######## block 1 ########
block_1/placement_by_type.png
The bar under the picture is 50 um long. Fill, decap, tap and diode cells in grey.
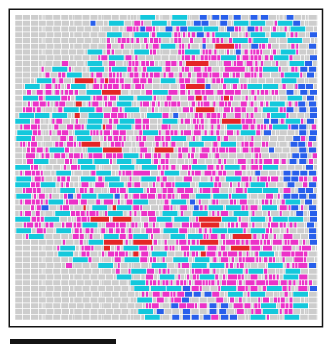
block_1/logic_types.png
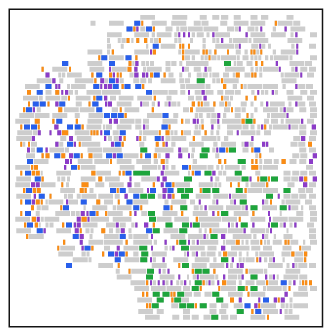
block_1/layer_met2.png
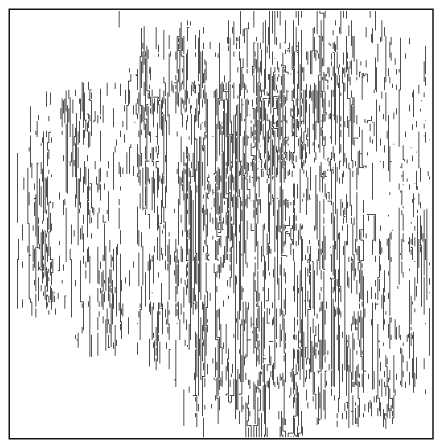
<file path="config.mk">
export PLATFORM = sky130hd
export DESIGN_NAME = mmio_responder
export DESIGN_NICKNAME = d
export VERILOG_FILES = /design/src/rtl/mmio_pkg.sv /design/src/rtl/pwm_channel.sv /design/src/rtl/mmio_responder.sv
export SDC_FILE = /design/constraint.sdc
export NUM_CORES = 1
export LEC_CHECK = 0
export ABC_CLOCK_PERIOD_IN_PS = 4100
export CORE_AREA = 2 2 145 147
export DETAILED_ROUTE_END_ITERATION = 10
export DIE_AREA = 0 0 147 149
export PLACE_DENSITY = 0.68
export SYNTH_ARGS = -nofsm -noshare
export SYNTH_HDL_FRONTEND = slang
export SYNTH_SLANG_ARGS = --single-unit
</file>
<file path="constraint.sdc">
create_clock -name clk -period 4.1 [get_ports clk]
set_input_delay 0.41 -clock clk [delete_from_list [all_inputs] [get_ports clk]]
set_output_delay 0.41 -clock clk [all_outputs]
set_load 0.1 [all_outputs]
</file>
<file path="src/rtl/mmio_pkg.sv">
// Shared address map, load/store width codes and timebase helpers for the MMIO responder.
// Store codes sit at 8 + funct3[1:0] so loads and stores share one enum.
package mmio_pkg;

  localparam logic [31:0] LED_RGB_ADDR = 32'hFFFF_FFFC;
  localparam logic [31:0] MICROS_ADDR  = 32'hFFFF_FFF8;
  localparam logic [31:0] MILLIS_ADDR  = 32'hFFFF_FFF4;
  localparam logic [31:0] SW_ADDR      = 32'hFFFF_FFF0;
  localparam logic [27:0] MMIO_PAGE    = 28'hFFF_FFFF;

  localparam int unsigned US_PER_MS = 1000;

  typedef enum logic [3:0] {
    LB  = 4'h0,
    LH  = 4'h1,
    LW  = 4'h2,
    LBU = 4'h4,
    LHU = 4'h5,
    SB  = 4'h8,
    SH  = 4'h9,
    SW  = 4'hA
  } funct3_e;

  function automatic int unsigned us_div(input int unsigned clk_hz);
    return clk_hz / 1_000_000;
  endfunction

  function automatic int unsigned ms_div(input int unsigned clk_hz);
    return clk_hz / 1000;
  endfunction

endpackage

</file>
<file path="src/rtl/pwm_channel.sv">
// One RGB channel: shadow duty written by the bus, active duty reloaded at the shared counter wrap.
// Output is active-low and glitch-free because the compare only sees the active duty.
module pwm_channel #(
  parameter int unsigned PWM_BITS = 8
) (
  input  logic                clk,
  input  logic                reset,
  input  logic [PWM_BITS-1:0] pwm_cnt,
  input  logic                pwm_wrap,
  input  logic                duty_wr_en,
  input  logic [PWM_BITS-1:0] duty_wdata,
  output logic [PWM_BITS-1:0] duty_shadow,
  output logic                pin_n
);

  logic [PWM_BITS-1:0] shadow_q, shadow_d;
  logic [PWM_BITS-1:0] active_q, active_d;

  always_comb begin
    shadow_d = duty_wr_en ? duty_wdata : shadow_q;
    active_d = pwm_wrap ? shadow_q : active_q;
  end

  always_ff @(posedge clk) begin
    if (reset) begin
      shadow_q <= '0;
      active_q <= '0;
    end else begin
      shadow_q <= shadow_d;
      active_q <= active_d;
    end
  end

  assign duty_shadow = shadow_q;
  assign pin_n       = !(pwm_cnt < active_q);

endmodule

</file>
<file path="src/rtl/mmio_responder.sv">
// Byte-addressable LED/RGB/timer/switch registers on the core data bus; loads return after 1 cycle.
// MMIO_SW_DEBOUNCE_EN adds a 1 ms debounce after the switch synchronizer.
module mmio_responder
  import mmio_pkg::*;
#(
  parameter int unsigned CLK_HZ   = 12_000_000,
  parameter int unsigned PWM_BITS = 8
) (
  input  logic        clk,
  input  logic        reset,
  input  logic [31:0] addr,
  input  logic [2:0]  funct3,
  input  logic        wr_en,
  input  logic        rd_en,
  input  logic [31:0] wdata,
  output logic [31:0] rdata,
  output logic        rdata_valid,
  input  logic        SW,
  output logic        LED,
  output logic        RGB_R,
  output logic        RGB_G,
  output logic        RGB_B
);

  localparam logic [31:0] US_LAST = 32'(us_div(CLK_HZ) - 1);
  localparam logic [9:0]  MS_LAST = 10'(US_PER_MS - 1);

  logic [31:0] pre_q, pre_d, micros_q, micros_d, millis_q, millis_d;
  logic [9:0]  sub_q, sub_d;
  logic [PWM_BITS-1:0] pwm_cnt_q, pwm_cnt_d;
  logic        led_q, led_d, rdata_valid_q, rdata_valid_d;
  logic [31:0] rdata_q, rdata_d;
  logic        sw_s1_q, sw_s1_d, sw_s2_q, sw_s2_d, sw_state;
  logic        hit, us_tick, ms_tick, pwm_wrap;
  funct3_e     ld_op, st_op;
  logic [3:0]  be;
  logic [31:0] wlane, rword, rshift, ld_val;
  logic [PWM_BITS-1:0] r_shadow, g_shadow, b_shadow;

  assign hit      = (addr[31:4] == MMIO_PAGE);
  assign ld_op    = funct3_e'({1'b0, funct3});
  // Store width ignores funct3[2], so one funct3 can carry both SB and LBU in the same cycle.
  assign st_op    = funct3_e'({2'b10, funct3[1:0]});
  assign wlane    = wdata << {addr[1:0], 3'b000};
  assign pwm_wrap = &pwm_cnt_q;

  always_comb begin
    be = 4'b0000;
    case (st_op)
      SB:           be = 4'b0001 << addr[1:0];
      SH:           if (!addr[0]) be = 4'b0011 << addr[1:0];
      mmio_pkg::SW: if (addr[1:0] == 2'b00) be = 4'b1111;
      default:      be = 4'b0000;
    endcase
    if (!(wr_en && hit && addr[3:2] == 2'b11)) be = 4'b0000;
  end

  always_comb begin
    us_tick   = (pre_q == US_LAST);
    ms_tick   = us_tick && (sub_q == MS_LAST);
    pre_d     = us_tick ? 32'd0 : pre_q + 32'd1;
    sub_d     = ms_tick ? 10'd0 : (us_tick ? sub_q + 10'd1 : sub_q);
    micros_d  = micros_q + 32'(us_tick);
    millis_d  = millis_q + 32'(ms_tick);
    pwm_cnt_d = pwm_cnt_q + PWM_BITS'(1);
    led_d     = be[3] ? wlane[24] : led_q;
    sw_s1_d   = SW;
    sw_s2_d   = sw_s1_q;
  end

  always_comb begin
    case (addr[3:2])
      2'b11:   rword = {7'b0, led_q, 8'(r_shadow), 8'(g_shadow), 8'(b_shadow)};
      2'b10:   rword = micros_q;
      2'b01:   rword = millis_q;
      default: rword = {31'b0, sw_state};
    endcase
    rshift = rword >> {addr[1:0], 3'b000};
    ld_val = 32'd0;
    case (ld_op)
      LB:      ld_val = {{24{rshift[7]}}, rshift[7:0]};
      LBU:     ld_val = {24'b0, rshift[7:0]};
      LH:      if (!addr[0]) ld_val = {{16{rshift[15]}}, rshift[15:0]};
      LHU:     if (!addr[0]) ld_val = {16'b0, rshift[15:0]};
      LW:      if (addr[1:0] == 2'b00) ld_val = rword;
      default: ld_val = 32'd0;
    endcase
    if (!hit) ld_val = 32'd0;
    // rword is sampled before this edge's store commits, giving read-before-write.
    rdata_d       = rd_en ? ld_val : rdata_q;
    rdata_valid_d = rd_en;
  end

  always_ff @(posedge clk) begin
    if (reset) begin
      pre_q         <= '0;
      sub_q         <= '0;
      micros_q      <= '0;
      millis_q      <= '0;
      pwm_cnt_q     <= '0;
      led_q         <= 1'b0;
      rdata_q       <= '0;
      rdata_valid_q <= 1'b0;
      sw_s1_q       <= 1'b0;
      sw_s2_q       <= 1'b0;
    end else begin
      pre_q         <= pre_d;
      sub_q         <= sub_d;
      micros_q      <= micros_d;
      millis_q      <= millis_d;
      pwm_cnt_q     <= pwm_cnt_d;
      led_q         <= led_d;
      rdata_q       <= rdata_d;
      rdata_valid_q <= rdata_valid_d;
      sw_s1_q       <= sw_s1_d;
      sw_s2_q       <= sw_s2_d;
    end
  end

`ifdef MMIO_SW_DEBOUNCE_EN
  localparam logic [31:0] DB_LAST = 32'(ms_div(CLK_HZ) - 1);
  logic [31:0] db_cnt_q, db_cnt_d;
  logic        sw_state_q, sw_state_d;

  always_comb begin
    db_cnt_d   = 32'd0;
    sw_state_d = sw_state_q;
    if (sw_s2_q != sw_state_q) begin
      if (db_cnt_q == DB_LAST) sw_state_d = sw_s2_q;
      else db_cnt_d = db_cnt_q + 32'd1;
    end
  end

  always_ff @(posedge clk) begin
    if (reset) begin
      db_cnt_q   <= '0;
      sw_state_q <= 1'b0;
    end else begin
      db_cnt_q   <= db_cnt_d;
      sw_state_q <= sw_state_d;
    end
  end

  assign sw_state = sw_state_q;
`else
  assign sw_state = sw_s2_q;
`endif

  pwm_channel #(.PWM_BITS(PWM_BITS)) u_pwm_r (
    .clk(clk), .reset(reset), .pwm_cnt(pwm_cnt_q), .pwm_wrap(pwm_wrap),
    .duty_wr_en(be[2]), .duty_wdata(wlane[16 +: PWM_BITS]),
    .duty_shadow(r_shadow), .pin_n(RGB_R)
  );

  pwm_channel #(.PWM_BITS(PWM_BITS)) u_pwm_g (
    .clk(clk), .reset(reset), .pwm_cnt(pwm_cnt_q), .pwm_wrap(pwm_wrap),
    .duty_wr_en(be[1]), .duty_wdata(wlane[8 +: PWM_BITS]),
    .duty_shadow(g_shadow), .pin_n(RGB_G)
  );

  pwm_channel #(.PWM_BITS(PWM_BITS)) u_pwm_b (
    .clk(clk), .reset(reset), .pwm_cnt(pwm_cnt_q), .pwm_wrap(pwm_wrap),
    .duty_wr_en(be[0]), .duty_wdata(wlane[0 +: PWM_BITS]),
    .duty_shadow(b_shadow), .pin_n(RGB_B)
  );

  logic unused_bits;
  assign unused_bits = ^{wlane[31:25], rshift[31:16]};

  assign rdata       = rdata_q;
  assign rdata_valid = rdata_valid_q;
  assign LED         = led_q;

endmodule

</file>
==> results.txt <==
run results: Max FO, Critical Path=5, final critical-path required period=3.38 ns, arrival time worst endpoint=2.97 ns, DP Area=0.0111 mm2, cts bufs inserted=17, reg-to-reg endpoint=millis_q[26], Synth Instances=1222, Netlist Area Pre-Place=0.00995 mm2, DRT iter0 DRCs=699, fraction of layout cells with a size suffix above 1=4.73%, Req. time, crit path=3.69 ns, Worst Skew=0.0121 ns, Clock Network Area Fraction=4.81%, endpoints failing hold=0, Hold Path Depth=2, vias in the first global route=8005, Crit path largest cell delay=0.97 ns, RSZ-0062 raised after global routing=no, clock sink total=198, power per cell area=331 mW/mm2, Logic family by area=simple AND/OR/NAND/NOR gates, first-pass GRT wire length=41.0 mm, vias per cell=5.55, CP endpoint=RGB_G, Clock Tree Buf Depth=2, Commonest cells post-synth=198 x dfxtp_1, 175 x nor2_1, 135 x nand2_1, 93 x a21oi_1, 62 x o21ai_0, worst hold path class=in2reg, Logic area=0.00555 mm2, status=completed, Crit. End Element=output port, Yosys cell types=58, crit path launch=pwm_cnt_q[1], area leader, netlist=dfxtp_1, Clock Power Share=42.2%, Signal buf overhead=9.33%, Placed Cells=1536, Internal=2.94 mW, top-area cell type share of the netlist area=39.8%, reg2reg start=pre_q[0], f_max=296 MHz, number of synthesized flops with an enable pin=0, Seq share, synth=39.8%, fill cell count=1899, initial antenna violation count=0, Hold Crit Endpoint=millis_q[19], Comb area share=47.7%
## Picture notes: block_1/placement_by_type.png
legend:
  flops:
    colour: cyan
    cells: 198
  other buffers and delay cells:
    colour: blue
    cells: 112
  combinational and other logic:
    colour: magenta
    cells: 951
  clock drivers and dummy loads:
    colour: red
    cells: 30
flop share of the area: 34.1%
# rows: 53
Core Area: 0.0206 mm2
Design Area, Final: 0.0116 mm2
final core occ: 56.6%

## Picture notes: block_1/logic_types.png
legend:
  NAND gates:
    colour: purple
    cells: 212
    most_used: nand2_1
    where: widely spread
  NOR gates:
    colour: orange
    cells: 228
    most_used: nor2_1
    where: widely spread
  XOR/XNOR gates:
    colour: blue
    cells: 86
    most_used: xor2_1
  multiplexers:
    colour: green
    cells: 69
    most_used: mux2i_1
post-route insts no fill: 1566
most frequent logic cell in the layout: dfxtp_1

## Picture notes: block_1/layer_met2.png
share of all routed wire: 46%
wire length on this layer: 11800 um
grt met2 use: 38.6%
via count: 8699
final WL: 25.5 mm

[cell usage in the layout (no fill, tap or decap), types with 12 or more instances in the layout]
cell,synthesis,final
nand4_1,34,34
o2bb2ai_1,12,12
and3_1,20,20
a21oi_1,93,93
clkdlybuf4s50_1,0,99
nand2_1,135,135
nor2_1,175,175
xnor2_1,38,38
or3_1,26,26
inv_1,34,34
xor2_1,48,48
dfxtp_1,198,198
o21ai_0,62,62
a22oi_1,12,12
nor3_1,22,22
and4_1,13,13
clkbuf_16,0,17
nor2b_1,15,15
buf_4,2,12
ha_1,28,28
nand3_1,39,39
mux2i_1,57,57
[power groups by stage]
stage          logic, mW  registers, mW  clock network, mW
2_1_floorplan      0.175           1.98                  0
3_3_place_gp       0.288           1.98                  0
3_5_place_dp       0.290           1.98                  0
4_1_cts            0.292           1.94               1.66
5_1_grt            0.315           1.94               1.73
6_report           0.292           1.94               1.63
[layer usage]
layer  share of wire (%)  GRT usage [%]
met1                  45           30.9
met2                  46           38.6
met3                 6.3           5.11
met4                 2.2           7.12
met5                   0              0

######## block 2 ########
block_2/clocks.png
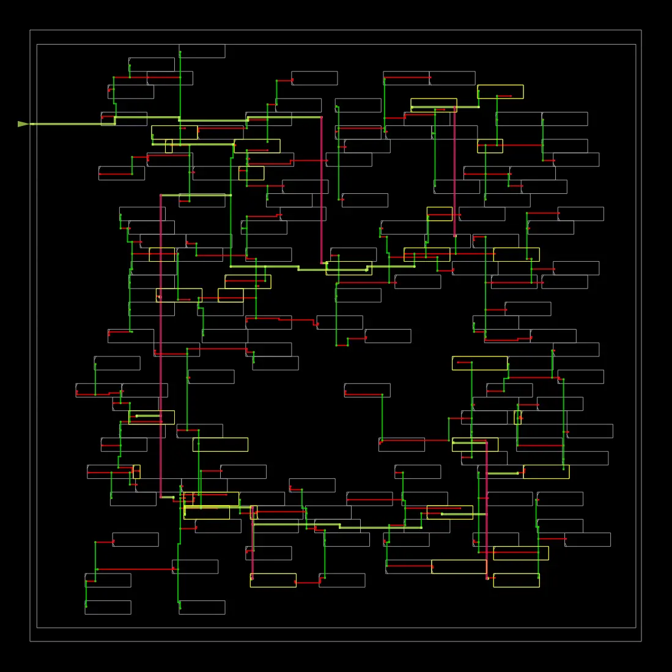
block_2/placement_by_type.png
The bar under the picture is 20 um long. Fill, decap, tap and diode cells in grey.
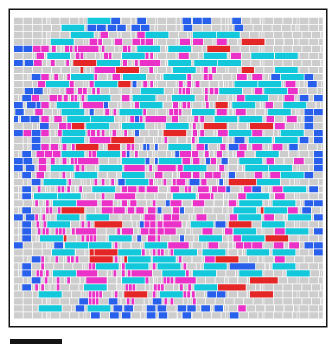
<file path="config.mk">
export PLATFORM = sky130hd
export DESIGN_NAME = adder_seq_32x8
export DESIGN_NICKNAME = d
export VERILOG_FILES = /design/src/rtl/adder_seq_32x8.sv
export SDC_FILE = /design/constraint.sdc
export NUM_CORES = 1
export LEC_CHECK = 0
export ABC_CLOCK_PERIOD_IN_PS = 4650
export CAP_MARGIN = 20
export CORE_UTILIZATION = 40
export DETAILED_ROUTE_END_ITERATION = 10
export GPL_ROUTABILITY_DRIVEN = 0
export GPL_TIMING_DRIVEN = 0
export SLEW_MARGIN = 20
export SYNTH_ARGS = -nofsm -noshare
export SYNTH_HDL_FRONTEND = slang
export SYNTH_HIERARCHICAL = 1
export SYNTH_SLANG_ARGS = --single-unit
</file>
<file path="constraint.sdc">
create_clock -name clock -period 4.65 [get_ports clock]
set_input_delay 0.6975 -clock clock [delete_from_list [all_inputs] [get_ports clock]]
set_output_delay 0.6975 -clock clock [all_outputs]
set_load 0.005 [all_outputs]
</file>
<file path="src/rtl/adder_seq_32x8.sv">
// 32-bit add/subtract sequencer: one shared 8-bit carry-lookahead adder walks
// four byte slices LSB first, carrying between slices through a register.

module x_adder_cl_8x1 (
  input  logic [7:0] a_i,
  input  logic [7:0] b_i,
  input  logic       c_i,
  output logic [7:0] s_o,
  output logic       c_o
);

  logic [7:0] g;
  logic [7:0] p;
  logic [4:0] lo;
  logic [4:0] hi;

  // Flattened 4-bit lookahead: carry i+1 as a sum of generate terms gated by
  // the propagate products above them, plus the carry-in term.
  function automatic logic [4:0] cla4(input logic [3:0] gg, input logic [3:0] pp,
                                      input logic ci);
    logic [4:0] c;
    logic       term;
    logic       prod;
    c[0] = ci;
    for (int i = 0; i < 4; i++) begin
      term = gg[i];
      prod = pp[i];
      for (int j = i - 1; j >= 0; j--) begin
        term = term | (prod & gg[j]);
        prod = prod & pp[j];
      end
      c[i+1] = term | (prod & ci);
    end
    return c;
  endfunction

  always_comb begin
    g   = a_i & b_i;
    p   = a_i ^ b_i;
    lo  = cla4(g[3:0], p[3:0], c_i);
    hi  = cla4(g[7:4], p[7:4], lo[4]);
    s_o = p ^ {hi[3:0], lo[3:0]};
    c_o = hi[4];
  end

endmodule

module adder_seq_32x8 (
  input  logic        clock,
  input  logic        reset,
  input  logic        start,
  input  logic        sub,
  input  logic [31:0] a,
  input  logic [31:0] b,
  output logic        busy,
  output logic        done,
  output logic [31:0] result,
  output logic        c_out,
  output logic        overflow
);

  typedef enum logic [1:0] {S_IDLE, S_BUSY, S_DONE} state_t;

  state_t      state_q, state_d;
  logic [1:0]  cnt_q, cnt_d;
  logic [31:0] opa_q, opa_d;
  logic [31:0] opb_q, opb_d;
  logic [31:0] acc_q, acc_d;
  logic [31:0] result_q, result_d;
  logic        carry_q, carry_d;
  logic        c_out_q, c_out_d;
  logic        ovf_q, ovf_d;

  logic [4:0]  sl_idx;
  logic [7:0]  sl_a;
  logic [7:0]  sl_b;
  logic [7:0]  sl_sum;
  logic        sl_co;
  logic        accept;

  assign sl_idx = {cnt_q, 3'b000};
  assign sl_a   = opa_q[sl_idx +: 8];
  assign sl_b   = opb_q[sl_idx +: 8];
  assign accept = start && ((state_q == S_IDLE) || (state_q == S_DONE));

  x_adder_cl_8x1 u_cla (
    .a_i (sl_a),
    .b_i (sl_b),
    .c_i (carry_q),
    .s_o (sl_sum),
    .c_o (sl_co)
  );

  always_ff @(posedge clock or posedge reset) begin
    if (reset) begin
      state_q  <= S_IDLE;
      cnt_q    <= 2'd0;
      opa_q    <= '0;
      opb_q    <= '0;
      acc_q    <= '0;
      result_q <= '0;
      carry_q  <= 1'b0;
      c_out_q  <= 1'b0;
      ovf_q    <= 1'b0;
    end else begin
      state_q  <= state_d;
      cnt_q    <= cnt_d;
      opa_q    <= opa_d;
      opb_q    <= opb_d;
      acc_q    <= acc_d;
      result_q <= result_d;
      carry_q  <= carry_d;
      c_out_q  <= c_out_d;
      ovf_q    <= ovf_d;
    end
  end

  always_comb begin
    state_d = state_q;
    case (state_q)
      S_IDLE:  if (start) state_d = S_BUSY;
      S_BUSY:  if (cnt_q == 2'd3) state_d = S_DONE;
      S_DONE:  state_d = start ? S_BUSY : S_IDLE;
      default: state_d = S_IDLE;
    endcase
  end

  // Subtraction is a + ~b + 1: invert B on load and seed the slice carry.
  always_comb begin
    cnt_d    = cnt_q;
    opa_d    = opa_q;
    opb_d    = opb_q;
    acc_d    = acc_q;
    result_d = result_q;
    carry_d  = carry_q;
    c_out_d  = c_out_q;
    ovf_d    = ovf_q;
    if (accept) begin
      opa_d   = a;
      opb_d   = sub ? ~b : b;
      carry_d = sub;
      cnt_d   = 2'd0;
      acc_d   = '0;
    end else if (state_q == S_BUSY) begin
      acc_d[sl_idx +: 8] = sl_sum;
      carry_d            = sl_co;
      if (cnt_q == 2'd3) begin
        result_d = {sl_sum, acc_q[23:0]};
        c_out_d  = sl_co;
        ovf_d    = (opa_q[31] == opb_q[31]) && (sl_sum[7] != opa_q[31]);
      end else begin
        cnt_d = cnt_q + 2'd1;
      end
    end
  end

  always_comb begin
    busy     = (state_q == S_BUSY);
    done     = (state_q == S_DONE);
    result   = result_q;
    c_out    = c_out_q;
    overflow = ovf_q;
  end

endmodule

</file>
==> results.txt <==
run results: Comb gates=344, Commonest flop=dfrtp_1, largest net degree at the start of global routing=72, Comb area share=31.6%, tool warnings=30, Clock Tree Buf Depth=2, crit path kind=reg2reg, Final Hold Slack=0.469 ns, Synth flops=127, buffers outside the clock class=134, sw frac=36.0%, most frequent logic cell in the layout=nand2_1, worst hold path class=reg2reg, DP HPWL=9.74 mm, status=completed, Slew @ Worst Pin=0.668 ns, Synth Instances=506, Post-CTS Hold Buffers=0, power per cell area=760 mW/mm2, GRT Total Usage=20.0%, Signal buf overhead=15.9%, Clock Power Share=24.1%, DP Area=0.00709 mm2, Yosys cell types=36, Max Slew Vio Count=0, # diodes=0, post-route insts no fill=820, area grow syn2layout=32.9%, CTS tree=built, Cell area leaders=dfrtp_1 55%, nand2_1 8.9%, mux2_2 6.4%, initial antenna violation count=0, Inverters, non-clock=4, Top class by area=flip-flops and latches, most common cell in the synthesized netlist=nand2_1, DRC=0, Max FO, Critical Path=10, arrival time worst endpoint=4.32 ns, syn_nets=589, total gr overflow=0, area leader, netlist=dfrtp_1, final critical-path required period=3.99 ns, cts bufs inserted=17, Reg area=0.00318 mm2, via count=4087, DRT iter0 DRCs=273
## Picture notes: block_2/clocks.png
clock sink total: 127
clock buffers: 26
Worst Skew: 0.00881 ns
worst skew pair latency: 0.42 ns
clock-net power: 1.42 mW

## Picture notes: block_2/placement_by_type.png
legend:
  combinational and other logic:
    colour: magenta
    cells: 348
  other buffers and delay cells:
    colour: blue
    cells: 134
  clock drivers and dummy loads:
    colour: red
    cells: 31
  flops:
    colour: cyan
    cells: 127
flop share of the area: 41.1%
final core occ: 55.0%
Core Area: 0.0140 mm2
# rows: 43
Design Area, Final: 0.00773 mm2

critical path, cell delays in order, from the launching register on:
cell and delay [ns]:
dfrtp_1 0.37, clkbuf_1 0.47, buf_2 0.39, mux4_2 0.38, ha_1 0.37, and3_1 0.20, a221o_1 0.37, or2_2 0.30
fa_1 0.38, xor2_1 0.44, nand2_1 0.09, o21ai_0 0.16
kinds of logic (layout without fill, tap and decap cells):
logic type | after synthesis | count (layout) | share of synthesized area [%]
xor gates and xnor gates | 38 | 38 | 5.73
adders and majority gates | 15 | 15 | 3.49
DFF | 127 | 127 | 54.7
AOI/OAI and AO/OA | 71 | 71 | 7.77
buffers and inverters | 35 | 169 | 3.36
and+or+nand+nor | 169 | 169 | 12.1
muxes | 51 | 51 | 12.9
per-layer routing:
layer	global-route usage, %	wire length [um]
met1	26.3	6470
met2	32.1	6460
met4	6.86	178
met5	0	0
met3	5.16	541
final timing paths:
check / from / endpoint / cells past startpoint
setup / recovery: cnt_q[1] / acc_q[21] / 11
hold / removal: opa_q[28] / opa_q[28] / 2
setup reg to reg: cnt_q[1] / acc_q[21] / 11
hold reg to reg: opa_q[28] / opa_q[28] / 2
max in group asynchronous: reset / opb_q[18] / 3
min in group asynchronous: reset / acc_q[4] / 2

######## block 3 ########
block_3/placement_by_type.png
The bar under the picture is 20 um long. Fill, decap, tap and diode cells in grey.
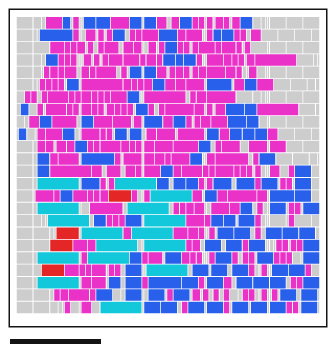
--- src/rtl/zz_pkg.sv ---
// Shared constants for the zigzag reorder buffer: block geometry and the
// 8x8 JPEG zigzag index -> raster address table.
package zz_pkg;

  localparam int BLK_SIZE = 64;
  localparam int LAST_IDX = 63;

  localparam logic [5:0] ZZ_TABLE [BLK_SIZE] = '{
    6'd0,  6'd1,  6'd8,  6'd16, 6'd9,  6'd2,  6'd3,  6'd10,
    6'd17, 6'd24, 6'd32, 6'd25, 6'd18, 6'd11, 6'd4,  6'd5,
    6'd12, 6'd19, 6'd26, 6'd33, 6'd40, 6'd48, 6'd41, 6'd34,
    6'd27, 6'd20, 6'd13, 6'd6,  6'd7,  6'd14, 6'd21, 6'd28,
    6'd35, 6'd42, 6'd49, 6'd56, 6'd57, 6'd50, 6'd43, 6'd36,
    6'd29, 6'd22, 6'd15, 6'd23, 6'd30, 6'd37, 6'd44, 6'd51,
    6'd58, 6'd59, 6'd52, 6'd45, 6'd38, 6'd31, 6'd39, 6'd46,
    6'd53, 6'd60, 6'd61, 6'd54, 6'd47, 6'd55, 6'd62, 6'd63
  };

endpackage

--- src/rtl/zigzag_rom.sv ---
// Combinational zigzag map: output-order index -> raster address in the block.
module zigzag_rom
  import zz_pkg::*;
(
  input  logic [5:0] idx_i,
  output logic [5:0] addr_o
);

  assign addr_o = ZZ_TABLE[idx_i];

endmodule

--- src/rtl/zz_buf_ctrl.sv ---
// Ping-pong controller: raster samples written to two external bank RAMs, read
// back in zigzag order. Optional blk_cnt output under ZZ_BUF_CTRL_BLKCNT_EN.
module zz_buf_ctrl
  import zz_pkg::*;
#(
  parameter int RAMADDR_W = 6,
  parameter int RAMDATA_W = 12
) (
  input  logic                 clk,
  input  logic                 rst,
  input  logic [RAMDATA_W-1:0] in_data,
  input  logic                 in_valid,
  output logic                 in_ready,
  output logic [RAMDATA_W-1:0] out_data,
  output logic                 out_valid,
  input  logic                 out_ready,
  output logic                 out_last,
  output logic [RAMDATA_W-1:0] ram_d,
  output logic [RAMADDR_W-1:0] ram_waddr,
  output logic                 ram_we0,
  output logic                 ram_we1,
  output logic [RAMADDR_W-1:0] ram_raddr,
  input  logic [RAMDATA_W-1:0] ram_q0,
  input  logic [RAMDATA_W-1:0] ram_q1
`ifdef ZZ_BUF_CTRL_BLKCNT_EN
  ,
  output logic [15:0]          blk_cnt
`endif
);

  logic                 wr_bank_q, wr_bank_d;
  logic                 rd_bank_q, rd_bank_d;
  logic [RAMADDR_W-1:0] wr_ptr_q, wr_ptr_d;
  logic [RAMADDR_W-1:0] rd_ptr_q, rd_ptr_d;
  logic [1:0]           full_q, full_d;
  logic                 in_xfer, out_xfer, wr_last, rd_last;
  logic [5:0]           zz_addr;

  assign in_ready  = ~full_q[wr_bank_q];
  assign out_valid = full_q[rd_bank_q];
  assign in_xfer   = in_valid & in_ready;
  assign out_xfer  = out_valid & out_ready;
  assign wr_last   = (wr_ptr_q == RAMADDR_W'(LAST_IDX));
  assign rd_last   = (rd_ptr_q == RAMADDR_W'(LAST_IDX));

  assign ram_d     = in_data;
  assign ram_waddr = wr_ptr_q;
  assign ram_we0   = in_xfer & ~wr_bank_q;
  assign ram_we1   = in_xfer & wr_bank_q;

  // Read address looks one sample ahead so the registered RAM address lines
  // up with rd_ptr after the edge.
  zigzag_rom u_zz (
    .idx_i  (6'(rd_ptr_d)),
    .addr_o (zz_addr)
  );
  assign ram_raddr = RAMADDR_W'(zz_addr);

  assign out_data = rd_bank_q ? ram_q1 : ram_q0;
  assign out_last = out_valid & rd_last;

  // Set and clear can coincide but always hit different banks.
  always_comb begin
    wr_bank_d = wr_bank_q;
    rd_bank_d = rd_bank_q;
    wr_ptr_d  = wr_ptr_q;
    rd_ptr_d  = rd_ptr_q;
    full_d    = full_q;
    if (in_xfer) begin
      wr_ptr_d = wr_ptr_q + 1'b1;
      if (wr_last) begin
        full_d[wr_bank_q] = 1'b1;
        wr_bank_d         = ~wr_bank_q;
      end
    end
    if (out_xfer) begin
      rd_ptr_d = rd_ptr_q + 1'b1;
      if (rd_last) begin
        full_d[rd_bank_q] = 1'b0;
        rd_bank_d         = ~rd_bank_q;
      end
    end
  end

  always_ff @(posedge clk or posedge rst) begin
    if (rst) begin
      wr_bank_q <= 1'b0;
      rd_bank_q <= 1'b0;
      wr_ptr_q  <= '0;
      rd_ptr_q  <= '0;
      full_q    <= '0;
    end else begin
      wr_bank_q <= wr_bank_d;
      rd_bank_q <= rd_bank_d;
      wr_ptr_q  <= wr_ptr_d;
      rd_ptr_q  <= rd_ptr_d;
      full_q    <= full_d;
    end
  end

`ifdef ZZ_BUF_CTRL_BLKCNT_EN
  logic [15:0] blk_cnt_q;

  always_ff @(posedge clk or posedge rst) begin
    if (rst)                       blk_cnt_q <= '0;
    else if (out_xfer && rd_last)  blk_cnt_q <= blk_cnt_q + 16'd1;
  end

  assign blk_cnt = blk_cnt_q;
`endif

endmodule
--- config.mk ---
export PLATFORM = sky130hd
export DESIGN_NAME = zz_buf_ctrl
export DESIGN_NICKNAME = d
export VERILOG_FILES = /design/src/rtl/zz_pkg.sv /design/src/rtl/zigzag_rom.sv /design/src/rtl/zz_buf_ctrl.sv
export SDC_FILE = /design/constraint.sdc
export NUM_CORES = 1
export LEC_CHECK = 0
export ABC_AREA = 1
export CORE_UTILIZATION = 45
export DETAILED_ROUTE_END_ITERATION = 8
export PLACE_DENSITY = 0.83
export RECOVER_POWER = 25
export REMOVE_ABC_BUFFERS = 1
export SLEW_MARGIN = 10
export SYNTH_ARGS = -nofsm -noshare
export SYNTH_HDL_FRONTEND = slang
export SYNTH_SLANG_ARGS = --single-unit
export TNS_END_PERCENT = 1
--- constraint.sdc ---
create_clock -name clk -period 3.7 [get_ports clk]
set_clock_uncertainty 0.15 [all_clocks]
set_input_delay 1.11 -clock clk [delete_from_list [all_inputs] [get_ports clk]]
set_output_delay 1.11 -clock clk [all_outputs]
set_load 0.005 [all_outputs]
==> results.txt <==
run results: most used cell, CP=nand2_1, final WL=7.81 mm, Logic pwr share=85.6%, sequential power=0.289 mW, I/O Buffers=56, Synth flops=16, Comb gates=253, die area=0.00483 mm2, xor/xnor share=2.99%, Reg area=400 um2, Nets=478, simple-gate area share of the yosys netlist=49.1%, arrival time worst endpoint=2.61 ns, Yosys cell types=26, worst hold path class=reg2reg, buffers outside the clock class=114, Clock Power Share=4.9%, global routing met1 resource utilization=34.2%, vias per cell=5.58, Final setup viols=6, aoi share=4.70%, registers=16, status=finished, violations left, Netlist Area Pre-Place=0.00205 mm2, failing checks=setup timing, Hold Path Depth=1, tally of yosys warning messages=0, crit path launch=out_ready, clock sink total=16, Combinational Power=2.60 mW, htree depth=1, min-delay src=ram_waddr[5], first-pass detailed-route iteration total=6, Mean Syn Cell Area=6.26 um2, Crit path largest cell delay=0.20 ns, CP endpoint=ram_raddr[0], Routed Antenna Nets=0, clock root cell=clkbuf_8, Setup WS post-layout=-0.166 ns, via count=2656, DRC=0, crit path kind=in2out, Top Layout Cells=109 x nand2_1, 49 x clkdlybuf4s50_1, 47 x buf_4, 27 x nand3_1, 26 x inv_1, tapcell count=52, power per cell area=914 mW/mm2, Slew headroom=61.8%, cycle use final=104%, final critical-path required period=3.87 ns, DP Area=0.00281 mm2
## Picture notes: block_3/placement_by_type.png
legend:
  other buffers and delay cells:
    colour: blue
    cells: 114
  clock drivers and dummy loads:
    colour: red
    cells: 4
  combinational and other logic:
    colour: magenta
    cells: 290
  flops:
    colour: cyan
    cells: 16
# rows: 24
final core occ: 76.4%
flop share of the area: 12.0%

[what timing repair did]
action / in CTS / in global routing
buffers inserted: 12 / 6
cloned: 0 / 0
pin swaps: 24 / 23
resized: 74 / 31
hold buffers: 0 / 0
endpoints found under the setup margin: 6 / 6
[through the flow]
step / worst slack (ns) / setup TNS, ns / hold slack [ns] / power (mW) / utilization, %
detailed placement: -1.05 / -6.19 / 0.343 / 2.20 / 64.5
CTS: -0.0629 / -0.126 / 0.353 / 2.66 / 72.9
global placement: -0.981 / -5.81 / 0.336 / 2.16 / 64.5
floorplan: -0.0547 / -0.126 / 0.338 / 1.33 / -
global route: -0.251 / -0.984 / 0.386 / 3.21 / 76.4
finish: -0.166 / -0.426 / 0.354 / 3.04 / 76.4
[layer usage]
layer	vias up	part of all wire [%]
li1	1207	-
met1	1219	39
met2	180	47
met3	50	9.3
met4	0	4.0
met5	-	0
[registers in the layout, summed over array words and instances, names as in the netlist]
register / cells
ram_waddr: 6
rd_ptr_q: 6
full_q: 2
rd_bank_q: 1
wr_bank_q: 1

######## block 4 ########
block_4/clocks.png
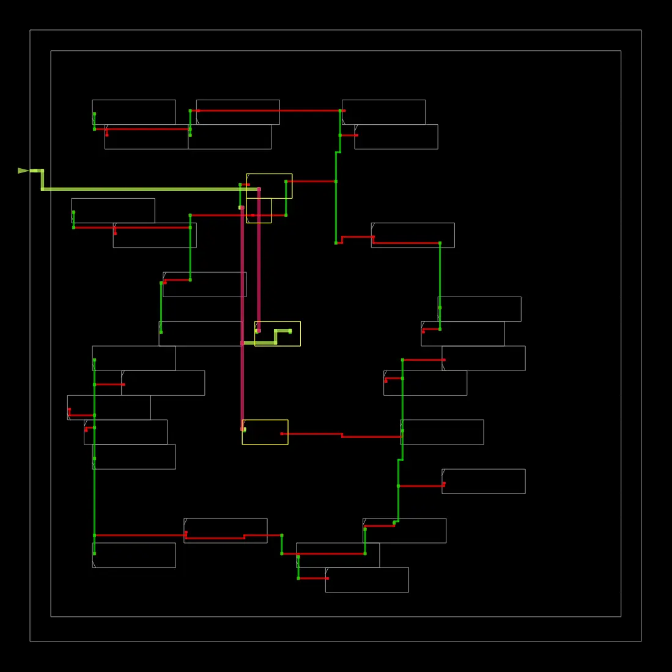
block_4/layer_met2.png
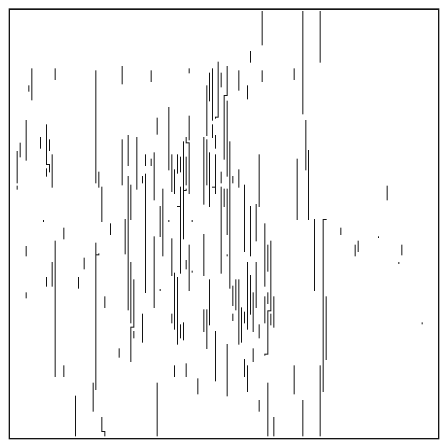
block_4/placement_by_type.png
The bar under the picture is 20 um long. Fill, decap, tap and diode cells in grey.
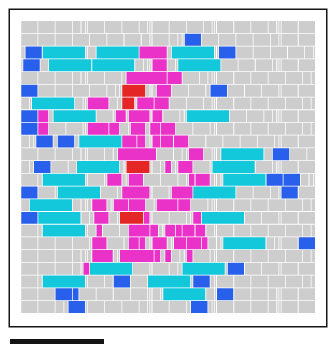
### config.mk
export PLATFORM = sky130hd
export DESIGN_NAME = fifo_wr_ctrl
export DESIGN_NICKNAME = d
export VERILOG_FILES = /design/src/rtl/fifo_pkg.sv /design/src/rtl/fifo_wr_ctrl_ptr_sync.sv /design/src/rtl/fifo_wr_ctrl.sv
export SDC_FILE = /design/constraint.sdc
export NUM_CORES = 1
export LEC_CHECK = 0
export CORE_MARGIN = 2
export CORE_UTILIZATION = 30
export CTS_BUF_LIST = sky130_fd_sc_hd__clkbuf_4 sky130_fd_sc_hd__clkbuf_8 sky130_fd_sc_hd__clkbuf_16
export DETAILED_ROUTE_END_ITERATION = 8
export PLACE_DENSITY = 0.58
export RECOVER_POWER = 100
export SLEW_MARGIN = 20
export SYNTH_ARGS = -nofsm -noshare
export SYNTH_HDL_FRONTEND = slang
export SYNTH_SLANG_ARGS = --single-unit
### constraint.sdc
create_clock -name clk_in -period 5.17 [get_ports clk_in]
set_input_delay 1.034 -clock clk_in [delete_from_list [all_inputs] [get_ports clk_in]]
set_output_delay 1.034 -clock clk_in [all_outputs]
set_load 0.02 [all_outputs]
### src/rtl/fifo_pkg.sv
// Shared helpers for the P2 async FIFO pointer logic.
// Gray/binary conversion and synchroniser defaults.
package fifo_pkg;

  localparam int SYNC_STAGES_DEFAULT = 2;
  localparam int PTR_MAX_W = 32;

  // Width-agnostic: callers zero-extend to PTR_MAX_W
  // and cast the result back to their pointer width.
  function automatic logic [PTR_MAX_W-1:0] bin2gray(
    input logic [PTR_MAX_W-1:0] b
  );
    return b ^ (b >> 1);
  endfunction

  // Zero upper bits convert to zero upper bits, so the
  // low slice is correct for any narrower pointer.
  function automatic logic [PTR_MAX_W-1:0] gray2bin(
    input logic [PTR_MAX_W-1:0] g
  );
    logic [PTR_MAX_W-1:0] b;
    b = '0;
    b[PTR_MAX_W-1] = g[PTR_MAX_W-1];
    for (int i = PTR_MAX_W-2; i >= 0; i--) begin
      b[i] = b[i+1] ^ g[i];
    end
    return b;
  endfunction

endpackage

### src/rtl/fifo_wr_ctrl_ptr_sync.sv
// N-stage flop chain bringing a Gray pointer into this clock domain.
// Ports: clk_i, rst_ni (async low), d_i (async pointer), q_o (last stage).
module ptr_sync
  import fifo_pkg::*;
#(
  parameter int W      = 5,
  parameter int STAGES = SYNC_STAGES_DEFAULT
) (
  input  logic         clk_i,
  input  logic         rst_ni,
  input  logic [W-1:0] d_i,
  output logic [W-1:0] q_o
);

  logic [STAGES-1:0][W-1:0] rq_q;

  always_ff @(posedge clk_i or negedge rst_ni) begin
    if (!rst_ni) begin
      rq_q <= '0;
    end else begin
      rq_q <= {rq_q[STAGES-2:0], d_i};
    end
  end

  assign q_o = rq_q[STAGES-1];

endmodule

### src/rtl/fifo_wr_ctrl.sv
// Write-side pointer and flag controller for the P2 async FIFO.
// Ports: clk_in, reset_n, wr_en, rd_ptr_gray in; mem_we, wr_addr,
// wr_ptr_gray, full, almost_full, wr_level, overflow out.
module fifo_wr_ctrl
  import fifo_pkg::*;
#(
  parameter int ADDR_W      = 4,
  parameter int AF_MARGIN   = 2,
  parameter int SYNC_STAGES = SYNC_STAGES_DEFAULT
) (
  input  logic              clk_in,
  input  logic              reset_n,
  input  logic              wr_en,
  input  logic [ADDR_W:0]   rd_ptr_gray,
  output logic              mem_we,
  output logic [ADDR_W-1:0] wr_addr,
  output logic [ADDR_W:0]   wr_ptr_gray,
  output logic              full,
  output logic              almost_full,
  output logic [ADDR_W:0]   wr_level,
  output logic              overflow
);

  localparam int PW    = ADDR_W + 1;
  localparam int DEPTH = 1 << ADDR_W;
  localparam logic [PW-1:0] AF_TH = PW'(DEPTH - AF_MARGIN);

  logic [PW-1:0] wr_bin_q, wr_bin_d;
  logic [PW-1:0] wr_gray_q, wr_gray_d;
  logic [PW-1:0] level_q, level_d;
  logic          full_q, full_d;
  logic          af_q, af_d;
  logic          ovf_q, ovf_d;
  logic          accept;
  logic [PW-1:0] rq_s;
  logic [PW-1:0] rd_bin_s;
  logic [PW-1:0] rq_full;

  ptr_sync #(
    .W      (PW),
    .STAGES (SYNC_STAGES)
  ) u_rd_sync (
    .clk_i  (clk_in),
    .rst_ni (reset_n),
    .d_i    (rd_ptr_gray),
    .q_o    (rq_s)
  );

  // Write pointer value that is exactly DEPTH ahead of the read pointer.
  assign rq_full = {~rq_s[ADDR_W:ADDR_W-1], rq_s[ADDR_W-2:0]};

  always_comb begin
    accept    = wr_en & ~full_q;
    wr_bin_d  = wr_bin_q + PW'(accept);
    wr_gray_d = PW'(bin2gray(PTR_MAX_W'(wr_bin_d)));
    rd_bin_s  = PW'(gray2bin(PTR_MAX_W'(rq_s)));
    level_d   = wr_bin_d - rd_bin_s;
    full_d    = (wr_gray_d == rq_full);
    af_d      = (level_d >= AF_TH);
    ovf_d     = wr_en & full_q;
  end

  always_ff @(posedge clk_in or negedge reset_n) begin
    if (!reset_n) begin
      wr_bin_q  <= '0;
      wr_gray_q <= '0;
      level_q   <= '0;
      full_q    <= 1'b0;
      af_q      <= 1'b0;
      ovf_q     <= 1'b0;
    end else begin
      wr_bin_q  <= wr_bin_d;
      wr_gray_q <= wr_gray_d;
      level_q   <= level_d;
      full_q    <= full_d;
      af_q      <= af_d;
      ovf_q     <= ovf_d;
    end
  end

  assign mem_we      = accept;
  assign wr_addr     = wr_bin_q[ADDR_W-1:0];
  assign wr_ptr_gray = wr_gray_q;
  assign full        = full_q;
  assign almost_full = af_q;
  assign wr_level    = level_q;
  assign overflow    = ovf_q;

endmodule
==> results.txt <==
run results: status=completed, CTS clk-pin slew, worst paths=0.09 ns, chip area line of the yosys report=0.00121 mm2, DR WL met2=905 um, setup TNS=0 ns, R2R setup slack=2.44 ns, min-delay src=u_rd_sync.rq_q[2], arrival time worst endpoint=3.72 ns, DRC=0, Crit path largest cell delay=0.53 ns, reg-to-reg endpoint=almost_full, xor/xnor share=18.8%, vias per cell=4.39, Cell area leaders=dfrtp_1 56%, xnor2_1 9.4%, ha_1 6.2%, GPL Wtd Cong=0.741, final core occ=39.6%, Post-synth mux share=0%, total gr overflow=0, fraction of layout cells with a size suffix above 1=6.78%, gr busiest metal=met2, Req. time, crit path=5.32 ns, DRT iter0 DRCs=4, metal3 WL=94 um, Mean Syn Cell Area=13.5 um2, vias in the first global route=746, Slew headroom=7.86%, area leader, netlist=dfrtp_1, fp_density=30.8%, htree depth=1, Post-CTS Hold Buffers=0, die area=0.00457 mm2, endpoints failing hold=0, GRT Total Usage=9.85%, area grow syn2layout=28.8%, final critical-path required period=3.57 ns, crit path kind=in2reg, Crit. End Element=flop, syn_nets=105, number of synthesized flops with an enable pin=0, Reg2Reg Depth=10, tool warnings=27, cts repair resizes=0, yosys cell count=90, CP endpoint=almost_full, Setup WS post-layout=1.60 ns, reg2reg start=u_rd_sync.q_o[4], clock root cell=clkbuf_8, I/O Buffers=25, Nets=134, power per cell area=679 mW/mm2, Logic family by area=XOR/XNOR gates, initial antenna violation count=0, Routed Antenna Nets=0, Synth flops=27, setup bufs post-CTS=0, Commonest cells post-synth=27 x dfrtp_1, 13 x xnor2_1, 7 x inv_1, 6 x ha_1, 4 x xor2_1, io pins=26, Slew @ Worst Pin=1.38 ns, DRT met1 WL=808 um, M3 GR Usage=2.17%, aoi share=5.57%, Synth Instances=90, Startpoint Class=input pin, first-pass detailed-route iteration total=2, Hold Path Depth=0
About block_4/clocks.png:
registers: 27
worst skew pair latency: 0.27 ns
cts bufs inserted: 3
clock sink total: 27
Worst Skew: 0.00315 ns

About block_4/layer_met2.png:
longest straight run: 27.2 um
main direction: vertical
nets with wire on the layer: 114
share of all routed wire: 48%
via count: 738
grt met2 use: 15.8%
final WL: 1.89 mm

About block_4/placement_by_type.png:
legend:
  other buffers and delay cells:
    colour: blue
    cells: 26
  combinational and other logic:
    colour: magenta
    cells: 61
  flops:
    colour: cyan
    cells: 27
  clock drivers and dummy loads:
    colour: red
    cells: 4
Design Area, Final: 0.00156 mm2
# rows: 23
flop share of the area: 43.3%

## worst max-delay path, delay by kind of cell
kind            cells  cell delay (ns)
buf+inv             2             0.70
compound gates      3             0.70
fa+ha+maj           2             0.66
simple gates        2             0.34
xor+xnor            1             0.27
## final cells by class
| class | instances | area (um2) |
|---|---|---|
| clock buffers | 4 | 48.8 |
| fillers | 372 | 2380 |
| inverters | 7 | 26.3 |
| multi-input cells | 54 | 494 |
| flip-flops and latches | 27 | 676 |
| well taps | 50 | 62.6 |
| repair buffers | 26 | 254 |
## layout by cell type, fill, tap and decap left out, types with 2 or more instances in the layout
master / netlist / routed
nor2b_1: 3 / 3
inv_1: 7 / 7
dfrtp_1: 27 / 27
nand2b_1: 2 / 2
ha_1: 6 / 6
xnor2_1: 13 / 13
o21ai_0: 2 / 2
dlygate4sd3_1: 0 / 25
xor2_1: 4 / 4
a21boi_0: 2 / 2
clkbuf_8: 0 / 3
nand2_1: 3 / 3
## power breakdown
part	internal (mW)	switching, mW
clock network	0.0604	0.0632
registers	0.288	0.0503
logic	0.292	0.306
total	0.640	0.420

######## block 5 ########
### src/rtl/dmem_arbiter_pkg.sv
// Shared definitions for the data-memory arbiter: memory access-size codes and
// the grant-record state encoding.
package dmem_arbiter_pkg;

   localparam logic [1:0] OP_WORD = 2'b00;
   localparam logic [1:0] OP_HALF = 2'b01;
   localparam logic [1:0] OP_BYTE = 2'b10;

   typedef enum logic [1:0] {
      IDLE     = 2'b00,
      GNT_I    = 2'b01,
      GNT_D_RD = 2'b10,
      GNT_D_WR = 2'b11
   } arb_state_e;

endpackage

### src/rtl/dmem_arb_fair_ctr.sv
// Streak counter of consecutive contended data grants; force_i lets the fetch
// requester through once the streak reaches MAX_STREAK.
module dmem_arb_fair_ctr #(
   parameter int MAX_STREAK = 3,
   parameter int STREAK_W   = 2
) (
   input  logic clk,
   input  logic rst,
   input  logic i_req,
   input  logic grant_i,
   input  logic grant_d,
   output logic force_i
);

   localparam logic [STREAK_W-1:0] STREAK_MAX = STREAK_W'(MAX_STREAK);

   logic [STREAK_W-1:0] streak_q;
   logic [STREAK_W-1:0] streak_d;

   always_comb begin
      streak_d = streak_q;
      if (grant_i || !i_req) begin
         streak_d = '0;
      end else if (grant_d && (streak_q != STREAK_MAX)) begin
         streak_d = streak_q + 1'b1;
      end
   end

   always_ff @(posedge clk) begin
      if (rst) begin
         streak_q <= '0;
      end else begin
         streak_q <= streak_d;
      end
   end

   assign force_i = (streak_q == STREAK_MAX);

endmodule

### src/rtl/dmem_arbiter.sv
// Shares one data-memory port between instruction fetch and MEM-stage load/store.
// Optional misaligned-access trapping is built when DMEM_ARB_ALIGN_CHECK_EN is defined.
//
// state    | meaning
// IDLE     | no access granted last cycle
// GNT_I    | fetch read granted last cycle, fetch response valid now
// GNT_D_RD | data load granted last cycle, load response valid now
// GNT_D_WR | data store granted last cycle, no response
module dmem_arbiter
   import dmem_arbiter_pkg::*;
#(
   parameter int ADDR_W     = 6,
   parameter int MAX_STREAK = 3,
   parameter int STREAK_W   = 2
) (
   input  logic              clk,
   input  logic              rst,
   input  logic              i_req,
   input  logic [ADDR_W-1:0] i_addr,
   output logic              i_stall,
   output logic              i_rvalid,
   output logic [31:0]       i_rdata,
   input  logic              d_req,
   input  logic              d_we,
   input  logic [ADDR_W-1:0] d_addr,
   input  logic [31:0]       d_wdata,
   input  logic [1:0]        d_op,
   output logic              d_stall,
   output logic              d_rvalid,
   output logic [31:0]       d_rdata,
`ifdef DMEM_ARB_ALIGN_CHECK_EN
   output logic              err_misalign,
`endif
   output logic              m_read,
   output logic              m_write,
   output logic [ADDR_W-1:0] m_addr,
   output logic [31:0]       m_wdata,
   output logic [1:0]        m_op,
   input  logic [31:0]       m_rdata
);

   arb_state_e  state_q, state_d;
   logic [31:0] i_rdata_q, i_rdata_d;
   logic [31:0] d_rdata_q, d_rdata_d;
   logic        grant_i, grant_d;
   logic        force_i;
   logic        misalign;

   dmem_arb_fair_ctr #(
      .MAX_STREAK (MAX_STREAK),
      .STREAK_W   (STREAK_W)
   ) u_fair_ctr (
      .clk     (clk),
      .rst     (rst),
      .i_req   (i_req),
      .grant_i (grant_i),
      .grant_d (grant_d),
      .force_i (force_i)
   );

   assign grant_i = i_req & (~d_req | force_i);
   assign grant_d = d_req & ~grant_i;

`ifdef DMEM_ARB_ALIGN_CHECK_EN
   logic err_misalign_q, err_misalign_d;

   always_comb begin
      misalign = 1'b0;
      if (grant_d) begin
         case (d_op)
            OP_WORD: misalign = (d_addr[1:0] != 2'b00);
            OP_HALF: misalign = d_addr[0];
            OP_BYTE: misalign = 1'b0;
            default: misalign = 1'b1;
         endcase
      end
      err_misalign_d = misalign;
   end

   always_ff @(posedge clk) begin
      if (rst) begin
         err_misalign_q <= 1'b0;
      end else begin
         err_misalign_q <= err_misalign_d;
      end
   end

   assign err_misalign = err_misalign_q;
`else
   assign misalign = 1'b0;
`endif

   always_comb begin
      m_read    = 1'b0;
      m_write   = 1'b0;
      m_addr    = '0;
      m_wdata   = '0;
      m_op      = OP_WORD;
      state_d   = IDLE;
      i_rdata_d = i_rdata_q;
      d_rdata_d = d_rdata_q;
      if (grant_i) begin
         m_read    = 1'b1;
         m_addr    = i_addr;
         state_d   = GNT_I;
         i_rdata_d = m_rdata;
      end else if (grant_d) begin
         m_read  = ~d_we & ~misalign;
         m_write = d_we & ~misalign;
         m_addr  = d_addr;
         m_wdata = d_wdata;
         m_op    = d_op;
         if (d_we) begin
            state_d = GNT_D_WR;
         end else begin
            state_d   = GNT_D_RD;
            // a trapped load still completes, but with zero data
            d_rdata_d = misalign ? 32'h0 : m_rdata;
         end
      end
   end

   always_ff @(posedge clk) begin
      if (rst) begin
         state_q   <= IDLE;
         i_rdata_q <= '0;
         d_rdata_q <= '0;
      end else begin
         state_q   <= state_d;
         i_rdata_q <= i_rdata_d;
         d_rdata_q <= d_rdata_d;
      end
   end

   assign i_stall  = i_req & ~grant_i;
   assign d_stall  = d_req & ~grant_d;
   assign i_rvalid = (state_q == GNT_I);
   assign d_rvalid = (state_q == GNT_D_RD);
   assign i_rdata  = i_rdata_q;
   assign d_rdata  = d_rdata_q;

endmodule

### config.mk
export PLATFORM = sky130hd
export DESIGN_NAME = dmem_arbiter
export DESIGN_NICKNAME = d
export VERILOG_FILES = /design/src/rtl/dmem_arbiter_pkg.sv /design/src/rtl/dmem_arb_fair_ctr.sv /design/src/rtl/dmem_arbiter.sv
export SDC_FILE = /design/constraint.sdc
export NUM_CORES = 1
export LEC_CHECK = 0
export CELL_PAD_IN_SITES_DETAIL_PLACEMENT = 1
export CELL_PAD_IN_SITES_GLOBAL_PLACEMENT = 2
export CORE_MARGIN = 2
export CORE_UTILIZATION = 34
export CTS_CLUSTER_DIAMETER = 100
export DETAILED_ROUTE_END_ITERATION = 10
export DONT_BUFFER_PORTS = 1
export PLACE_DENSITY_LB_ADDON = 0.1
export SLEW_MARGIN = 0
export SYNTH_ARGS = -nofsm -noshare
export SYNTH_HDL_FRONTEND = slang
export SYNTH_SLANG_ARGS = --single-unit
### constraint.sdc
create_clock -name clk -period 1.78 [get_ports clk]
set_input_delay 0.178 -clock clk [delete_from_list [all_inputs] [get_ports clk]]
set_output_delay 0.178 -clock clk [all_outputs]
set_load 0.005 [all_outputs]
block_5/clocks.png
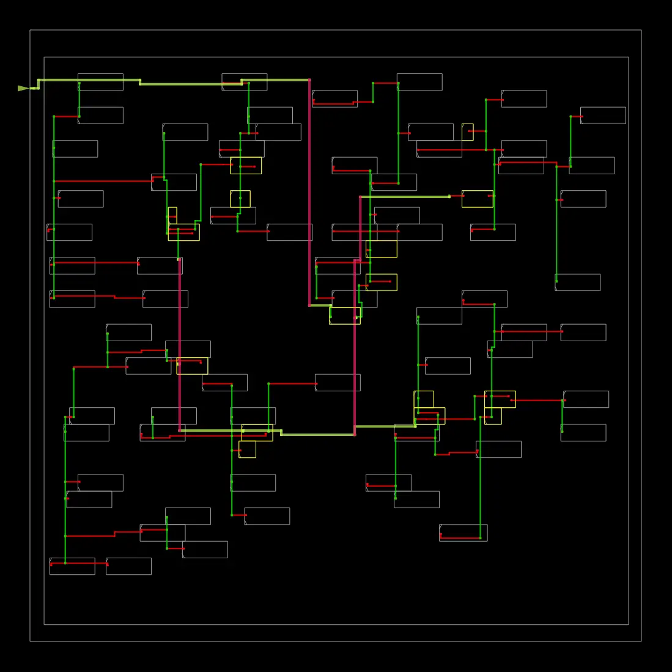
worst skew pair latency: 0.34 ns
clock-net power: 1.14 mW
registers: 68
clock buffers: 11

==> results.txt <==
run results: Nets=400, CP top delay family=AND-OR/OR-AND gates, DRC=0, Mean Syn Cell Area=10.0 um2, M3 GR Usage=6.82%, arrival time worst endpoint=1.59 ns, chip area line of the yosys report=0.00311 mm2, initial antenna violation count=0, status=completed, Final setup viols=0, clock sink total=68, Final Hold Slack=0.0146 ns, clock root cell=clkbuf_8, CP endpoint=m_addr[1], Max FO, Critical Path=5
block_5/logic_types.png
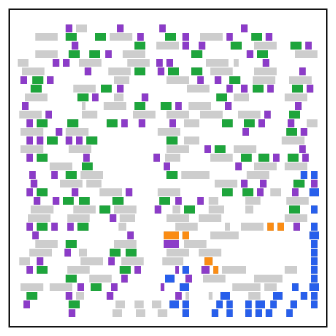
legend:
  NOR gates:
    colour: orange
    cells: 6
    most_used: nor2b_1
  multiplexers:
    colour: green
    cells: 64
    most_used: mux2i_1
    where: widely spread
  NAND gates:
    colour: purple
    cells: 102
    most_used: nand2b_1
    where: widely spread
  AND and OR gates:
    colour: blue
    cells: 36
    most_used: and2_1
    where: south-east
most frequent logic cell in the layout: nand2b_1
Comb area share: 46.3%
post-route insts no fill: 429

## power by group
group / internal (mW) / switching [mW]
clock network: 0.546 / 0.589
logic: 0.198 / 0.151
registers: 1.60 / 0.0656
total: 2.34 / 0.806
## timing repair
action,CTS,global route
hold buffers,5,0
endpoints found under the hold margin,10,0
buffers inserted,0,2
cloned,0,6
pin swaps,0,12
gates resized,5,13
setup endpoints to repair,41,41
## cell usage after synthesis (2+ instances only)
cell and count:
and2_1 35, buf_2 3, dfxtp_1 68, clkbuf_1 16, nand2_1 2, buf_4 2
nor2b_1 4, buf_6 2, a22o_1 6, mux2i_1 64, nand2b_1 98, inv_1 2
## cells in the final DEF, fill, tap and decap left out, drive strengths merged
master / netlist / final
and2: 35 / 35
clkbuf: 16 / 14
clkinvlp: 0 / 2
inv: 2 / 2
nor3b: 1 / 1
a21oi: 1 / 1
a22o: 6 / 6
a21boi: 1 / 1
and3: 1 / 1
dfxtp: 68 / 68
buf: 7 / 10
nand2: 3 / 3
nand3b: 1 / 1
clkinv: 0 / 3
mux2i: 64 / 64
nor2b: 4 / 4
ha: 1 / 1
nand2b: 98 / 98
dlygate4sd3: 0 / 5
nor3: 1 / 1

######## block 6 ########
File: config.mk
export PLATFORM = sky130hd
export DESIGN_NAME = rvfi_retire_serializer
export DESIGN_NICKNAME = d
export VERILOG_FILES = /design/src/rtl/rvfi_retire_serializer.sv
export SDC_FILE = /design/constraint.sdc
export NUM_CORES = 1
export LEC_CHECK = 0
export CAP_MARGIN = 20
export CORE_MARGIN = 4
export CORE_UTILIZATION = 41
export CTS_CLUSTER_DIAMETER = 30
export DETAILED_ROUTE_END_ITERATION = 7
export GPL_ROUTABILITY_DRIVEN = 0
export PLACE_DENSITY_LB_ADDON = 0.25
export SKIP_CTS_REPAIR_TIMING = 1
export SLEW_MARGIN = 20
export SYNTH_ARGS = -nofsm -noshare
export SYNTH_HDL_FRONTEND = slang
export SYNTH_SLANG_ARGS = --single-unit
File: constraint.sdc
create_clock -name clock -period 25.8 [get_ports clock]
set_clock_uncertainty 0.05 [all_clocks]
set_input_delay 3.87 -clock clock [delete_from_list [all_inputs] [get_ports clock]]
set_output_delay 3.87 -clock clock [all_outputs]
set_load 0.02 [all_outputs]
File: src/rtl/rvfi_retire_serializer.sv
// -----------------------------------------------------------------------------
// rvfi_retire_serializer
//
// This block takes the records retired on an NRET-wide RVFI bus and re-emits
// them one per cycle as a single-channel stream. Records leave in arrival
// order, and records that arrive in the same cycle leave in channel-index
// order. The output feeds a single-channel instruction checker. The block
// also raises that checker's check strobe when the emitted record's order
// number equals check_order.
//
// Optional feature:
//   RISCV_FORMAL_SERIAL_ORDER_CHECK_EN - when this macro is defined, the block
//     tracks the expected next order number and sets the sticky order_err flag
//     on a gap. When it is undefined, order_err is tied to 0.
//
// Parameters:
//   NRET  - number of input retire channels (1..4). Defaults to
//           RISCV_FORMAL_NRET.
//   RECW  - packed record width. Bits [63:0] hold rvfi_order.
//   DEPTH - number of FIFO entries, not counting the output register. Must be
//           a power of two and >= NRET.
//
// Ports:
//   clock       in   rising-edge clock
//   reset       in   synchronous, active-high
//   in_valid    in   [NRET]       per-channel retire valid
//   in_rec      in   [NRET*RECW]  channel c occupies [c*RECW +: RECW]
//   check_order in   [64]         order number that raises out_check
//   out_valid   out  record present on out_rec this cycle
//   out_rec     out  [RECW]       emitted record; holds when idle
//   out_check   out  out_valid and out_rec order == check_order
//   overflow    out  sticky; at least one record was dropped
//   level       out  [clog2(DEPTH+1)] FIFO occupancy
//   order_err   out  sticky order-gap flag
// -----------------------------------------------------------------------------
`ifndef RISCV_FORMAL_NRET
`define RISCV_FORMAL_NRET 1
`endif

module rvfi_retire_serializer #(
  parameter int NRET  = `RISCV_FORMAL_NRET,
  parameter int RECW  = 256,
  parameter int DEPTH = 4
) (
  input  logic                         clock,
  input  logic                         reset,
  input  logic [NRET-1:0]              in_valid,
  input  logic [NRET*RECW-1:0]         in_rec,
  input  logic [63:0]                  check_order,
  output logic                         out_valid,
  output logic [RECW-1:0]              out_rec,
  output logic                         out_check,
  output logic                         overflow,
  output logic [$clog2(DEPTH+1)-1:0]   level,
  output logic                         order_err
);

  localparam int LVLW = $clog2(DEPTH+1);
  localparam int PTRW = (DEPTH > 1) ? $clog2(DEPTH) : 1;
  // Counts wide enough to hold level + NRET without wrapping
  localparam int CW   = $clog2(DEPTH + NRET + 1) + 1;
  localparam logic [PTRW-1:0] PMASK = PTRW'(DEPTH - 1);

  // Occupancy clamps at DEPTH; anything beyond it has been dropped
  function automatic logic [LVLW-1:0] sat_level(input logic [CW-1:0] s);
    if (s > CW'(DEPTH)) return LVLW'(DEPTH);
    else                return s[LVLW-1:0];
  endfunction

  function automatic logic over_depth(input logic [CW-1:0] s);
    return s > CW'(DEPTH);
  endfunction

  // Storage and control state
  logic [RECW-1:0] r_mem [1 << PTRW];
  logic [PTRW-1:0] r_rptr;
  logic [PTRW-1:0] r_wptr;
  logic [LVLW-1:0] r_level;
  logic            r_overflow;
  logic            r_out_vld_p1;
  logic [RECW-1:0] r_out_rec_p1;
  logic            r_out_check_p1;

  // Combinational next-state signals
  logic [CW-1:0]   w_rank [NRET];
  logic [CW-1:0]   w_npush;
  logic [RECW-1:0] w_first;
  logic [RECW-1:0] w_src [NRET];
  logic            w_pop_fifo;
  logic            w_pop;
  logic            w_skip;
  logic [RECW-1:0] w_pop_rec;
  logic [CW-1:0]   w_sum;
  logic            w_ovf;
  logic [LVLW-1:0] w_level_nxt;
  logic [CW-1:0]   w_nwr;

  // ---- Stage 0: compaction of valid channels, pop select, FIFO write ----

  // The rank of a channel is its position among this cycle's valid channels.
  // The rank removes gaps between valid channels without any variable-index
  // writes.
  always_comb begin
    logic [CW-1:0] acc;
    acc = '0;
    for (int c = 0; c < NRET; c++) begin
      w_rank[c] = acc;
      if (in_valid[c]) acc = acc + CW'(1);
    end
    w_npush = acc;
  end

  // When the FIFO is empty, the lowest-ranked incoming record bypasses
  // straight to the output. The remaining records shift down by one slot
  // before they are stored (w_skip).
  assign w_pop_fifo = (r_level != '0);
  assign w_pop      = w_pop_fifo || (w_npush != '0);
  assign w_skip     = !w_pop_fifo;

  always_comb begin
    w_first = '0;
    for (int k = 0; k < NRET; k++) w_src[k] = '0;
    for (int c = 0; c < NRET; c++) begin
      if (in_valid[c] && (w_rank[c] == '0)) w_first = in_rec[c*RECW +: RECW];
      for (int k = 0; k < NRET; k++) begin
        if (in_valid[c] && (w_rank[c] == (CW'(k) + CW'(w_skip))))
          w_src[k] = in_rec[c*RECW +: RECW];
      end
    end
  end

  assign w_pop_rec   = w_pop_fifo ? r_mem[r_rptr] : w_first;
  assign w_sum       = CW'(r_level) + w_npush - CW'(w_pop);
  assign w_ovf       = over_depth(w_sum);
  assign w_level_nxt = sat_level(w_sum);
  // w_nwr counts the records actually stored. A pop from the FIFO frees one
  // slot. Clamping level to DEPTH drops the excess records, which are the
  // highest-ranked ones because writes fill w_src from index 0 upward.
  assign w_nwr       = CW'(w_level_nxt) - CW'(r_level) + CW'(w_pop_fifo);

  // At full with a pop, wptr equals rptr. Writing that slot is safe: the pop
  // reads the old contents combinationally, before this edge.
  always_ff @(posedge clock) begin
    for (int k = 0; k < NRET; k++) begin
      if (CW'(k) < w_nwr) r_mem[(r_wptr + PTRW'(k)) & PMASK] <= w_src[k];
    end
  end

  always_ff @(posedge clock) begin
    if (reset) begin
      r_rptr     <= '0;
      r_wptr     <= '0;
      r_level    <= '0;
      r_overflow <= 1'b0;
    end else begin
      r_level <= w_level_nxt;
      r_wptr  <= (r_wptr + w_nwr[PTRW-1:0]) & PMASK;
      if (w_pop_fifo) r_rptr <= (r_rptr + PTRW'(1)) & PMASK;
      if (w_ovf)      r_overflow <= 1'b1;
    end
  end

  // ---- Stage 1: output register ----
  always_ff @(posedge clock) begin
    if (reset) begin
      r_out_vld_p1   <= 1'b0;
      r_out_check_p1 <= 1'b0;
      r_out_rec_p1   <= '0;
    end else begin
      r_out_vld_p1   <= w_pop;
      r_out_check_p1 <= w_pop && (w_pop_rec[63:0] == check_order);
      if (w_pop) r_out_rec_p1 <= w_pop_rec;
    end
  end

  assign out_valid = r_out_vld_p1;
  assign out_rec   = r_out_rec_p1;
  assign out_check = r_out_check_p1;
  assign overflow  = r_overflow;
  assign level     = r_level;

`ifdef RISCV_FORMAL_SERIAL_ORDER_CHECK_EN
  // ---- Stage 2: order-continuity monitor on the emitted stream ----
  logic [63:0] r_exp_order;
  logic        r_exp_init;
  logic        r_order_err;

  // The first record after reset only seeds the expected order
  always_ff @(posedge clock) begin
    if (reset) begin
      r_exp_order <= '0;
      r_exp_init  <= 1'b0;
      r_order_err <= 1'b0;
    end else if (r_out_vld_p1) begin
      if (r_exp_init && (r_out_rec_p1[63:0] != r_exp_order)) r_order_err <= 1'b1;
      r_exp_order <= r_out_rec_p1[63:0] + 64'd1;
      r_exp_init  <= 1'b1;
    end
  end

  assign order_err = r_order_err;
`else
  assign order_err = 1'b0;
`endif

endmodule

==> results.txt <==
run results: f_max=101 MHz, first-pass GRT wire length=209 mm, Pleak=25.3 nW, cycle use final=38.5%, I/O Buffers=584, chip area line of the yosys report=0.0520 mm2, Synth Instances=3172, routed len/inst=24.1 um, total gr overflow=0, aoi share=5.14%, worst hold path class=reg2reg, Nets=4197, vias per cell=5.52, arrival time worst endpoint=10.33 ns, DRC=0, Combinational Power=2.92 mW, Die H=364 um, power per cell area=148 mW/mm2, clock root cell=clkbuf_16, DRT iter0 DRCs=2641, Crit. End Element=flop, CTS tree=built, fa+ha+maj area frac=0.294%, post-route insts no fill=5745, metal3 WL=11.4 mm, most common cell in the synthesized netlist=edfxtp_1, vias in the first global route=33.1k, max cap viols=0, most frequent logic cell in the layout=edfxtp_1, GRT Total Usage=20.6%, Pwr top=sequential cells, Startpoint Class=input pin, IR drop worst, VDD=98.0 uV, Req. time, crit path=26.19 ns, worst skew pair latency=0.88 ns, yosys cell count=3172, final critical-path required period=9.94 ns, simple-gate area share of the yosys netlist=6.27%, min-delay src=out_rec[26], M3 GR Usage=5.46%, Max FO, Critical Path=60, die width=364 um, Logic family by area=multiplexers, Yosys cell types=58, largest net degree at the start of global routing=167, status=completed, global routing met1 resource utilization=28.5%, Logic pwr share=28.6%, DP Area=0.0594 mm2, Cell area leaders=edfxtp_1 59%, mux4_2 11%, dfxtp_1 10%, Placed Cells=5215, Setup WS post-layout=15.86 ns, DRT met1 WL=59.2 mm, die area=0.133 mm2, Switch Pwr=3.18 mW, Post-synth mux share=15.6%, Commonest flop=edfxtp_1, Synth flops=1292, CTS clk-pin slew, worst paths=0.04 ns
area by class of cell:
type                            count  area (um2)
Fill cell                        9961       56500
Inverter                           65         251
Clock buffer                      359        7990
Clock inverter                    164        1820
Multi-Input combinational cell   1579       14700
Timing Repair Buffer              629        6260
Tap cell                         1650        2060
Antenna cell                        7        17.5
Sequential cell                  1292       36100
critical path, stage by stage:
cell	delay, ns
buf_8	0.19
nor2_1	0.54
inv_1	0.25
ha_1	0.24
inv_1	0.09
ha_1	0.23
a31o_2	0.24
a21o_1	0.21
xnor2_1	0.28
and2_1	0.22
nand2_1	0.07
ha_1	0.28
inv_1	0.06
ha_1	0.16
inv_1	0.06
fa_1	0.43
xor2_1	0.15
nand4b_1	0.17
nor3b_4	0.19
buf_4	0.54
buf_4	0.79
buf_4	0.84
worst paths after layout:
kind                        end  slack [ns]  cells past startpoint
hold / removal      out_rec[26]        0.41                      2
setup / recovery  r_mem[0][138]       15.86                     22
setup reg to reg  r_mem[0][138]       17.40                     24
hold reg to reg     out_rec[26]        0.41                      2
state kept, by name, summed over array words and instances, names as in the netlist, named ones only:
name and flops:
out_check 1, r_wptr 2, level 3, overflow 1
r_rptr 2, out_valid 1, r_mem 1024, out_rec 256
block_6/layer_met2.png
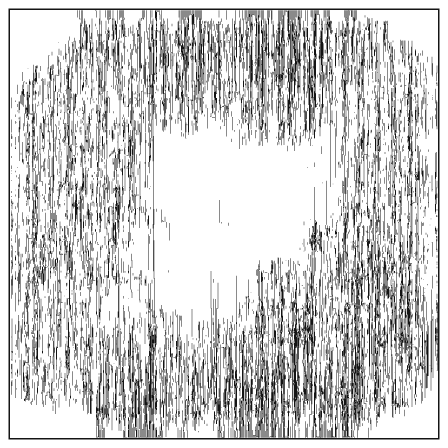
longest straight run: 132 um
nets with wire on the layer: 3773
via count: 31.7k
final WL: 139 mm
grt met2 use: 31.8%

block_6/clocks.png
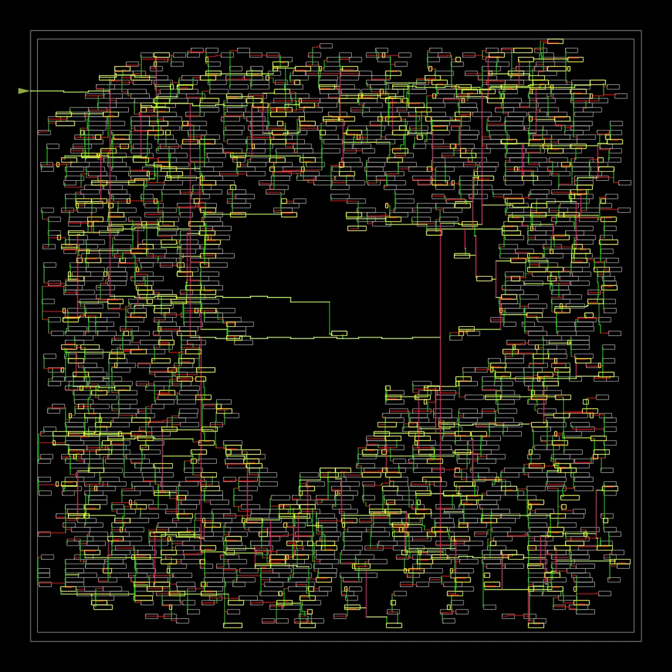
cts bufs inserted: 296
clock-net power: 3.64 mW
clock buffers: 359
registers: 1292

block_6/placement_by_type.png
The bar under the picture is 100 um long. Fill, decap, tap and diode cells in grey.
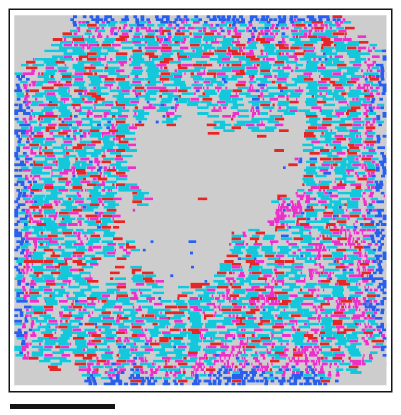
legend:
  combinational and other logic:
    colour: magenta
    cells: 1644
  other buffers and delay cells:
    colour: blue
    cells: 629
  clock drivers and dummy loads:
    colour: red
    cells: 523
  flops:
    colour: cyan
    cells: 1292
Core Area: 0.126 mm2
Design Area, Final: 0.0692 mm2
final core occ: 55.1%
flop share of the area: 52.2%
# rows: 130


######## block 7 ########
==> src/rtl/reg_read_file_pkg.sv <==
// Shared selector codes and register index constants for the register read file.
// The write-back selector uses the same constants, so encode and decode stay consistent.
package reg_read_file_pkg;

    typedef enum logic [7:0] {
        SEL_RX    = 8'h05,
        SEL_RY    = 8'h06,
        SEL_RZ    = 8'h07,
        SEL_IN    = 8'h08,
        SEL_SP    = 8'h09,
        SEL_T     = 8'h0A,
        SEL_EMPTY = 8'h0B,
        SEL_R5    = 8'h29
    } src_sel_e;

    localparam logic [3:0] IDX_R5    = 4'h5;
    localparam logic [3:0] IDX_IN    = 4'h9;
    localparam logic [3:0] IDX_SP    = 4'hA;
    localparam logic [3:0] IDX_T     = 4'hB;
    localparam logic [3:0] IDX_EMPTY = 4'hF;

    localparam int NUM_REGS = 16;

    // The null register is never written and always reads zero.
    function automatic logic idx_is_null(input logic [3:0] idx);
        return idx == IDX_EMPTY;
    endfunction

endpackage

==> src/rtl/reg_read_file_if.sv <==
// Write-back, read-select and ID/EX operand signals of the register read file.
interface reg_read_file_if #(
    parameter int DATA_W = 16
);
    logic              wr_en;
    logic [3:0]        wr_idx;
    logic [DATA_W-1:0] wr_data;
    logic [7:0]        rd_sel_a;
    logic [7:0]        rd_sel_b;
    logic [3:0]        regx;
    logic [3:0]        regy;
    logic [3:0]        regz;
    logic              stall;
    logic              flush;
    logic [3:0]        idx_a;
    logic [3:0]        idx_b;
    logic [DATA_W-1:0] data_a;
    logic [DATA_W-1:0] data_b;

    modport master (
        output wr_en, wr_idx, wr_data, rd_sel_a, rd_sel_b,
               regx, regy, regz, stall, flush,
        input  idx_a, idx_b, data_a, data_b
    );

    modport slave (
        input  wr_en, wr_idx, wr_data, rd_sel_a, rd_sel_b,
               regx, regy, regz, stall, flush,
        output idx_a, idx_b, data_a, data_b
    );
endinterface

==> src/rtl/reg_src_decode.sv <==
// Combinational read-source selector decode: maps an 8-bit source code to a register index.
module reg_src_decode
    import reg_read_file_pkg::*;
(
    input  logic [7:0] sel,
    input  logic [3:0] regx,
    input  logic [3:0] regy,
    input  logic [3:0] regz,
    output logic [3:0] idx
);

    always_comb begin
        idx = IDX_EMPTY;
        case (sel)
            SEL_RX:    idx = regx;
            SEL_RY:    idx = regy;
            SEL_RZ:    idx = regz;
            SEL_IN:    idx = IDX_IN;
            SEL_SP:    idx = IDX_SP;
            SEL_T:     idx = IDX_T;
            SEL_R5:    idx = IDX_R5;
            SEL_EMPTY: idx = IDX_EMPTY;
            default:   idx = IDX_EMPTY;
        endcase
    end

endmodule

==> src/rtl/reg_read_file.sv <==
// 16-entry register file with two bypassed read ports feeding the ID/EX operand register.
// Stall holds the operands but refreshes them from a matching write-back.
module reg_read_file
    import reg_read_file_pkg::*;
#(
    parameter int                DATA_W  = 16,
    parameter logic [DATA_W-1:0] SP_INIT = '0
) (
    input  logic            clk,
    input  logic            rst,
    reg_read_file_if.slave  bus
);

    logic [DATA_W-1:0] mem_q [NUM_REGS];
    logic [DATA_W-1:0] mem_d [NUM_REGS];

    logic [3:0]        dec_idx_a;
    logic [3:0]        dec_idx_b;
    logic [DATA_W-1:0] rd_a;
    logic [DATA_W-1:0] rd_b;

    logic [3:0]        idx_a_q, idx_a_d;
    logic [3:0]        idx_b_q, idx_b_d;
    logic [DATA_W-1:0] data_a_q, data_a_d;
    logic [DATA_W-1:0] data_b_q, data_b_d;

    function automatic logic wb_hit(input logic wr_en, input logic [3:0] wr_idx,
                                    input logic [3:0] idx);
        return wr_en && (wr_idx == idx) && !idx_is_null(idx);
    endfunction

    reg_src_decode u_dec_a (
        .sel  (bus.rd_sel_a),
        .regx (bus.regx),
        .regy (bus.regy),
        .regz (bus.regz),
        .idx  (dec_idx_a)
    );

    reg_src_decode u_dec_b (
        .sel  (bus.rd_sel_b),
        .regx (bus.regx),
        .regy (bus.regy),
        .regz (bus.regz),
        .idx  (dec_idx_b)
    );

    always_comb begin
        mem_d = mem_q;
        if (bus.wr_en && !idx_is_null(bus.wr_idx)) begin
            mem_d[bus.wr_idx] = bus.wr_data;
        end
    end

    // Same-cycle write-back wins over the stored value on either port.
    always_comb begin
        rd_a = '0;
        rd_b = '0;
        if (wb_hit(bus.wr_en, bus.wr_idx, dec_idx_a)) begin
            rd_a = bus.wr_data;
        end else if (!idx_is_null(dec_idx_a)) begin
            rd_a = mem_q[dec_idx_a];
        end
        if (wb_hit(bus.wr_en, bus.wr_idx, dec_idx_b)) begin
            rd_b = bus.wr_data;
        end else if (!idx_is_null(dec_idx_b)) begin
            rd_b = mem_q[dec_idx_b];
        end
    end

    always_comb begin
        idx_a_d  = idx_a_q;
        idx_b_d  = idx_b_q;
        data_a_d = data_a_q;
        data_b_d = data_b_q;
        if (bus.flush) begin
            idx_a_d  = IDX_EMPTY;
            idx_b_d  = IDX_EMPTY;
            data_a_d = '0;
            data_b_d = '0;
        end else if (bus.stall) begin
            // Held operands track writes to their register so a long stall never goes stale.
            if (wb_hit(bus.wr_en, bus.wr_idx, idx_a_q)) begin
                data_a_d = bus.wr_data;
            end
            if (wb_hit(bus.wr_en, bus.wr_idx, idx_b_q)) begin
                data_b_d = bus.wr_data;
            end
        end else begin
            idx_a_d  = dec_idx_a;
            idx_b_d  = dec_idx_b;
            data_a_d = rd_a;
            data_b_d = rd_b;
        end
    end

    always_ff @(posedge clk or negedge rst) begin
        if (!rst) begin
            for (int i = 0; i < NUM_REGS; i++) begin
                mem_q[i] <= (i == int'(IDX_SP)) ? SP_INIT : '0;
            end
            idx_a_q  <= IDX_EMPTY;
            idx_b_q  <= IDX_EMPTY;
            data_a_q <= '0;
            data_b_q <= '0;
        end else begin
            mem_q    <= mem_d;
            idx_a_q  <= idx_a_d;
            idx_b_q  <= idx_b_d;
            data_a_q <= data_a_d;
            data_b_q <= data_b_d;
        end
    end

    assign bus.idx_a  = idx_a_q;
    assign bus.idx_b  = idx_b_q;
    assign bus.data_a = data_a_q;
    assign bus.data_b = data_b_q;

endmodule

==> src/flat_wrapper.sv <==
// flat-port wrapper written by rule: the top's interface ports become plain ports
module reg_read_file_flat import reg_read_file_pkg::*;
#(
    parameter int                DATA_W  = 16,
    parameter logic [DATA_W-1:0] SP_INIT = '0
)
  (clk, rst, bus_wr_en, bus_wr_idx, bus_wr_data, bus_rd_sel_a, bus_rd_sel_b, bus_regx, bus_regy, bus_regz, bus_stall, bus_flush, bus_idx_a, bus_idx_b, bus_data_a, bus_data_b);
  reg_read_file_if #(.DATA_W(DATA_W)) bus_i ();
  input  logic clk;
  input  logic rst;
  input wire logic [$bits(bus_i.wr_en)-1:0] bus_wr_en;
  input wire logic [$bits(bus_i.wr_idx)-1:0] bus_wr_idx;
  input wire logic [$bits(bus_i.wr_data)-1:0] bus_wr_data;
  input wire logic [$bits(bus_i.rd_sel_a)-1:0] bus_rd_sel_a;
  input wire logic [$bits(bus_i.rd_sel_b)-1:0] bus_rd_sel_b;
  input wire logic [$bits(bus_i.regx)-1:0] bus_regx;
  input wire logic [$bits(bus_i.regy)-1:0] bus_regy;
  input wire logic [$bits(bus_i.regz)-1:0] bus_regz;
  input wire logic [$bits(bus_i.stall)-1:0] bus_stall;
  input wire logic [$bits(bus_i.flush)-1:0] bus_flush;
  output wire logic [$bits(bus_i.idx_a)-1:0] bus_idx_a;
  output wire logic [$bits(bus_i.idx_b)-1:0] bus_idx_b;
  output wire logic [$bits(bus_i.data_a)-1:0] bus_data_a;
  output wire logic [$bits(bus_i.data_b)-1:0] bus_data_b;
  assign bus_i.wr_en = bus_wr_en;
  assign bus_i.wr_idx = bus_wr_idx;
  assign bus_i.wr_data = bus_wr_data;
  assign bus_i.rd_sel_a = bus_rd_sel_a;
  assign bus_i.rd_sel_b = bus_rd_sel_b;
  assign bus_i.regx = bus_regx;
  assign bus_i.regy = bus_regy;
  assign bus_i.regz = bus_regz;
  assign bus_i.stall = bus_stall;
  assign bus_i.flush = bus_flush;
  assign bus_idx_a = bus_i.idx_a;
  assign bus_idx_b = bus_i.idx_b;
  assign bus_data_a = bus_i.data_a;
  assign bus_data_b = bus_i.data_b;
  reg_read_file #(.DATA_W(DATA_W), .SP_INIT(SP_INIT)) u_core (.clk(clk), .rst(rst), .bus(bus_i));
endmodule
==> config.mk <==
export PLATFORM = sky130hd
export DESIGN_NAME = reg_read_file_flat
export DESIGN_NICKNAME = d
export VERILOG_FILES = /design/src/rtl/reg_read_file_pkg.sv /design/src/rtl/reg_read_file_if.sv /design/src/rtl/reg_src_decode.sv /design/src/rtl/reg_read_file.sv /design/src/flat_wrapper.sv
export SDC_FILE = /design/constraint.sdc
export NUM_CORES = 1
export LEC_CHECK = 0
export CAP_MARGIN = 15
export CORE_UTILIZATION = 55
export DETAILED_ROUTE_END_ITERATION = 10
export PLACE_DENSITY = 0.79
export SLEW_MARGIN = 5
export SYNTH_ARGS = -nofsm -noshare
export SYNTH_HDL_FRONTEND = slang
export SYNTH_HIERARCHICAL = 1
export SYNTH_SLANG_ARGS = --single-unit
==> constraint.sdc <==
create_clock -name clk -period 3.3 [get_ports clk]
set_clock_uncertainty 0.15 [all_clocks]
set_input_delay 0.66 -clock clk [delete_from_list [all_inputs] [get_ports clk]]
set_output_delay 0.66 -clock clk [all_outputs]
set_load 0.1 [all_outputs]
block_7/logic_types.png
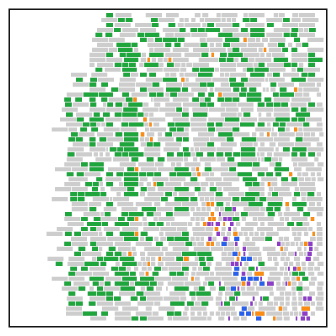
legend:
  XOR/XNOR gates:
    colour: blue
    cells: 16
    most_used: xor2_1
    where: south-east
  multiplexers:
    colour: green
    cells: 427
    most_used: mux2_2
    where: widely spread
  NAND gates:
    colour: purple
    cells: 46
    most_used: nand2_1
    where: south-east
  NOR gates:
    colour: orange
    cells: 57
    most_used: nor2b_1
most frequent logic cell in the layout: dfrtp_1
Comb area share: 41.2%

==> results.txt <==
run results: sw frac=25.4%, area leader, netlist=dfrtp_1, Slew headroom=50.7%, Nets=1367, number of synthesized flops with an enable pin=0, Biggest register=u_core/mem_q, I/O Buffers=92, final core occ=68.2%, aoi share=8.52%, Clock Network Area Fraction=5.74%, Mean Syn Cell Area=14.0 um2, Final setup viols=0, DP Area=0.0183 mm2, Die H=173 um, Logic family by area=multiplexers, first-pass detailed-route iteration total=5, # diodes=0, Reg area=0.00742 mm2, Startpoint Class=input pin, Switch Pwr=2.67 mW, Hold Path Depth=0, crit path kind=in2reg, Max Slew Vio Count=0, vias in the first global route=11.8k, Pleak=8.82 nW, Synth Instances=1147, final WL=45.5 mm, die width=173 um, sequential power=4.87 mW, routed len/inst=26.5 um, reg2reg start=u_core/bus.idx_a[3], Final Hold Slack=0.247 ns, largest net degree at the start of global routing=76, Placed Cells=1659, clock sink total=296, tapcell count=384, fp_density=55.9%, R2R setup slack=1.23 ns, RSZ-0062 raised after global routing=yes, DRC=0, cycle use final=97.4%, initial antenna violation count=0, Core Area=0.0287 mm2, grt met2 use=50.5%, most common cell in the synthesized netlist=dfrtp_1, Setup WS post-layout=0.0846 ns, Cell area leaders=dfrtp_1 45%, mux2_2 17%, mux4_2 13%, setup TNS=0 ns, Reg2Reg Depth=6, DR WL met2=22.1 mm, clock root cell=clkbuf_16, crit path launch=bus_rd_sel_a[1], Slew @ Worst Pin=0.737 ns, Routed Antenna Nets=0, yosys cell count=1147, Clock Power Share=36.2%, Top class by area=multi-input combinational cells, post-route insts no fill=1720, Commonest flop=dfrtp_1, io pins=93, htree depth=1, f_max=311 MHz, Top Metal Used=met4, worst hold path class=reg2reg, Yosys cell types=56, status=completed, tool warnings=27, area grow syn2layout=22.1%, Crit. End Element=flop
block_7/clocks.png
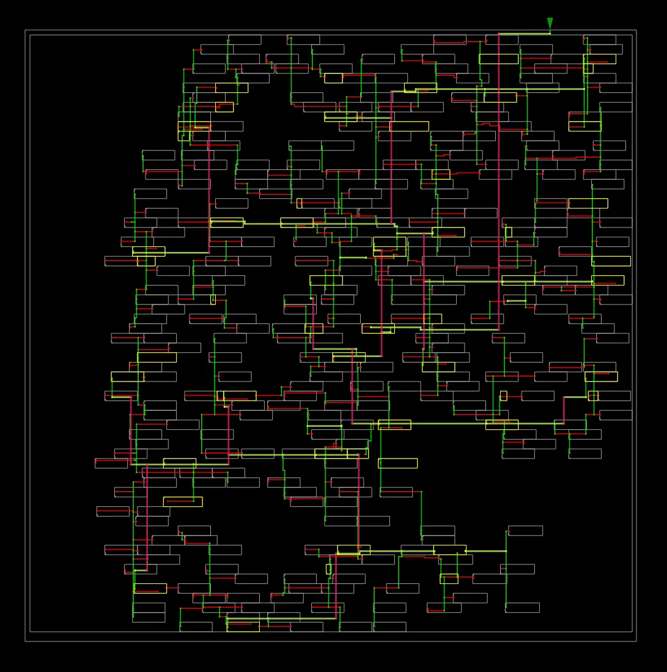
clock-net power: 3.82 mW
cts bufs inserted: 30
clock buffers: 40
registers: 296
worst skew pair latency: 0.57 ns

-- worst max-delay path: stages --
cell	delay [ns]
clkdlybuf4s50_1	0.61
nand2b_1	0.24
nor3_1	0.08
buf_4	0.14
o31ai_4	0.31
buf_4	0.23
nor2b_2	0.24
buf_12	0.19
buf_4	0.13
a221oi_1	0.08
a211oi_1	0.24
nor3_1	0.07
a221o_1	0.27
-- cells in the final DEF, fill, tap and decap left out, drive strengths merged, types with 5 or more instances in the layout --
cell type / count
nand2b: 12
clkinv: 6
dfstp: 8
buf: 204
xnor2: 7
nand2: 19
o22ai: 18
mux4: 96
clkbuf: 41
dfrtp: 288
nor3: 19
o21ai: 8
a21oi: 11
bufinv: 7
nand3b: 7
mux2: 240
a221o: 32
clkdlybuf4s50: 49
mux2i: 91
nand4: 5
a211oi: 62
nor2: 11
xor2: 9
nor2b: 22
a221oi: 16
-- timing repair --
item                                    4_1_cts  5_1_grt
buffers inserted                              0        5
hold buffers                                  1        0
endpoints found under the setup margin        0       24
hold endpoints to repair                     68        0
resized                                       0       21

######## block 8 ########
**config.mk**
```make
export PLATFORM = sky130hd
export DESIGN_NAME = alu_multicycle
export DESIGN_NICKNAME = d
export VERILOG_FILES = /design/src/rtl/alu_multicycle.sv
export SDC_FILE = /design/constraint.sdc
export NUM_CORES = 1
export LEC_CHECK = 0
export ABC_AREA = 0
export CELL_PAD_IN_SITES_DETAIL_PLACEMENT = 1
export CELL_PAD_IN_SITES_GLOBAL_PLACEMENT = 1
export CORE_UTILIZATION = 47
export DETAILED_ROUTE_END_ITERATION = 12
export PLACE_DENSITY_LB_ADDON = 0.12
export SYNTH_ARGS = -nofsm -noshare
export SYNTH_HDL_FRONTEND = slang
export SYNTH_SLANG_ARGS = --single-unit
```
**constraint.sdc**
```tcl
create_clock -name Clock -period 4.72 [get_ports Clock]
set_clock_uncertainty 0.15 [all_clocks]
set_input_delay 0.944 -clock Clock [delete_from_list [all_inputs] [get_ports Clock]]
set_output_delay 0.944 -clock Clock [all_outputs]
set_load 0.05 [all_outputs]
```
**src/rtl/alu_multicycle.sv**
```systemverilog
// Multi-cycle ALU: single-cycle logic/arithmetic ops, shift-add unsigned MUL
// that iterates one multiplier bit per clock. All outputs are registered.
module alu_multicycle #(
  parameter int unsigned WIDTH = 24
) (
  input  logic             Clock,
  input  logic             Reset,
  input  logic             Start,
  input  logic [3:0]       ALUCtrl,
  input  logic [WIDTH-1:0] A,
  input  logic [WIDTH-1:0] B,
  output logic [WIDTH-1:0] Result,
  output logic             Zero,
  output logic             Overflow,
  output logic             Busy,
  output logic             Done
);

  localparam int unsigned PROD_W = 2 * WIDTH;
  localparam int unsigned CNT_W  = $clog2(WIDTH + 1);

  localparam logic [3:0] OP_AND = 4'b0000;
  localparam logic [3:0] OP_OR  = 4'b0001;
  localparam logic [3:0] OP_ADD = 4'b0010;
  localparam logic [3:0] OP_SLT = 4'b0011;
  localparam logic [3:0] OP_MUL = 4'b0100;
  localparam logic [3:0] OP_XOR = 4'b0101;
  localparam logic [3:0] OP_SLL = 4'b0110;
  localparam logic [3:0] OP_SUB = 4'b1010;

  typedef enum logic {
    S_IDLE = 1'b0,
    S_MUL  = 1'b1
  } state_t;

  state_t              state_q, state_d;
  logic [PROD_W-1:0]   mcand_q, mcand_d;
  logic [WIDTH-1:0]    mplier_q, mplier_d;
  logic [PROD_W-1:0]   acc_q, acc_d;
  logic [CNT_W-1:0]    cnt_q, cnt_d;
  logic [WIDTH-1:0]    result_d;
  logic                zero_d, ovf_d, busy_d, done_d;

  logic [WIDTH-1:0]    alu_res;
  logic                alu_ovf;
  logic                is_mul;
  logic [WIDTH-1:0]    sum, diff;
  logic [4:0]          shamt;
  logic [PROD_W-1:0]   acc_sum;

  // Single-cycle operation results and flags from the live operands
  always_comb begin
    alu_res = '0;
    alu_ovf = 1'b0;
    is_mul  = 1'b0;
    sum     = A + B;
    diff    = A - B;
    shamt   = B[4:0];
    case (ALUCtrl)
      OP_ADD: begin
        alu_res = sum;
        alu_ovf = (A[WIDTH-1] == B[WIDTH-1]) && (sum[WIDTH-1] != A[WIDTH-1]);
      end
      OP_SUB: begin
        alu_res = diff;
        alu_ovf = (A[WIDTH-1] != B[WIDTH-1]) && (diff[WIDTH-1] != A[WIDTH-1]);
      end
      OP_AND: alu_res = A & B;
      OP_OR:  alu_res = A | B;
      OP_XOR: alu_res = A ^ B;
      OP_SLT: alu_res = WIDTH'($signed(A) < $signed(B));
      OP_SLL: alu_res = (32'(shamt) >= WIDTH) ? '0 : (A << shamt);
      OP_MUL: is_mul  = 1'b1;
      default: alu_res = '0;
    endcase
  end

  // One shift-add step: add the shifted multiplicand when the multiplier LSB is set
  always_comb begin
    acc_sum = acc_q + (mplier_q[0] ? mcand_q : '0);
  end

  // Next-state and registered-output values
  always_comb begin
    state_d  = state_q;
    mcand_d  = mcand_q;
    mplier_d = mplier_q;
    acc_d    = acc_q;
    cnt_d    = cnt_q;
    result_d = Result;
    zero_d   = Zero;
    ovf_d    = Overflow;
    busy_d   = Busy;
    done_d   = 1'b0;
    case (state_q)
      S_IDLE: begin
        if (Start) begin
          if (is_mul) begin
            mcand_d  = PROD_W'(A);
            mplier_d = B;
            acc_d    = '0;
            cnt_d    = '0;
            busy_d   = 1'b1;
            state_d  = S_MUL;
          end else begin
            result_d = alu_res;
            zero_d   = (alu_res == '0);
            ovf_d    = alu_ovf;
            done_d   = 1'b1;
          end
        end
      end
      S_MUL: begin
        acc_d    = acc_sum;
        mcand_d  = mcand_q << 1;
        mplier_d = mplier_q >> 1;
        cnt_d    = cnt_q + CNT_W'(1);
        if (cnt_q == CNT_W'(WIDTH - 1)) begin
          result_d = acc_sum[WIDTH-1:0];
          zero_d   = (acc_sum[WIDTH-1:0] == '0);
          ovf_d    = |acc_sum[PROD_W-1:WIDTH];
          done_d   = 1'b1;
          busy_d   = 1'b0;
          state_d  = S_IDLE;
        end
      end
      default: begin
        state_d = S_IDLE;
        busy_d  = 1'b0;
      end
    endcase
  end

  // State, datapath and output registers
  always_ff @(posedge Clock or negedge Reset) begin
    if (!Reset) begin
      state_q  <= S_IDLE;
      mcand_q  <= '0;
      mplier_q <= '0;
      acc_q    <= '0;
      cnt_q    <= '0;
      Result   <= '0;
      Zero     <= 1'b1;
      Overflow <= 1'b0;
      Busy     <= 1'b0;
      Done     <= 1'b0;
    end else begin
      state_q  <= state_d;
      mcand_q  <= mcand_d;
      mplier_q <= mplier_d;
      acc_q    <= acc_d;
      cnt_q    <= cnt_d;
      Result   <= result_d;
      Zero     <= zero_d;
      Overflow <= ovf_d;
      Busy     <= busy_d;
      Done     <= done_d;
    end
  end

endmodule

```
block_8/sizes.png
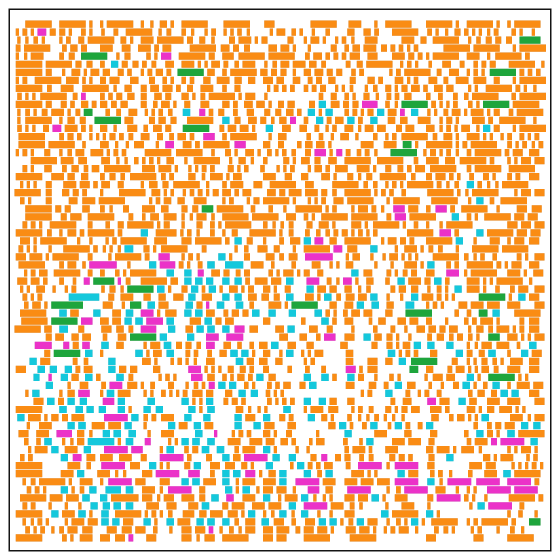
legend:
  _6 and larger:
    colour: green
    cells: 28
    share: 1.3%
    most_used: clkbuf_16
  _3 and _4 cells:
    colour: cyan
    cells: 255
    share: 12%
    most_used: buf_4
  _0 and _1 cells:
    colour: orange
    cells: 1845
    share: 83%
    most_used: nand2_1
  _2 cells:
    colour: magenta
    cells: 87
    share: 3.9%
    most_used: mux4_2
Design Area, Final: 0.0187 mm2
Setup WS post-layout: 0.0872 ns
area grow syn2layout: 21.4%

==> results.txt <==
run results: fa+ha+maj area frac=11.1%, Nets=2392, Signal buf overhead=14.5%, Logic family by area=AND-OR/OR-AND gates, Routed Antenna Nets=0, chip area line of the yosys report=0.0154 mm2, Logic area=0.0106 mm2, Netlist Area Pre-Place=0.0154 mm2, fp_density=48.3%, Comb gates=1597, max cap viols=0, global routing met1 resource utilization=53.5%, arrival time worst endpoint=4.90 ns, Slew @ Worst Pin=0.906 ns, total gr overflow=0, Crit path depth=15, # rows=65, clock buffers=18, Logic pwr share=50.7%, routed len/inst=24.5 um, Synth Instances=1984, buffers outside the clock class=330, cts bufs inserted=17, Clock Network Area Fraction=3.04%, htree depth=4, first-pass detailed-route iteration total=5, Mean Syn Cell Area=7.76 um2, GPL Wtd Cong=1.00, status=completed, initial antenna violation count=0, Post-synth mux share=6.61%, setup bufs post-CTS=1, Yosys cell types=106, Clock Power Share=19.3%, Top Metal Used=met4, worst hold path class=reg2reg, vias per cell=6.33, metal3 WL=4.91 mm, Req. time, crit path=4.98 ns, Final setup viols=0, first-pass GRT wire length=101 mm, Post-CTS Hold Buffers=0, CP top delay family=buffers and inverters, CTS tree=built, yosys cell count=1984, Async SR Flop Fraction=100%, aoi share=26.2%, R2R setup slack=0.24 ns, DRC=0, Crit path largest cell delay=0.50 ns, Clock Tree Buf Depth=2, Die H=183 um, worst skew pair latency=0.47 ns, Switch Pwr=3.40 mW, Internal=3.88 mW, grt met2 use=60.7%
block_8/logic_types.png
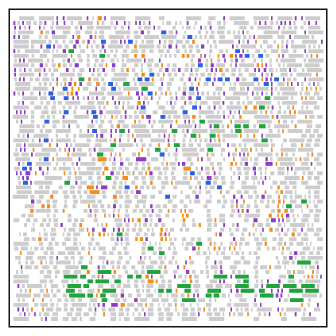
legend:
  NOR gates:
    colour: orange
    cells: 237
    most_used: nor2_1
    where: widely spread
  multiplexers:
    colour: green
    cells: 72
    most_used: mux2i_1
  XOR/XNOR gates:
    colour: blue
    cells: 47
    most_used: xnor2_1
  NAND gates:
    colour: purple
    cells: 351
    most_used: nand2_1
    where: widely spread
most frequent logic cell in the layout: nand2_1
post-route insts no fill: 2650
Comb area share: 56.8%

==> cell usage after synthesis (all sizes together) (13+ instances only) <==
cell	count	share of area (%)
nand2b	17	0.69
nor2	166	4.0
o211ai	29	1.4
mux4	22	3.2
and3	22	0.89
clkbuf	106	2.9
o22ai	16	0.65
a21oi	183	6.0
and2	56	2.3
inv	98	2.4
o31ai	13	0.63
nand3	34	1.1
o21ai	180	5.9
a31oi	18	0.73
buf	24	1.1
mux2i	39	2.5
nor4	17	0.73
or3	13	0.54
nand4	23	0.98
ha	132	11
o21a	13	0.63
nand2	268	6.6
xnor2	32	1.8
dfrtp	153	25
xor2	15	0.85
a21o	29	1.4
a211oi	23	1.2
nor3	39	1.3
==> power groups by stage <==
stage	registers [mW]	clock network (mW)	logic, mW
6_report	2.18	1.41	3.69
5_1_grt	2.23	1.45	3.96
4_1_cts	2.17	1.42	3.62
3_5_place_dp	2.18	0	3.59
3_3_place_gp	2.15	0	3.44
2_1_floorplan	2.43	0	1.95
==> state kept, by name (all words and copies together) (netlist names) <==
signal	cells
Done	1
Overflow	1
Zero	1
cnt_q	5
state_q	1
Result	24
mcand_q	48
acc_q	48
Busy	1
mplier_q	24

######## block 9 ########
===== config.mk =====
export PLATFORM = sky130hd
export DESIGN_NAME = acc_add_sched
export DESIGN_NICKNAME = d
export VERILOG_FILES = /design/src/rtl/acc_add_sched.sv
export SDC_FILE = /design/constraint.sdc
export NUM_CORES = 1
export LEC_CHECK = 0
export ABC_AREA = 1
export CAP_MARGIN = 20
export CELL_PAD_IN_SITES_DETAIL_PLACEMENT = 1
export CELL_PAD_IN_SITES_GLOBAL_PLACEMENT = 1
export CORE_MARGIN = 8
export CORE_UTILIZATION = 36
export CTS_BUF_LIST = sky130_fd_sc_hd__clkbuf_4
export DETAILED_ROUTE_END_ITERATION = 12
export GPL_TIMING_DRIVEN = 0
export PLACE_DENSITY = 0.86
export SLEW_MARGIN = 20
export SYNTH_ARGS = -nofsm -noshare
export SYNTH_HDL_FRONTEND = slang
export SYNTH_SLANG_ARGS = --single-unit

===== constraint.sdc =====
create_clock -name clk -period 2 [get_ports clk]
set_clock_uncertainty 0.1 [all_clocks]
set_input_delay 0.4 -clock clk [delete_from_list [all_inputs] [get_ports clk]]
set_output_delay 0.4 -clock clk [all_outputs]
set_load 0.01 [all_outputs]

===== src/rtl/acc_add_sched.sv =====
// Add-port scheduler for the running total/count accumulator: debounces the
// front-panel add button, arbitrates it against a host valid/ready port and paces add/clear strobes.
module acc_add_sched #(
    parameter int WIDTH           = 8,
    parameter int DEBOUNCE_CYCLES = 4,
    parameter int HOLDOFF_CYCLES  = 2
) (
    input  logic             clk,
    input  logic             rst,
    input  logic             add_n,
    input  logic [WIDTH-1:0] SW,
    input  logic             clr,
    input  logic             host_valid,
    input  logic [WIDTH-1:0] host_data,
    output logic             host_ready,
    output logic             acc_add,
    output logic [WIDTH-1:0] acc_operand,
    output logic             acc_clr,
    output logic             grant_src,
    output logic             btn_drop
);

    typedef enum logic [1:0] {IDLE, ISSUE, HOLDOFF, CLEAR} state_t;

    localparam logic SRC_BTN  = 1'b0;
    localparam logic SRC_HOST = 1'b1;

    localparam int DW = (DEBOUNCE_CYCLES > 1) ? $clog2(DEBOUNCE_CYCLES) : 1;
    localparam int HW = (HOLDOFF_CYCLES > 1) ? $clog2(HOLDOFF_CYCLES) : 1;
    localparam logic [DW-1:0] DB_LAST = DW'(DEBOUNCE_CYCLES - 1);
    localparam logic [HW-1:0] HO_LAST = HW'((HOLDOFF_CYCLES > 0) ? HOLDOFF_CYCLES - 1 : 0);

    state_t        state, state_nxt;
    logic          sync1, btn_s, db;
    logic [DW-1:0] db_cnt;
    logic [HW-1:0] ho_cnt;
    logic          btn_pend, clr_pend, clr_pend_nxt, rr_last;
    logic          grant_btn, grant_host, db_fall;

    // Accepted press: released debounced state meets its final agreeing sample.
    assign db_fall = db && !btn_s && (db_cnt == DB_LAST);

    // NOTE: add_n is asynchronous, so only btn_s (second flop) may feed any logic.
    always_ff @(posedge clk) begin
        if (rst) begin
            sync1  <= 1'b1;
            btn_s  <= 1'b1;
            db     <= 1'b1;
            db_cnt <= '0;
        end else begin
            sync1 <= add_n;
            btn_s <= sync1;
            if (btn_s == db) begin
                db_cnt <= '0;
            end else if (db_cnt == DB_LAST) begin
                db     <= btn_s;
                db_cnt <= '0;
            end else begin
                db_cnt <= db_cnt + 1'b1;
            end
        end
    end

    always_ff @(posedge clk) begin
        if (rst) state <= IDLE;
        else     state <= state_nxt;
    end

    always_comb begin
        state_nxt    = state;
        grant_btn    = 1'b0;
        grant_host   = 1'b0;
        clr_pend_nxt = clr_pend;
        case (state)
            IDLE: begin
                if (clr || clr_pend) begin
                    state_nxt    = CLEAR;
                    clr_pend_nxt = 1'b0;
                end else if (btn_pend && host_valid) begin
                    grant_btn  = (rr_last == SRC_HOST);
                    grant_host = (rr_last == SRC_BTN);
                end else begin
                    grant_btn  = btn_pend;
                    grant_host = host_valid;
                end
                if (grant_btn || grant_host) state_nxt = ISSUE;
            end
            ISSUE:   state_nxt = (HOLDOFF_CYCLES > 0) ? HOLDOFF : IDLE;
            HOLDOFF: if (ho_cnt == HO_LAST) state_nxt = IDLE;
            CLEAR:   state_nxt = IDLE;
            default: state_nxt = IDLE;
        endcase
        if (state != IDLE && clr) clr_pend_nxt = 1'b1;
    end

    // Strobes are decoded from the next state so they are registered yet still
    // coincide with the cycle spent in ISSUE or CLEAR.
    always_ff @(posedge clk) begin
        if (rst) begin
            btn_pend    <= 1'b0;
            clr_pend    <= 1'b0;
            rr_last     <= SRC_HOST;
            ho_cnt      <= '0;
            acc_add     <= 1'b0;
            acc_clr     <= 1'b0;
            host_ready  <= 1'b0;
            acc_operand <= '0;
            grant_src   <= SRC_BTN;
            btn_drop    <= 1'b0;
        end else begin
            clr_pend   <= clr_pend_nxt;
            acc_add    <= grant_btn || grant_host;
            host_ready <= grant_host;
            acc_clr    <= (state_nxt == CLEAR);
            btn_drop   <= db_fall && btn_pend && !grant_btn;
            ho_cnt     <= (state == HOLDOFF) ? ho_cnt + 1'b1 : '0;
            // A new press in the same cycle as a button grant becomes the next request.
            if (db_fall)        btn_pend <= 1'b1;
            else if (grant_btn) btn_pend <= 1'b0;
            if (grant_btn || grant_host) begin
                acc_operand <= grant_host ? host_data : SW;
                grant_src   <= grant_host;
                rr_last     <= grant_host;
            end
        end
    end

endmodule


block_9/layer_met2.png
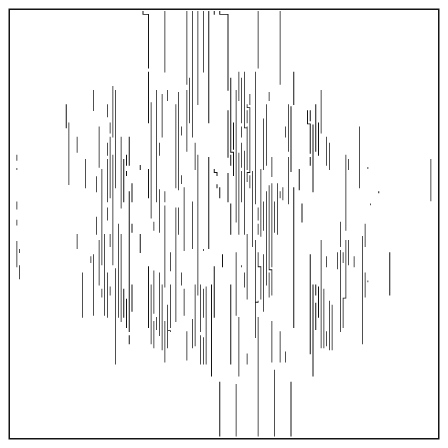
main direction: vertical
longest straight run: 23.5 um
grt met2 use: 23.2%
via count: 1035
final WL: 2.99 mm

==> results.txt <==
run results: GPL Wtd Cong=0.795, die area=0.00516 mm2, CP top delay family=buffers and inverters, Clock Tree Buf Depth=2, most common cell in the synthesized netlist=nand2_1, die width=71.8 um, RSZ-0062 raised after global routing=no, setup TNS=0 ns, worst hold path class=reg2reg, Commonest cells post-synth=30 x nand2_1, 28 x nor2_1, 24 x dfxtp_1, 21 x inv_1, IR drop worst, VDD=259 uV, Die H=71.8 um, Slew headroom=73.4%, fill cell count=387, Slew @ Worst Pin=0.399 ns, top flop regs=acc_operand (8), db_cnt (2), state (2), most frequent logic cell in the layout=clkdlybuf4s50_1, top-area cell type share of the netlist area=42.9%, CP Buf/Inv Count=1, tool warnings=26, final critical-path required period=1.74 ns, Top Layout Cells=33 x clkdlybuf4s50_1, 30 x nand2_1, 28 x nor2_1, 24 x dfxtp_1, 21 x inv_1, setup bufs post-CTS=0, Pleak=0.680 nW, I/O Buffers=33, xor/xnor share=0%, Clock Power Share=22.5%, worst skew pair latency=0.32 ns, CP cell instances=clkdlybuf4s50_1, fraction of layout cells with a size suffix above 1=11.2%, arrival time worst endpoint=1.24 ns, status=completed, Place WS=0.0793 ns, Cell area leaders=dfxtp_1 43%, nand2_1 10%, nor2_1 9.4%, slowest CP cell=clkdlybuf4s50_1, DR WL met2=1.60 mm, htree depth=1, Post-CTS Hold Buffers=0, Seq share, synth=42.9%, Netlist Area Pre-Place=0.00112 mm2, Design Area, Final=0.00152 mm2, area grow syn2layout=35.5%, Crit path largest cell delay=0.55 ns, Biggest register=acc_operand, Commonest flop=dfxtp_1
==> worst paths after layout <==
kind	startpoint	end	slack, ns	cells past startpoint
setup reg to reg	clr_pend	acc_operand[4]	0.62	6
hold reg to reg	db_cnt[0]	db_cnt[0]	0.33	1
hold / removal	db_cnt[0]	db_cnt[0]	0.33	1
setup / recovery	grant_src	grant_src	0.26	1
==> power by group through the flow <==
| stage | combinational (mW) | sequential (mW) | clock (mW) |
|---|---|---|---|
| after CTS | 0.241 | 0.525 | 0.225 |
| after floorplan | 0.127 | 0.540 | 0 |
| after global placement | 0.229 | 0.533 | 0 |
| after detailed placement | 0.239 | 0.535 | 0 |
| after global routing | 0.262 | 0.528 | 0.242 |
| final | 0.236 | 0.524 | 0.221 |
==> final cells by class <==
type	count	area (um2)	share of cell area, %
Multi-Input combinational cell	96	490	32.3
Sequential cell	24	480	31.6
Timing Repair Buffer	33	330	21.7
Inverter	26	98.8	6.51
Buffer	5	51.3	3.38
Tap cell	33	41.3	2.72
Clock buffer	3	22.5	1.48
Clock inverter	1	3.75	0.247

######## block 10 ########
==> src/rtl/demux1x4_stream.sv <==
// One-input, four-output stream demultiplexer with packet locking and
// per-channel completed-packet counters. Single holding register, no bubbles.
//
// state  | meaning
// -------+-----------------------------------------------------------
// IDLE   | between packets; next accepted beat routes by in_sel
// LOCKED | mid-packet; beats route to lock_sel, in_sel is ignored
module demux1x4_stream #(
    parameter int WIDTH = 8
) (
    input  logic             clk,
    input  logic             rst_n,
    input  logic [WIDTH-1:0] in_data,
    input  logic             in_valid,
    input  logic             in_last,
    input  logic [1:0]       in_sel,
    output logic             in_ready,
    output logic [WIDTH-1:0] out_data,
    output logic             out_last,
    output logic [3:0]       out_valid,
    input  logic [3:0]       out_ready,
    output logic [31:0]      pkt_cnt,
    output logic             busy
);

    typedef enum logic {IDLE, LOCKED} state_t;

    state_t           state, state_nxt;
    logic [1:0]       lock_sel, lock_sel_nxt;
    logic [1:0]       dst;
    logic             hold_v;
    logic [1:0]       hold_dst;
    logic [WIDTH-1:0] hold_data;
    logic             hold_last;
    logic [7:0]       cnt [4];
    logic             accept;
    logic             drain;

    assign drain    = hold_v & out_ready[hold_dst];
    assign in_ready = ~hold_v | out_ready[hold_dst];
    assign accept   = in_valid & in_ready;
    assign out_data = hold_data;
    assign out_last = hold_last;
    assign busy     = (state == LOCKED);

    always_comb begin
        out_valid = '0;
        if (hold_v) out_valid[hold_dst] = 1'b1;
    end

    always_comb begin
        pkt_cnt = '0;
        for (int i = 0; i < 4; i++) pkt_cnt[8*i +: 8] = cnt[i];
    end

    always_comb begin
        state_nxt    = state;
        lock_sel_nxt = lock_sel;
        dst          = (state == LOCKED) ? lock_sel : in_sel;
        case (state)
            IDLE: begin
                if (accept && !in_last) begin
                    state_nxt    = LOCKED;
                    lock_sel_nxt = in_sel;
                end
            end
            LOCKED: begin
                if (accept && in_last) state_nxt = IDLE;
            end
            default: state_nxt = IDLE;
        endcase
    end

    always_ff @(posedge clk or negedge rst_n) begin
        if (!rst_n) begin
            state    <= IDLE;
            lock_sel <= 2'd0;
        end else begin
            state    <= state_nxt;
            lock_sel <= lock_sel_nxt;
        end
    end

    // Accept wins over drain so a drain+accept reloads with no bubble.
    always_ff @(posedge clk or negedge rst_n) begin
        if (!rst_n) begin
            hold_v    <= 1'b0;
            hold_dst  <= 2'd0;
            hold_data <= '0;
            hold_last <= 1'b0;
        end else if (accept) begin
            hold_v    <= 1'b1;
            hold_dst  <= dst;
            hold_data <= in_data;
            hold_last <= in_last;
        end else if (drain) begin
            hold_v    <= 1'b0;
        end
    end

    always_ff @(posedge clk or negedge rst_n) begin
        if (!rst_n) begin
            for (int i = 0; i < 4; i++) cnt[i] <= 8'd0;
        end else if (drain && hold_last) begin
            for (int i = 0; i < 4; i++)
                if (hold_dst == 2'(i)) cnt[i] <= cnt[i] + 8'd1;
        end
    end

endmodule

==> config.mk <==
export PLATFORM = sky130hd
export DESIGN_NAME = demux1x4_stream
export DESIGN_NICKNAME = d
export VERILOG_FILES = /design/src/rtl/demux1x4_stream.sv
export SDC_FILE = /design/constraint.sdc
export NUM_CORES = 1
export LEC_CHECK = 0
export CAP_MARGIN = 20
export CELL_PAD_IN_SITES_DETAIL_PLACEMENT = 1
export CELL_PAD_IN_SITES_GLOBAL_PLACEMENT = 2
export CORE_MARGIN = 10
export CORE_UTILIZATION = 31
export DETAILED_ROUTE_END_ITERATION = 16
export PLACE_DENSITY_LB_ADDON = 0.1
export SETUP_SLACK_MARGIN = 0.15
export SYNTH_ARGS = -nofsm -noshare
export SYNTH_HDL_FRONTEND = slang
export SYNTH_SLANG_ARGS = --single-unit
export TNS_END_PERCENT = 50
==> constraint.sdc <==
create_clock -name clk -period 3.4 [get_ports clk]
set_input_delay 0.68 -clock clk [delete_from_list [all_inputs] [get_ports clk]]
set_output_delay 0.68 -clock clk [all_outputs]
set_load 0.01 [all_outputs]
==> results.txt <==
run results: max FFs per register=32, CTS clk-pin slew, worst paths=0.08 ns, cts bufs inserted=5, Logic family by area=simple AND/OR/NAND/NOR gates, GRT Total Usage=10.6%, most frequent logic cell in the layout=clkdlybuf4s50_1, cycle use final=87.6%, clock sink total=47, Inverters, non-clock=1, Yosys cell types=28, Worst Skew=0.00476 ns, power per cell area=669 mW/mm2, CP Buf/Inv Count=2, Commonest flop=dfrtp_1, Netlist Area Pre-Place=0.00206 mm2, Post-synth mux share=9.94%, Top class by area=flip-flops and latches, GPL Wtd Cong=0.785, Place WS=0.415 ns, Top Layout Cells=63 x clkdlybuf4s50_1, 47 x dfrtp_1, 19 x nand2_1, 18 x xnor2_1, 12 x mux2_2, first-pass detailed-route iteration total=3, Synth flops=47, Comb gates=117, DRT iter0 DRCs=47, Req. time, crit path=2.72 ns, Tot Pwr=1.93 mW, total gr overflow=0, DP Area=0.00278 mm2, vias in the first global route=1776, Startpoint Class=input pin, Logic area=868 um2, simple-gate area share of the yosys netlist=15.9%, most used cell, CP=clkdlybuf4s50_1, Signal buf overhead=22.8%, tapcell count=77, gr busiest metal=met2, io pins=65, final critical-path required period=2.98 ns, Clock Tree Buf Depth=2, clock root cell=clkbuf_8, fa+ha+maj area frac=2.42%, status=completed, Crit path largest cell delay=0.63 ns, largest net degree at the start of global routing=48, initial antenna violation count=0
[Yosys cell counts, drive strengths merged (2+ instances only)]
library cell   n  area [um2]
xor2          10        87.6
xnor2         18         158
nand2         19        71.3
nand4          8        50.1
mux2i          4        40.0
nor2b          4        25.0
nor2           3        11.3
o21ai          2        10.0
ha             4        50.1
and4           2        17.5
nor3           3        15.0
buf            2        12.5
mux2          14         165
dfrtp         47        1180
and2           6        37.5
and3           8        50.1
nand3          5        25.0
[where the power goes]
group / total (mW) / internal, mW / switching (mW) / leakage (nW)
logic: 0.732 / 0.431 / 0.301 / 0.626
clock network: 0.331 / 0.145 / 0.186 / 0.0422
registers: 0.864 / 0.703 / 0.161 / 0.607
[worst paths after layout]
path | from | to | slack, ns | depth (start not counted)
worst max-delay path | out_ready[2] | in_ready | 0.42 | 4
max in group asynchronous | rst_n | pkt_cnt[11] | 2.67 | 2
worst min register to register | pkt_cnt[23] | pkt_cnt[23] | 0.47 | 1
worst min-delay path | rst_n | pkt_cnt[20] | 0.24 | 1
worst max register to register | hold_dst[0] | lock_sel[0] | 1.16 | 4
min in group clk | pkt_cnt[23] | pkt_cnt[23] | 0.47 | 1
block_10/layer_met2.png
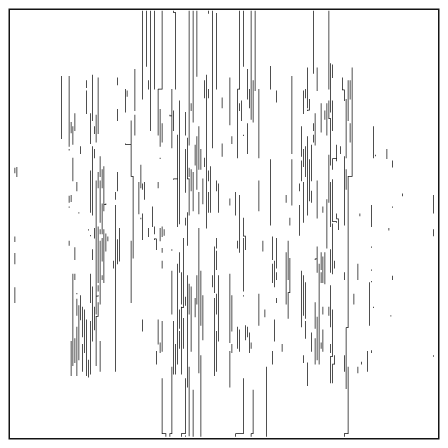
share of all routed wire: 49%
main direction: vertical
final WL: 5.54 mm
via count: 1538

block_10/sizes.png
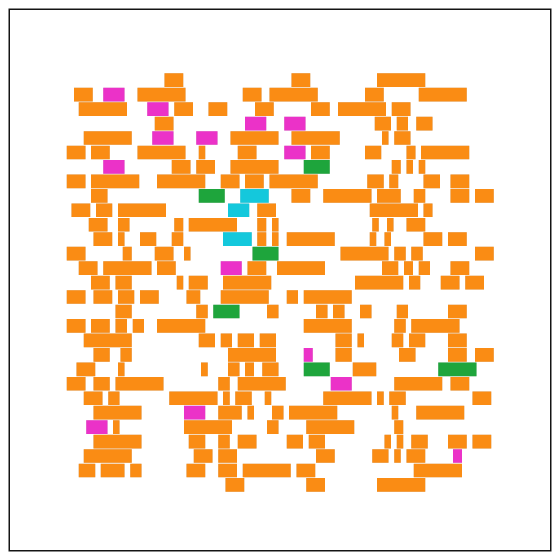
legend:
  _3 and _4 cells:
    colour: cyan
    cells: 3
    share: 1.3%
    most_used: mux2_4
  _2 cells:
    colour: magenta
    cells: 14
    share: 5.9%
    most_used: mux2_2
  _6 and larger:
    colour: green
    cells: 6
    share: 2.5%
    most_used: clkbuf_8
  _0 and _1 cells:
    colour: orange
    cells: 215
    share: 90%
    most_used: clkdlybuf4s50_1
Design Area, Final: 0.00288 mm2
buffers outside the clock class: 65
Setup WS post-layout: 0.423 ns
area grow syn2layout: 39.6%

block_10/placement_by_type.png
The bar under the picture is 20 um long. Fill, decap, tap and diode cells in grey.
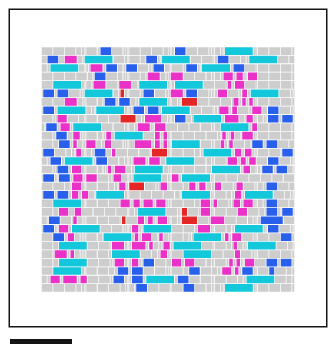
legend:
  flops:
    colour: cyan
    cells: 47
  other buffers and delay cells:
    colour: blue
    cells: 65
  combinational and other logic:
    colour: magenta
    cells: 118
  clock drivers and dummy loads:
    colour: red
    cells: 8
final core occ: 44.9%
# rows: 29
flop share of the area: 40.8%
Core Area: 0.00642 mm2


######## block 11 ########
**src/rtl/irq_pkg.sv**
```systemverilog
// Shared types and constants for the external-interrupt controller.
package irq_pkg;

  typedef enum logic [1:0] {
    IDLE    = 2'd0,
    REQ     = 2'd1,
    SERVICE = 2'd2
  } irq_state_t;

  localparam logic [1:0] ADDR_ENABLE = 2'd0;
  localparam logic [1:0] ADDR_MODE   = 2'd1;
  localparam logic [1:0] ADDR_PEND   = 2'd2;
  localparam logic [1:0] ADDR_CTRL   = 2'd3;

endpackage

```
**src/rtl/irq_controller_if.sv**
```systemverilog
// Bundles interrupt sources, the register port and the core-side ExtIRQ handshake.
interface irq_controller_if #(
  parameter int NCH = 8,
  parameter int N   = 64,
  parameter int IW  = $clog2(NCH)
);
  logic [NCH-1:0] irq_in;
  logic           cfg_we;
  logic [1:0]     cfg_addr;
  logic [N-1:0]   cfg_wdata;
  logic [N-1:0]   cfg_rdata;
  logic           ExtIRQ;
  logic           ExtIAck;
  logic           eoi;
  logic [IW-1:0]  irq_id;

  modport master (
    output irq_in, cfg_we, cfg_addr, cfg_wdata, ExtIAck, eoi,
    input  cfg_rdata, ExtIRQ, irq_id
  );

  modport slave (
    input  irq_in, cfg_we, cfg_addr, cfg_wdata, ExtIAck, eoi,
    output cfg_rdata, ExtIRQ, irq_id
  );
endinterface

```
**src/rtl/irq_prio_enc.sv**
```systemverilog
// Combinational priority encoder: first set bit of req searching upward from
// start, wrapping modulo NCH.
module irq_prio_enc #(
  parameter int NCH = 8,
  parameter int IW  = $clog2(NCH)
) (
  input  logic [NCH-1:0] req,
  input  logic [IW-1:0]  start,
  output logic           valid,
  output logic [IW-1:0]  winner
);

  logic [IW:0] idx;

  // Walk the search order backwards so the earliest hit is the last one written.
  always_comb begin
    valid  = 1'b0;
    winner = '0;
    idx    = '0;
    for (int k = NCH - 1; k >= 0; k--) begin
      idx = {1'b0, start} + (IW+1)'(k);
      if (idx >= (IW+1)'(NCH)) idx = idx - (IW+1)'(NCH);
      if (req[idx[IW-1:0]]) begin
        valid  = 1'b1;
        winner = idx[IW-1:0];
      end
    end
  end

endmodule

```
**src/rtl/irq_controller.sv**
```systemverilog
// External-interrupt controller: edge/level capture, fixed or rotating
// arbitration, and a one-at-a-time request/ack/eoi handshake to the core.
//   state   | meaning
//   IDLE    | no request outstanding; arbitrate pending & enabled channels
//   REQ     | ExtIRQ high for irq_id, waiting for ExtIAck
//   SERVICE | core is running the handler, waiting for eoi
module irq_controller
  import irq_pkg::*;
#(
  parameter int NCH = 8,
  parameter int N   = 64,
  parameter int IW  = $clog2(NCH)
) (
  input logic             clk,
  input logic             reset,
  irq_controller_if.slave bus
);

  irq_state_t     state, state_next;
  logic [NCH-1:0] enable, mode, pend_edge, irq_q;
  logic [NCH-1:0] pend, cand, ack_clr, w1c, pend_edge_next;
  logic           rotate;
  logic [IW-1:0]  last, irq_id_r, start, win_id;
  logic           win_valid, latch, ack_take;

  // Level channels mirror the registered input; edge channels use the sticky bits.
  assign pend  = (mode & pend_edge) | (~mode & irq_q);
  assign cand  = pend & enable;
  assign start = !rotate ? '0 : (last == IW'(NCH-1)) ? '0 : last + IW'(1);

  irq_prio_enc #(.NCH(NCH), .IW(IW)) u_prio (
    .req    (cand),
    .start  (start),
    .valid  (win_valid),
    .winner (win_id)
  );

  always_ff @(posedge clk) begin
    if (reset) state <= IDLE;
    else       state <= state_next;
  end

  always_comb begin
    state_next = state;
    latch      = 1'b0;
    ack_take   = 1'b0;
    case (state)
      IDLE: if (win_valid) begin
        state_next = REQ;
        latch      = 1'b1;
      end
      REQ: if (bus.ExtIAck) begin
        state_next = SERVICE;
        ack_take   = 1'b1;
      end
      SERVICE: if (bus.eoi) state_next = IDLE;
      default: state_next = IDLE;
    endcase
  end

  assign ack_clr = ack_take ? (NCH'(1) << irq_id_r) : '0;
  assign w1c     = (bus.cfg_we && bus.cfg_addr == ADDR_PEND) ? bus.cfg_wdata[NCH-1:0] : '0;
  // A new edge in the same cycle as a clear wins.
  assign pend_edge_next = ((pend_edge & ~(ack_clr | w1c)) | (bus.irq_in & ~irq_q)) & mode;

  always_ff @(posedge clk) begin
    if (reset) begin
      enable    <= '0;
      mode      <= '0;
      pend_edge <= '0;
      irq_q     <= '0;
      rotate    <= 1'b0;
      last      <= IW'(NCH-1);
      irq_id_r  <= '0;
    end else begin
      irq_q     <= bus.irq_in;
      pend_edge <= pend_edge_next;
      if (latch)    irq_id_r <= win_id;
      if (ack_take) last     <= irq_id_r;
      if (bus.cfg_we) begin
        case (bus.cfg_addr)
          ADDR_ENABLE: enable <= bus.cfg_wdata[NCH-1:0];
          ADDR_MODE:   mode   <= bus.cfg_wdata[NCH-1:0];
          ADDR_CTRL:   rotate <= bus.cfg_wdata[0];
          default: ;
        endcase
      end
    end
  end

  always_comb begin
    bus.cfg_rdata = '0;
    case (bus.cfg_addr)
      ADDR_ENABLE: bus.cfg_rdata[NCH-1:0]  = enable;
      ADDR_MODE:   bus.cfg_rdata[NCH-1:0]  = mode;
      ADDR_PEND:   bus.cfg_rdata[NCH-1:0]  = pend;
      default:     bus.cfg_rdata[IW+2:0]   = {state, rotate, irq_id_r};
    endcase
  end

  assign bus.ExtIRQ = (state == REQ);
  assign bus.irq_id = irq_id_r;

  // Write-data bits above the channel count carry no state.
  if (N > NCH) begin : g_wdata_hi
    logic unused_wdata_hi;
    assign unused_wdata_hi = ^bus.cfg_wdata[N-1:NCH];
  end

endmodule

```
**src/flat_wrapper.sv**
```systemverilog
// flat-port wrapper written by rule: the top's interface ports become plain ports
module irq_controller_flat import irq_pkg::*;
#(
  parameter int NCH = 8,
  parameter int N   = 64,
  parameter int IW  = $clog2(NCH)
)
  (clk, reset, bus_irq_in, bus_cfg_we, bus_cfg_addr, bus_cfg_wdata, bus_ExtIAck, bus_eoi, bus_cfg_rdata, bus_ExtIRQ, bus_irq_id);
  irq_controller_if #(.NCH(NCH), .N(N), .IW(IW)) bus_i ();
  input logic clk;
  input logic reset;
  input wire logic [$bits(bus_i.irq_in)-1:0] bus_irq_in;
  input wire logic [$bits(bus_i.cfg_we)-1:0] bus_cfg_we;
  input wire logic [$bits(bus_i.cfg_addr)-1:0] bus_cfg_addr;
  input wire logic [$bits(bus_i.cfg_wdata)-1:0] bus_cfg_wdata;
  input wire logic [$bits(bus_i.ExtIAck)-1:0] bus_ExtIAck;
  input wire logic [$bits(bus_i.eoi)-1:0] bus_eoi;
  output wire logic [$bits(bus_i.cfg_rdata)-1:0] bus_cfg_rdata;
  output wire logic [$bits(bus_i.ExtIRQ)-1:0] bus_ExtIRQ;
  output wire logic [$bits(bus_i.irq_id)-1:0] bus_irq_id;
  assign bus_i.irq_in = bus_irq_in;
  assign bus_i.cfg_we = bus_cfg_we;
  assign bus_i.cfg_addr = bus_cfg_addr;
  assign bus_i.cfg_wdata = bus_cfg_wdata;
  assign bus_i.ExtIAck = bus_ExtIAck;
  assign bus_i.eoi = bus_eoi;
  assign bus_cfg_rdata = bus_i.cfg_rdata;
  assign bus_ExtIRQ = bus_i.ExtIRQ;
  assign bus_irq_id = bus_i.irq_id;
  irq_controller #(.NCH(NCH), .N(N), .IW(IW)) u_core (.clk(clk), .reset(reset), .bus(bus_i));
endmodule
```
**config.mk**
```make
export PLATFORM = sky130hd
export DESIGN_NAME = irq_controller_flat
export DESIGN_NICKNAME = d
export VERILOG_FILES = /design/src/rtl/irq_pkg.sv /design/src/rtl/irq_controller_if.sv /design/src/rtl/irq_prio_enc.sv /design/src/rtl/irq_controller.sv /design/src/flat_wrapper.sv
export SDC_FILE = /design/constraint.sdc
export NUM_CORES = 1
export LEC_CHECK = 0
export CAP_MARGIN = 30
export CORE_MARGIN = 8
export CORE_UTILIZATION = 46
export CTS_CLUSTER_SIZE = 30
export DETAILED_ROUTE_END_ITERATION = 16
export HOLD_SLACK_MARGIN = 0.03
export PLACE_DENSITY_LB_ADDON = 0.25
export REMOVE_ABC_BUFFERS = 1
export SETUP_SLACK_MARGIN = 0.3
export SYNTH_ARGS = -nofsm -noshare
export SYNTH_HDL_FRONTEND = slang
export SYNTH_SLANG_ARGS = --single-unit
```
**constraint.sdc**
```tcl
create_clock -name clk -period 7.1 [get_ports clk]
set_input_delay 1.775 -clock clk [delete_from_list [all_inputs] [get_ports clk]]
set_output_delay 1.775 -clock clk [all_outputs]
set_load 0.03 [all_outputs]
```
block_11/layer_met2.png
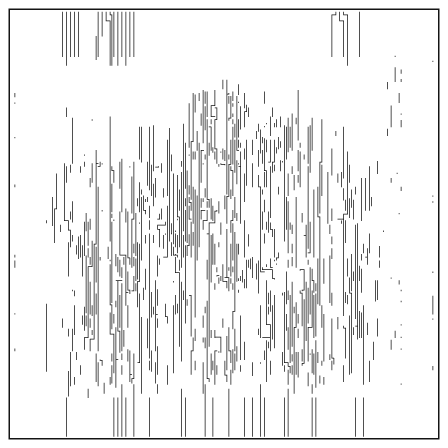
main direction: vertical
wire length on this layer: 3710 um
share of all routed wire: 45%
grt met2 use: 25.5%
final WL: 8.24 mm
via count: 2755

==> results.txt <==
run results: status=completed, CP cell instances=clkdlybuf4s50_1 > nor2b_1 > buf_4 > a21oi_1 > o22ai_1 > clkdlybuf4s50_1, Routed Antenna Nets=0, number of synthesized flops with an enable pin=0, Commonest flop=dfxtp_1, Core Area=0.00676 mm2, total gr overflow=0, Seq share, synth=25.6%, Crit path largest cell delay=0.72 ns, sequential share of power=46.8%, Crit path depth=6, first-pass GRT wire length=13.1 mm, die width=99.4 um, setup bufs post-CTS=0, CTS tree=built, Cell area leaders=dfxtp_1 26%, buf_4 13%, mux4_2 4.9%, Hold Path Depth=1, Logic area=0.00201 mm2, sequential power=0.247 mW, Post-CTS Hold Buffers=0, RSZ-0062 raised after global routing=no, area grow syn2layout=8.09%
block_11/clocks.png
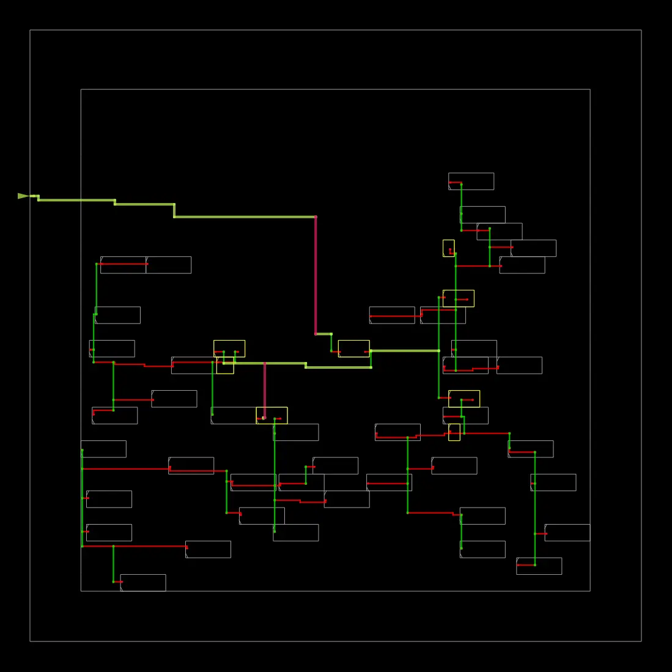
clock-net power: 0.151 mW
cts bufs inserted: 5
clock buffers: 5
registers: 41
worst skew pair latency: 0.29 ns

## layout make-up
cell class,count,area share (%)
clock inverters,3,0.506
inverters,16,1.88
well taps,80,2.89
flip-flops and latches,41,23.7
clock buffers,5,1.99
multi-input cells,298,58.1
repair buffers,39,10.9
## cell families (layout without fill, tap and decap cells)
kind of cell | Yosys count | count (layout) | synth area share (%)
DFF | 41 | 41 | 25.6
adders and majority gates | 3 | 3 | 1.17
and+or+nand+nor | 133 | 133 | 24.2
xor gates and xnor gates | 1 | 1 | 0.274
other | 1 | 56 | 0.117
AOI/OAI and AO/OA | 73 | 73 | 16.7
muxes | 32 | 32 | 13.8
buffers and inverters | 91 | 63 | 18.0
## metal layers
layer / routed length [um] / track usage, % / vias to the layer above
met4: 139 / 5.24 / 0
li1: - / - / 1309
met2: 3710 / 25.5 / 122
met3: 710 / 4.33 / 12
met1: 3680 / 21.0 / 1312
met5: 0 / 0 / -
## sequential cells by signal (all words and copies together), names as in the netlist
| signal | flops |
|---|---|
| u_core.enable | 8 |
| u_core.irq_q | 8 |
| u_core.mode | 8 |
| u_core.pend_edge | 8 |
| u_core.bus.irq_id | 3 |
| u_core.last | 3 |
| u_core.state | 2 |
| u_core.rotate | 1 |


==> screenshots <==
Clock nets.
image #1
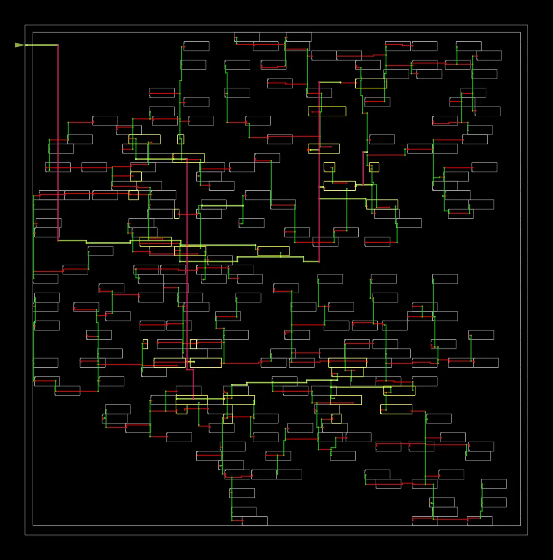
image #2
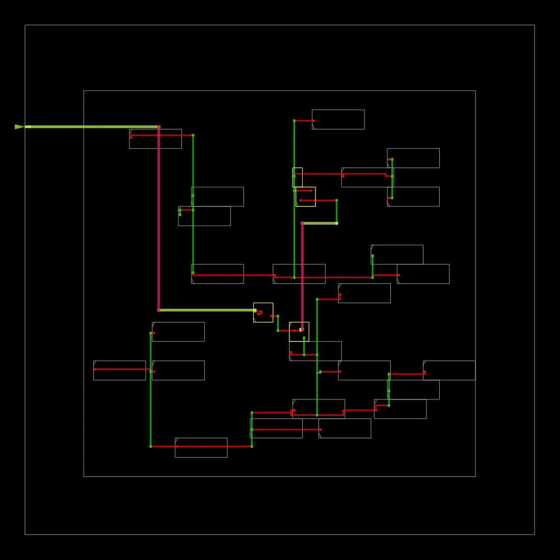
image #3
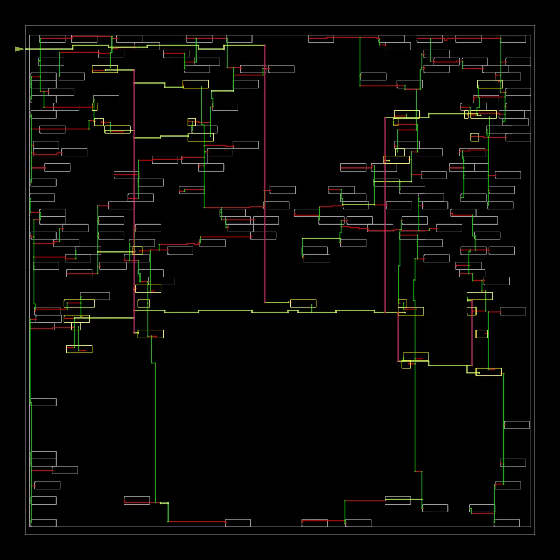
image #4
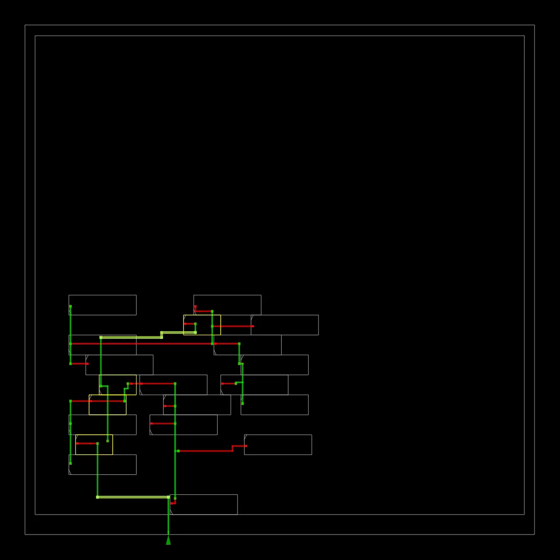
image #5
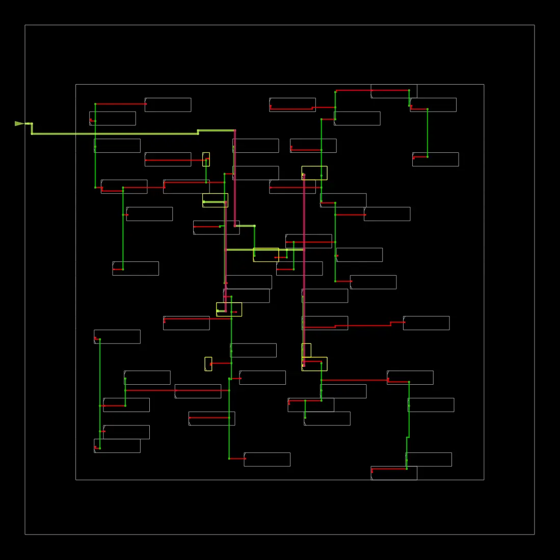
Image #3 is block 8.
Image #5 is block 10.
Image #1 is block 1.
Image #4 is block 3.
Image #2 is block 9.
- most sequential cells: image #1


==> layout pictures side by side <==
Sizing map.
picture 1
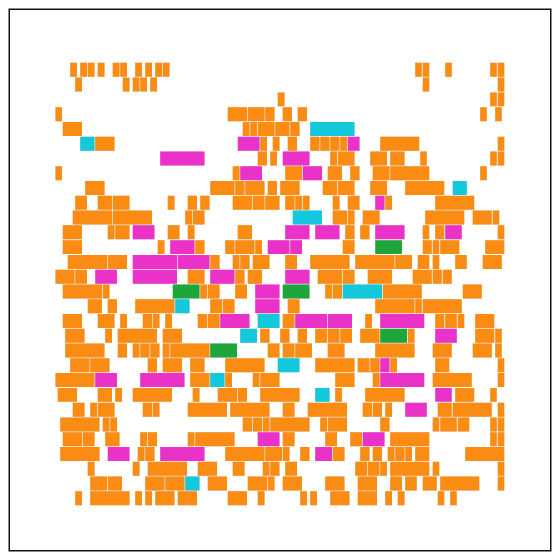
picture 2
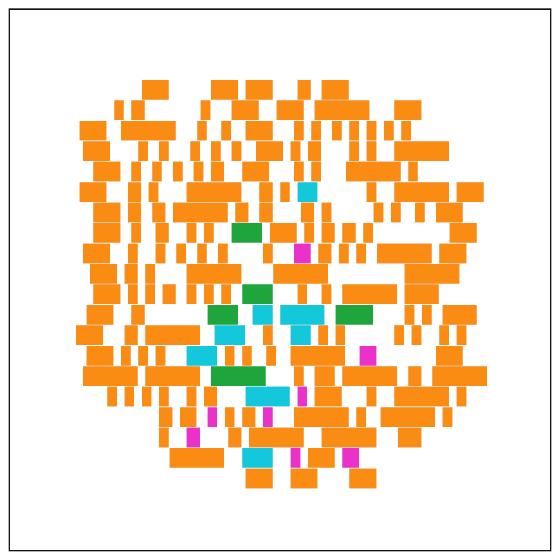
picture 3
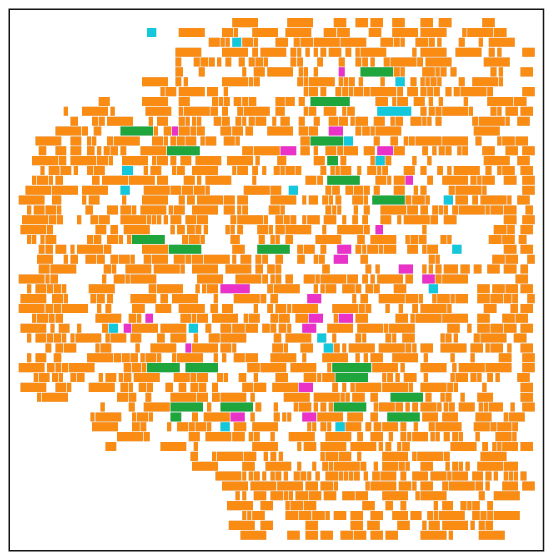
picture 4
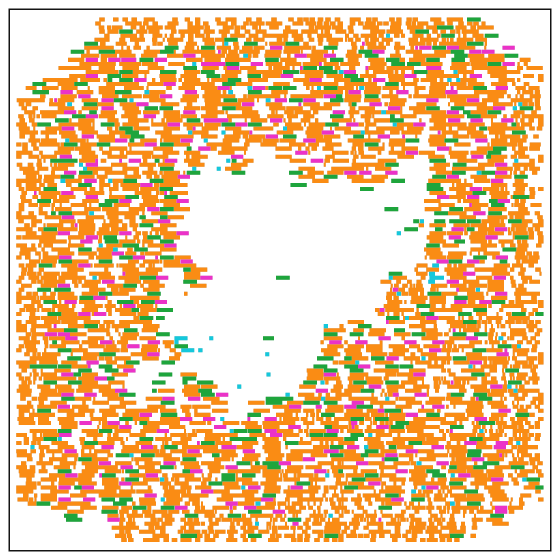
- fewest cells: picture 2
- most cells: picture 4
block 9 -> picture 2
block 11 -> picture 1
block 1 -> picture 3
block 6 -> picture 4

Power is estimated from default activity; no workload was simulated.
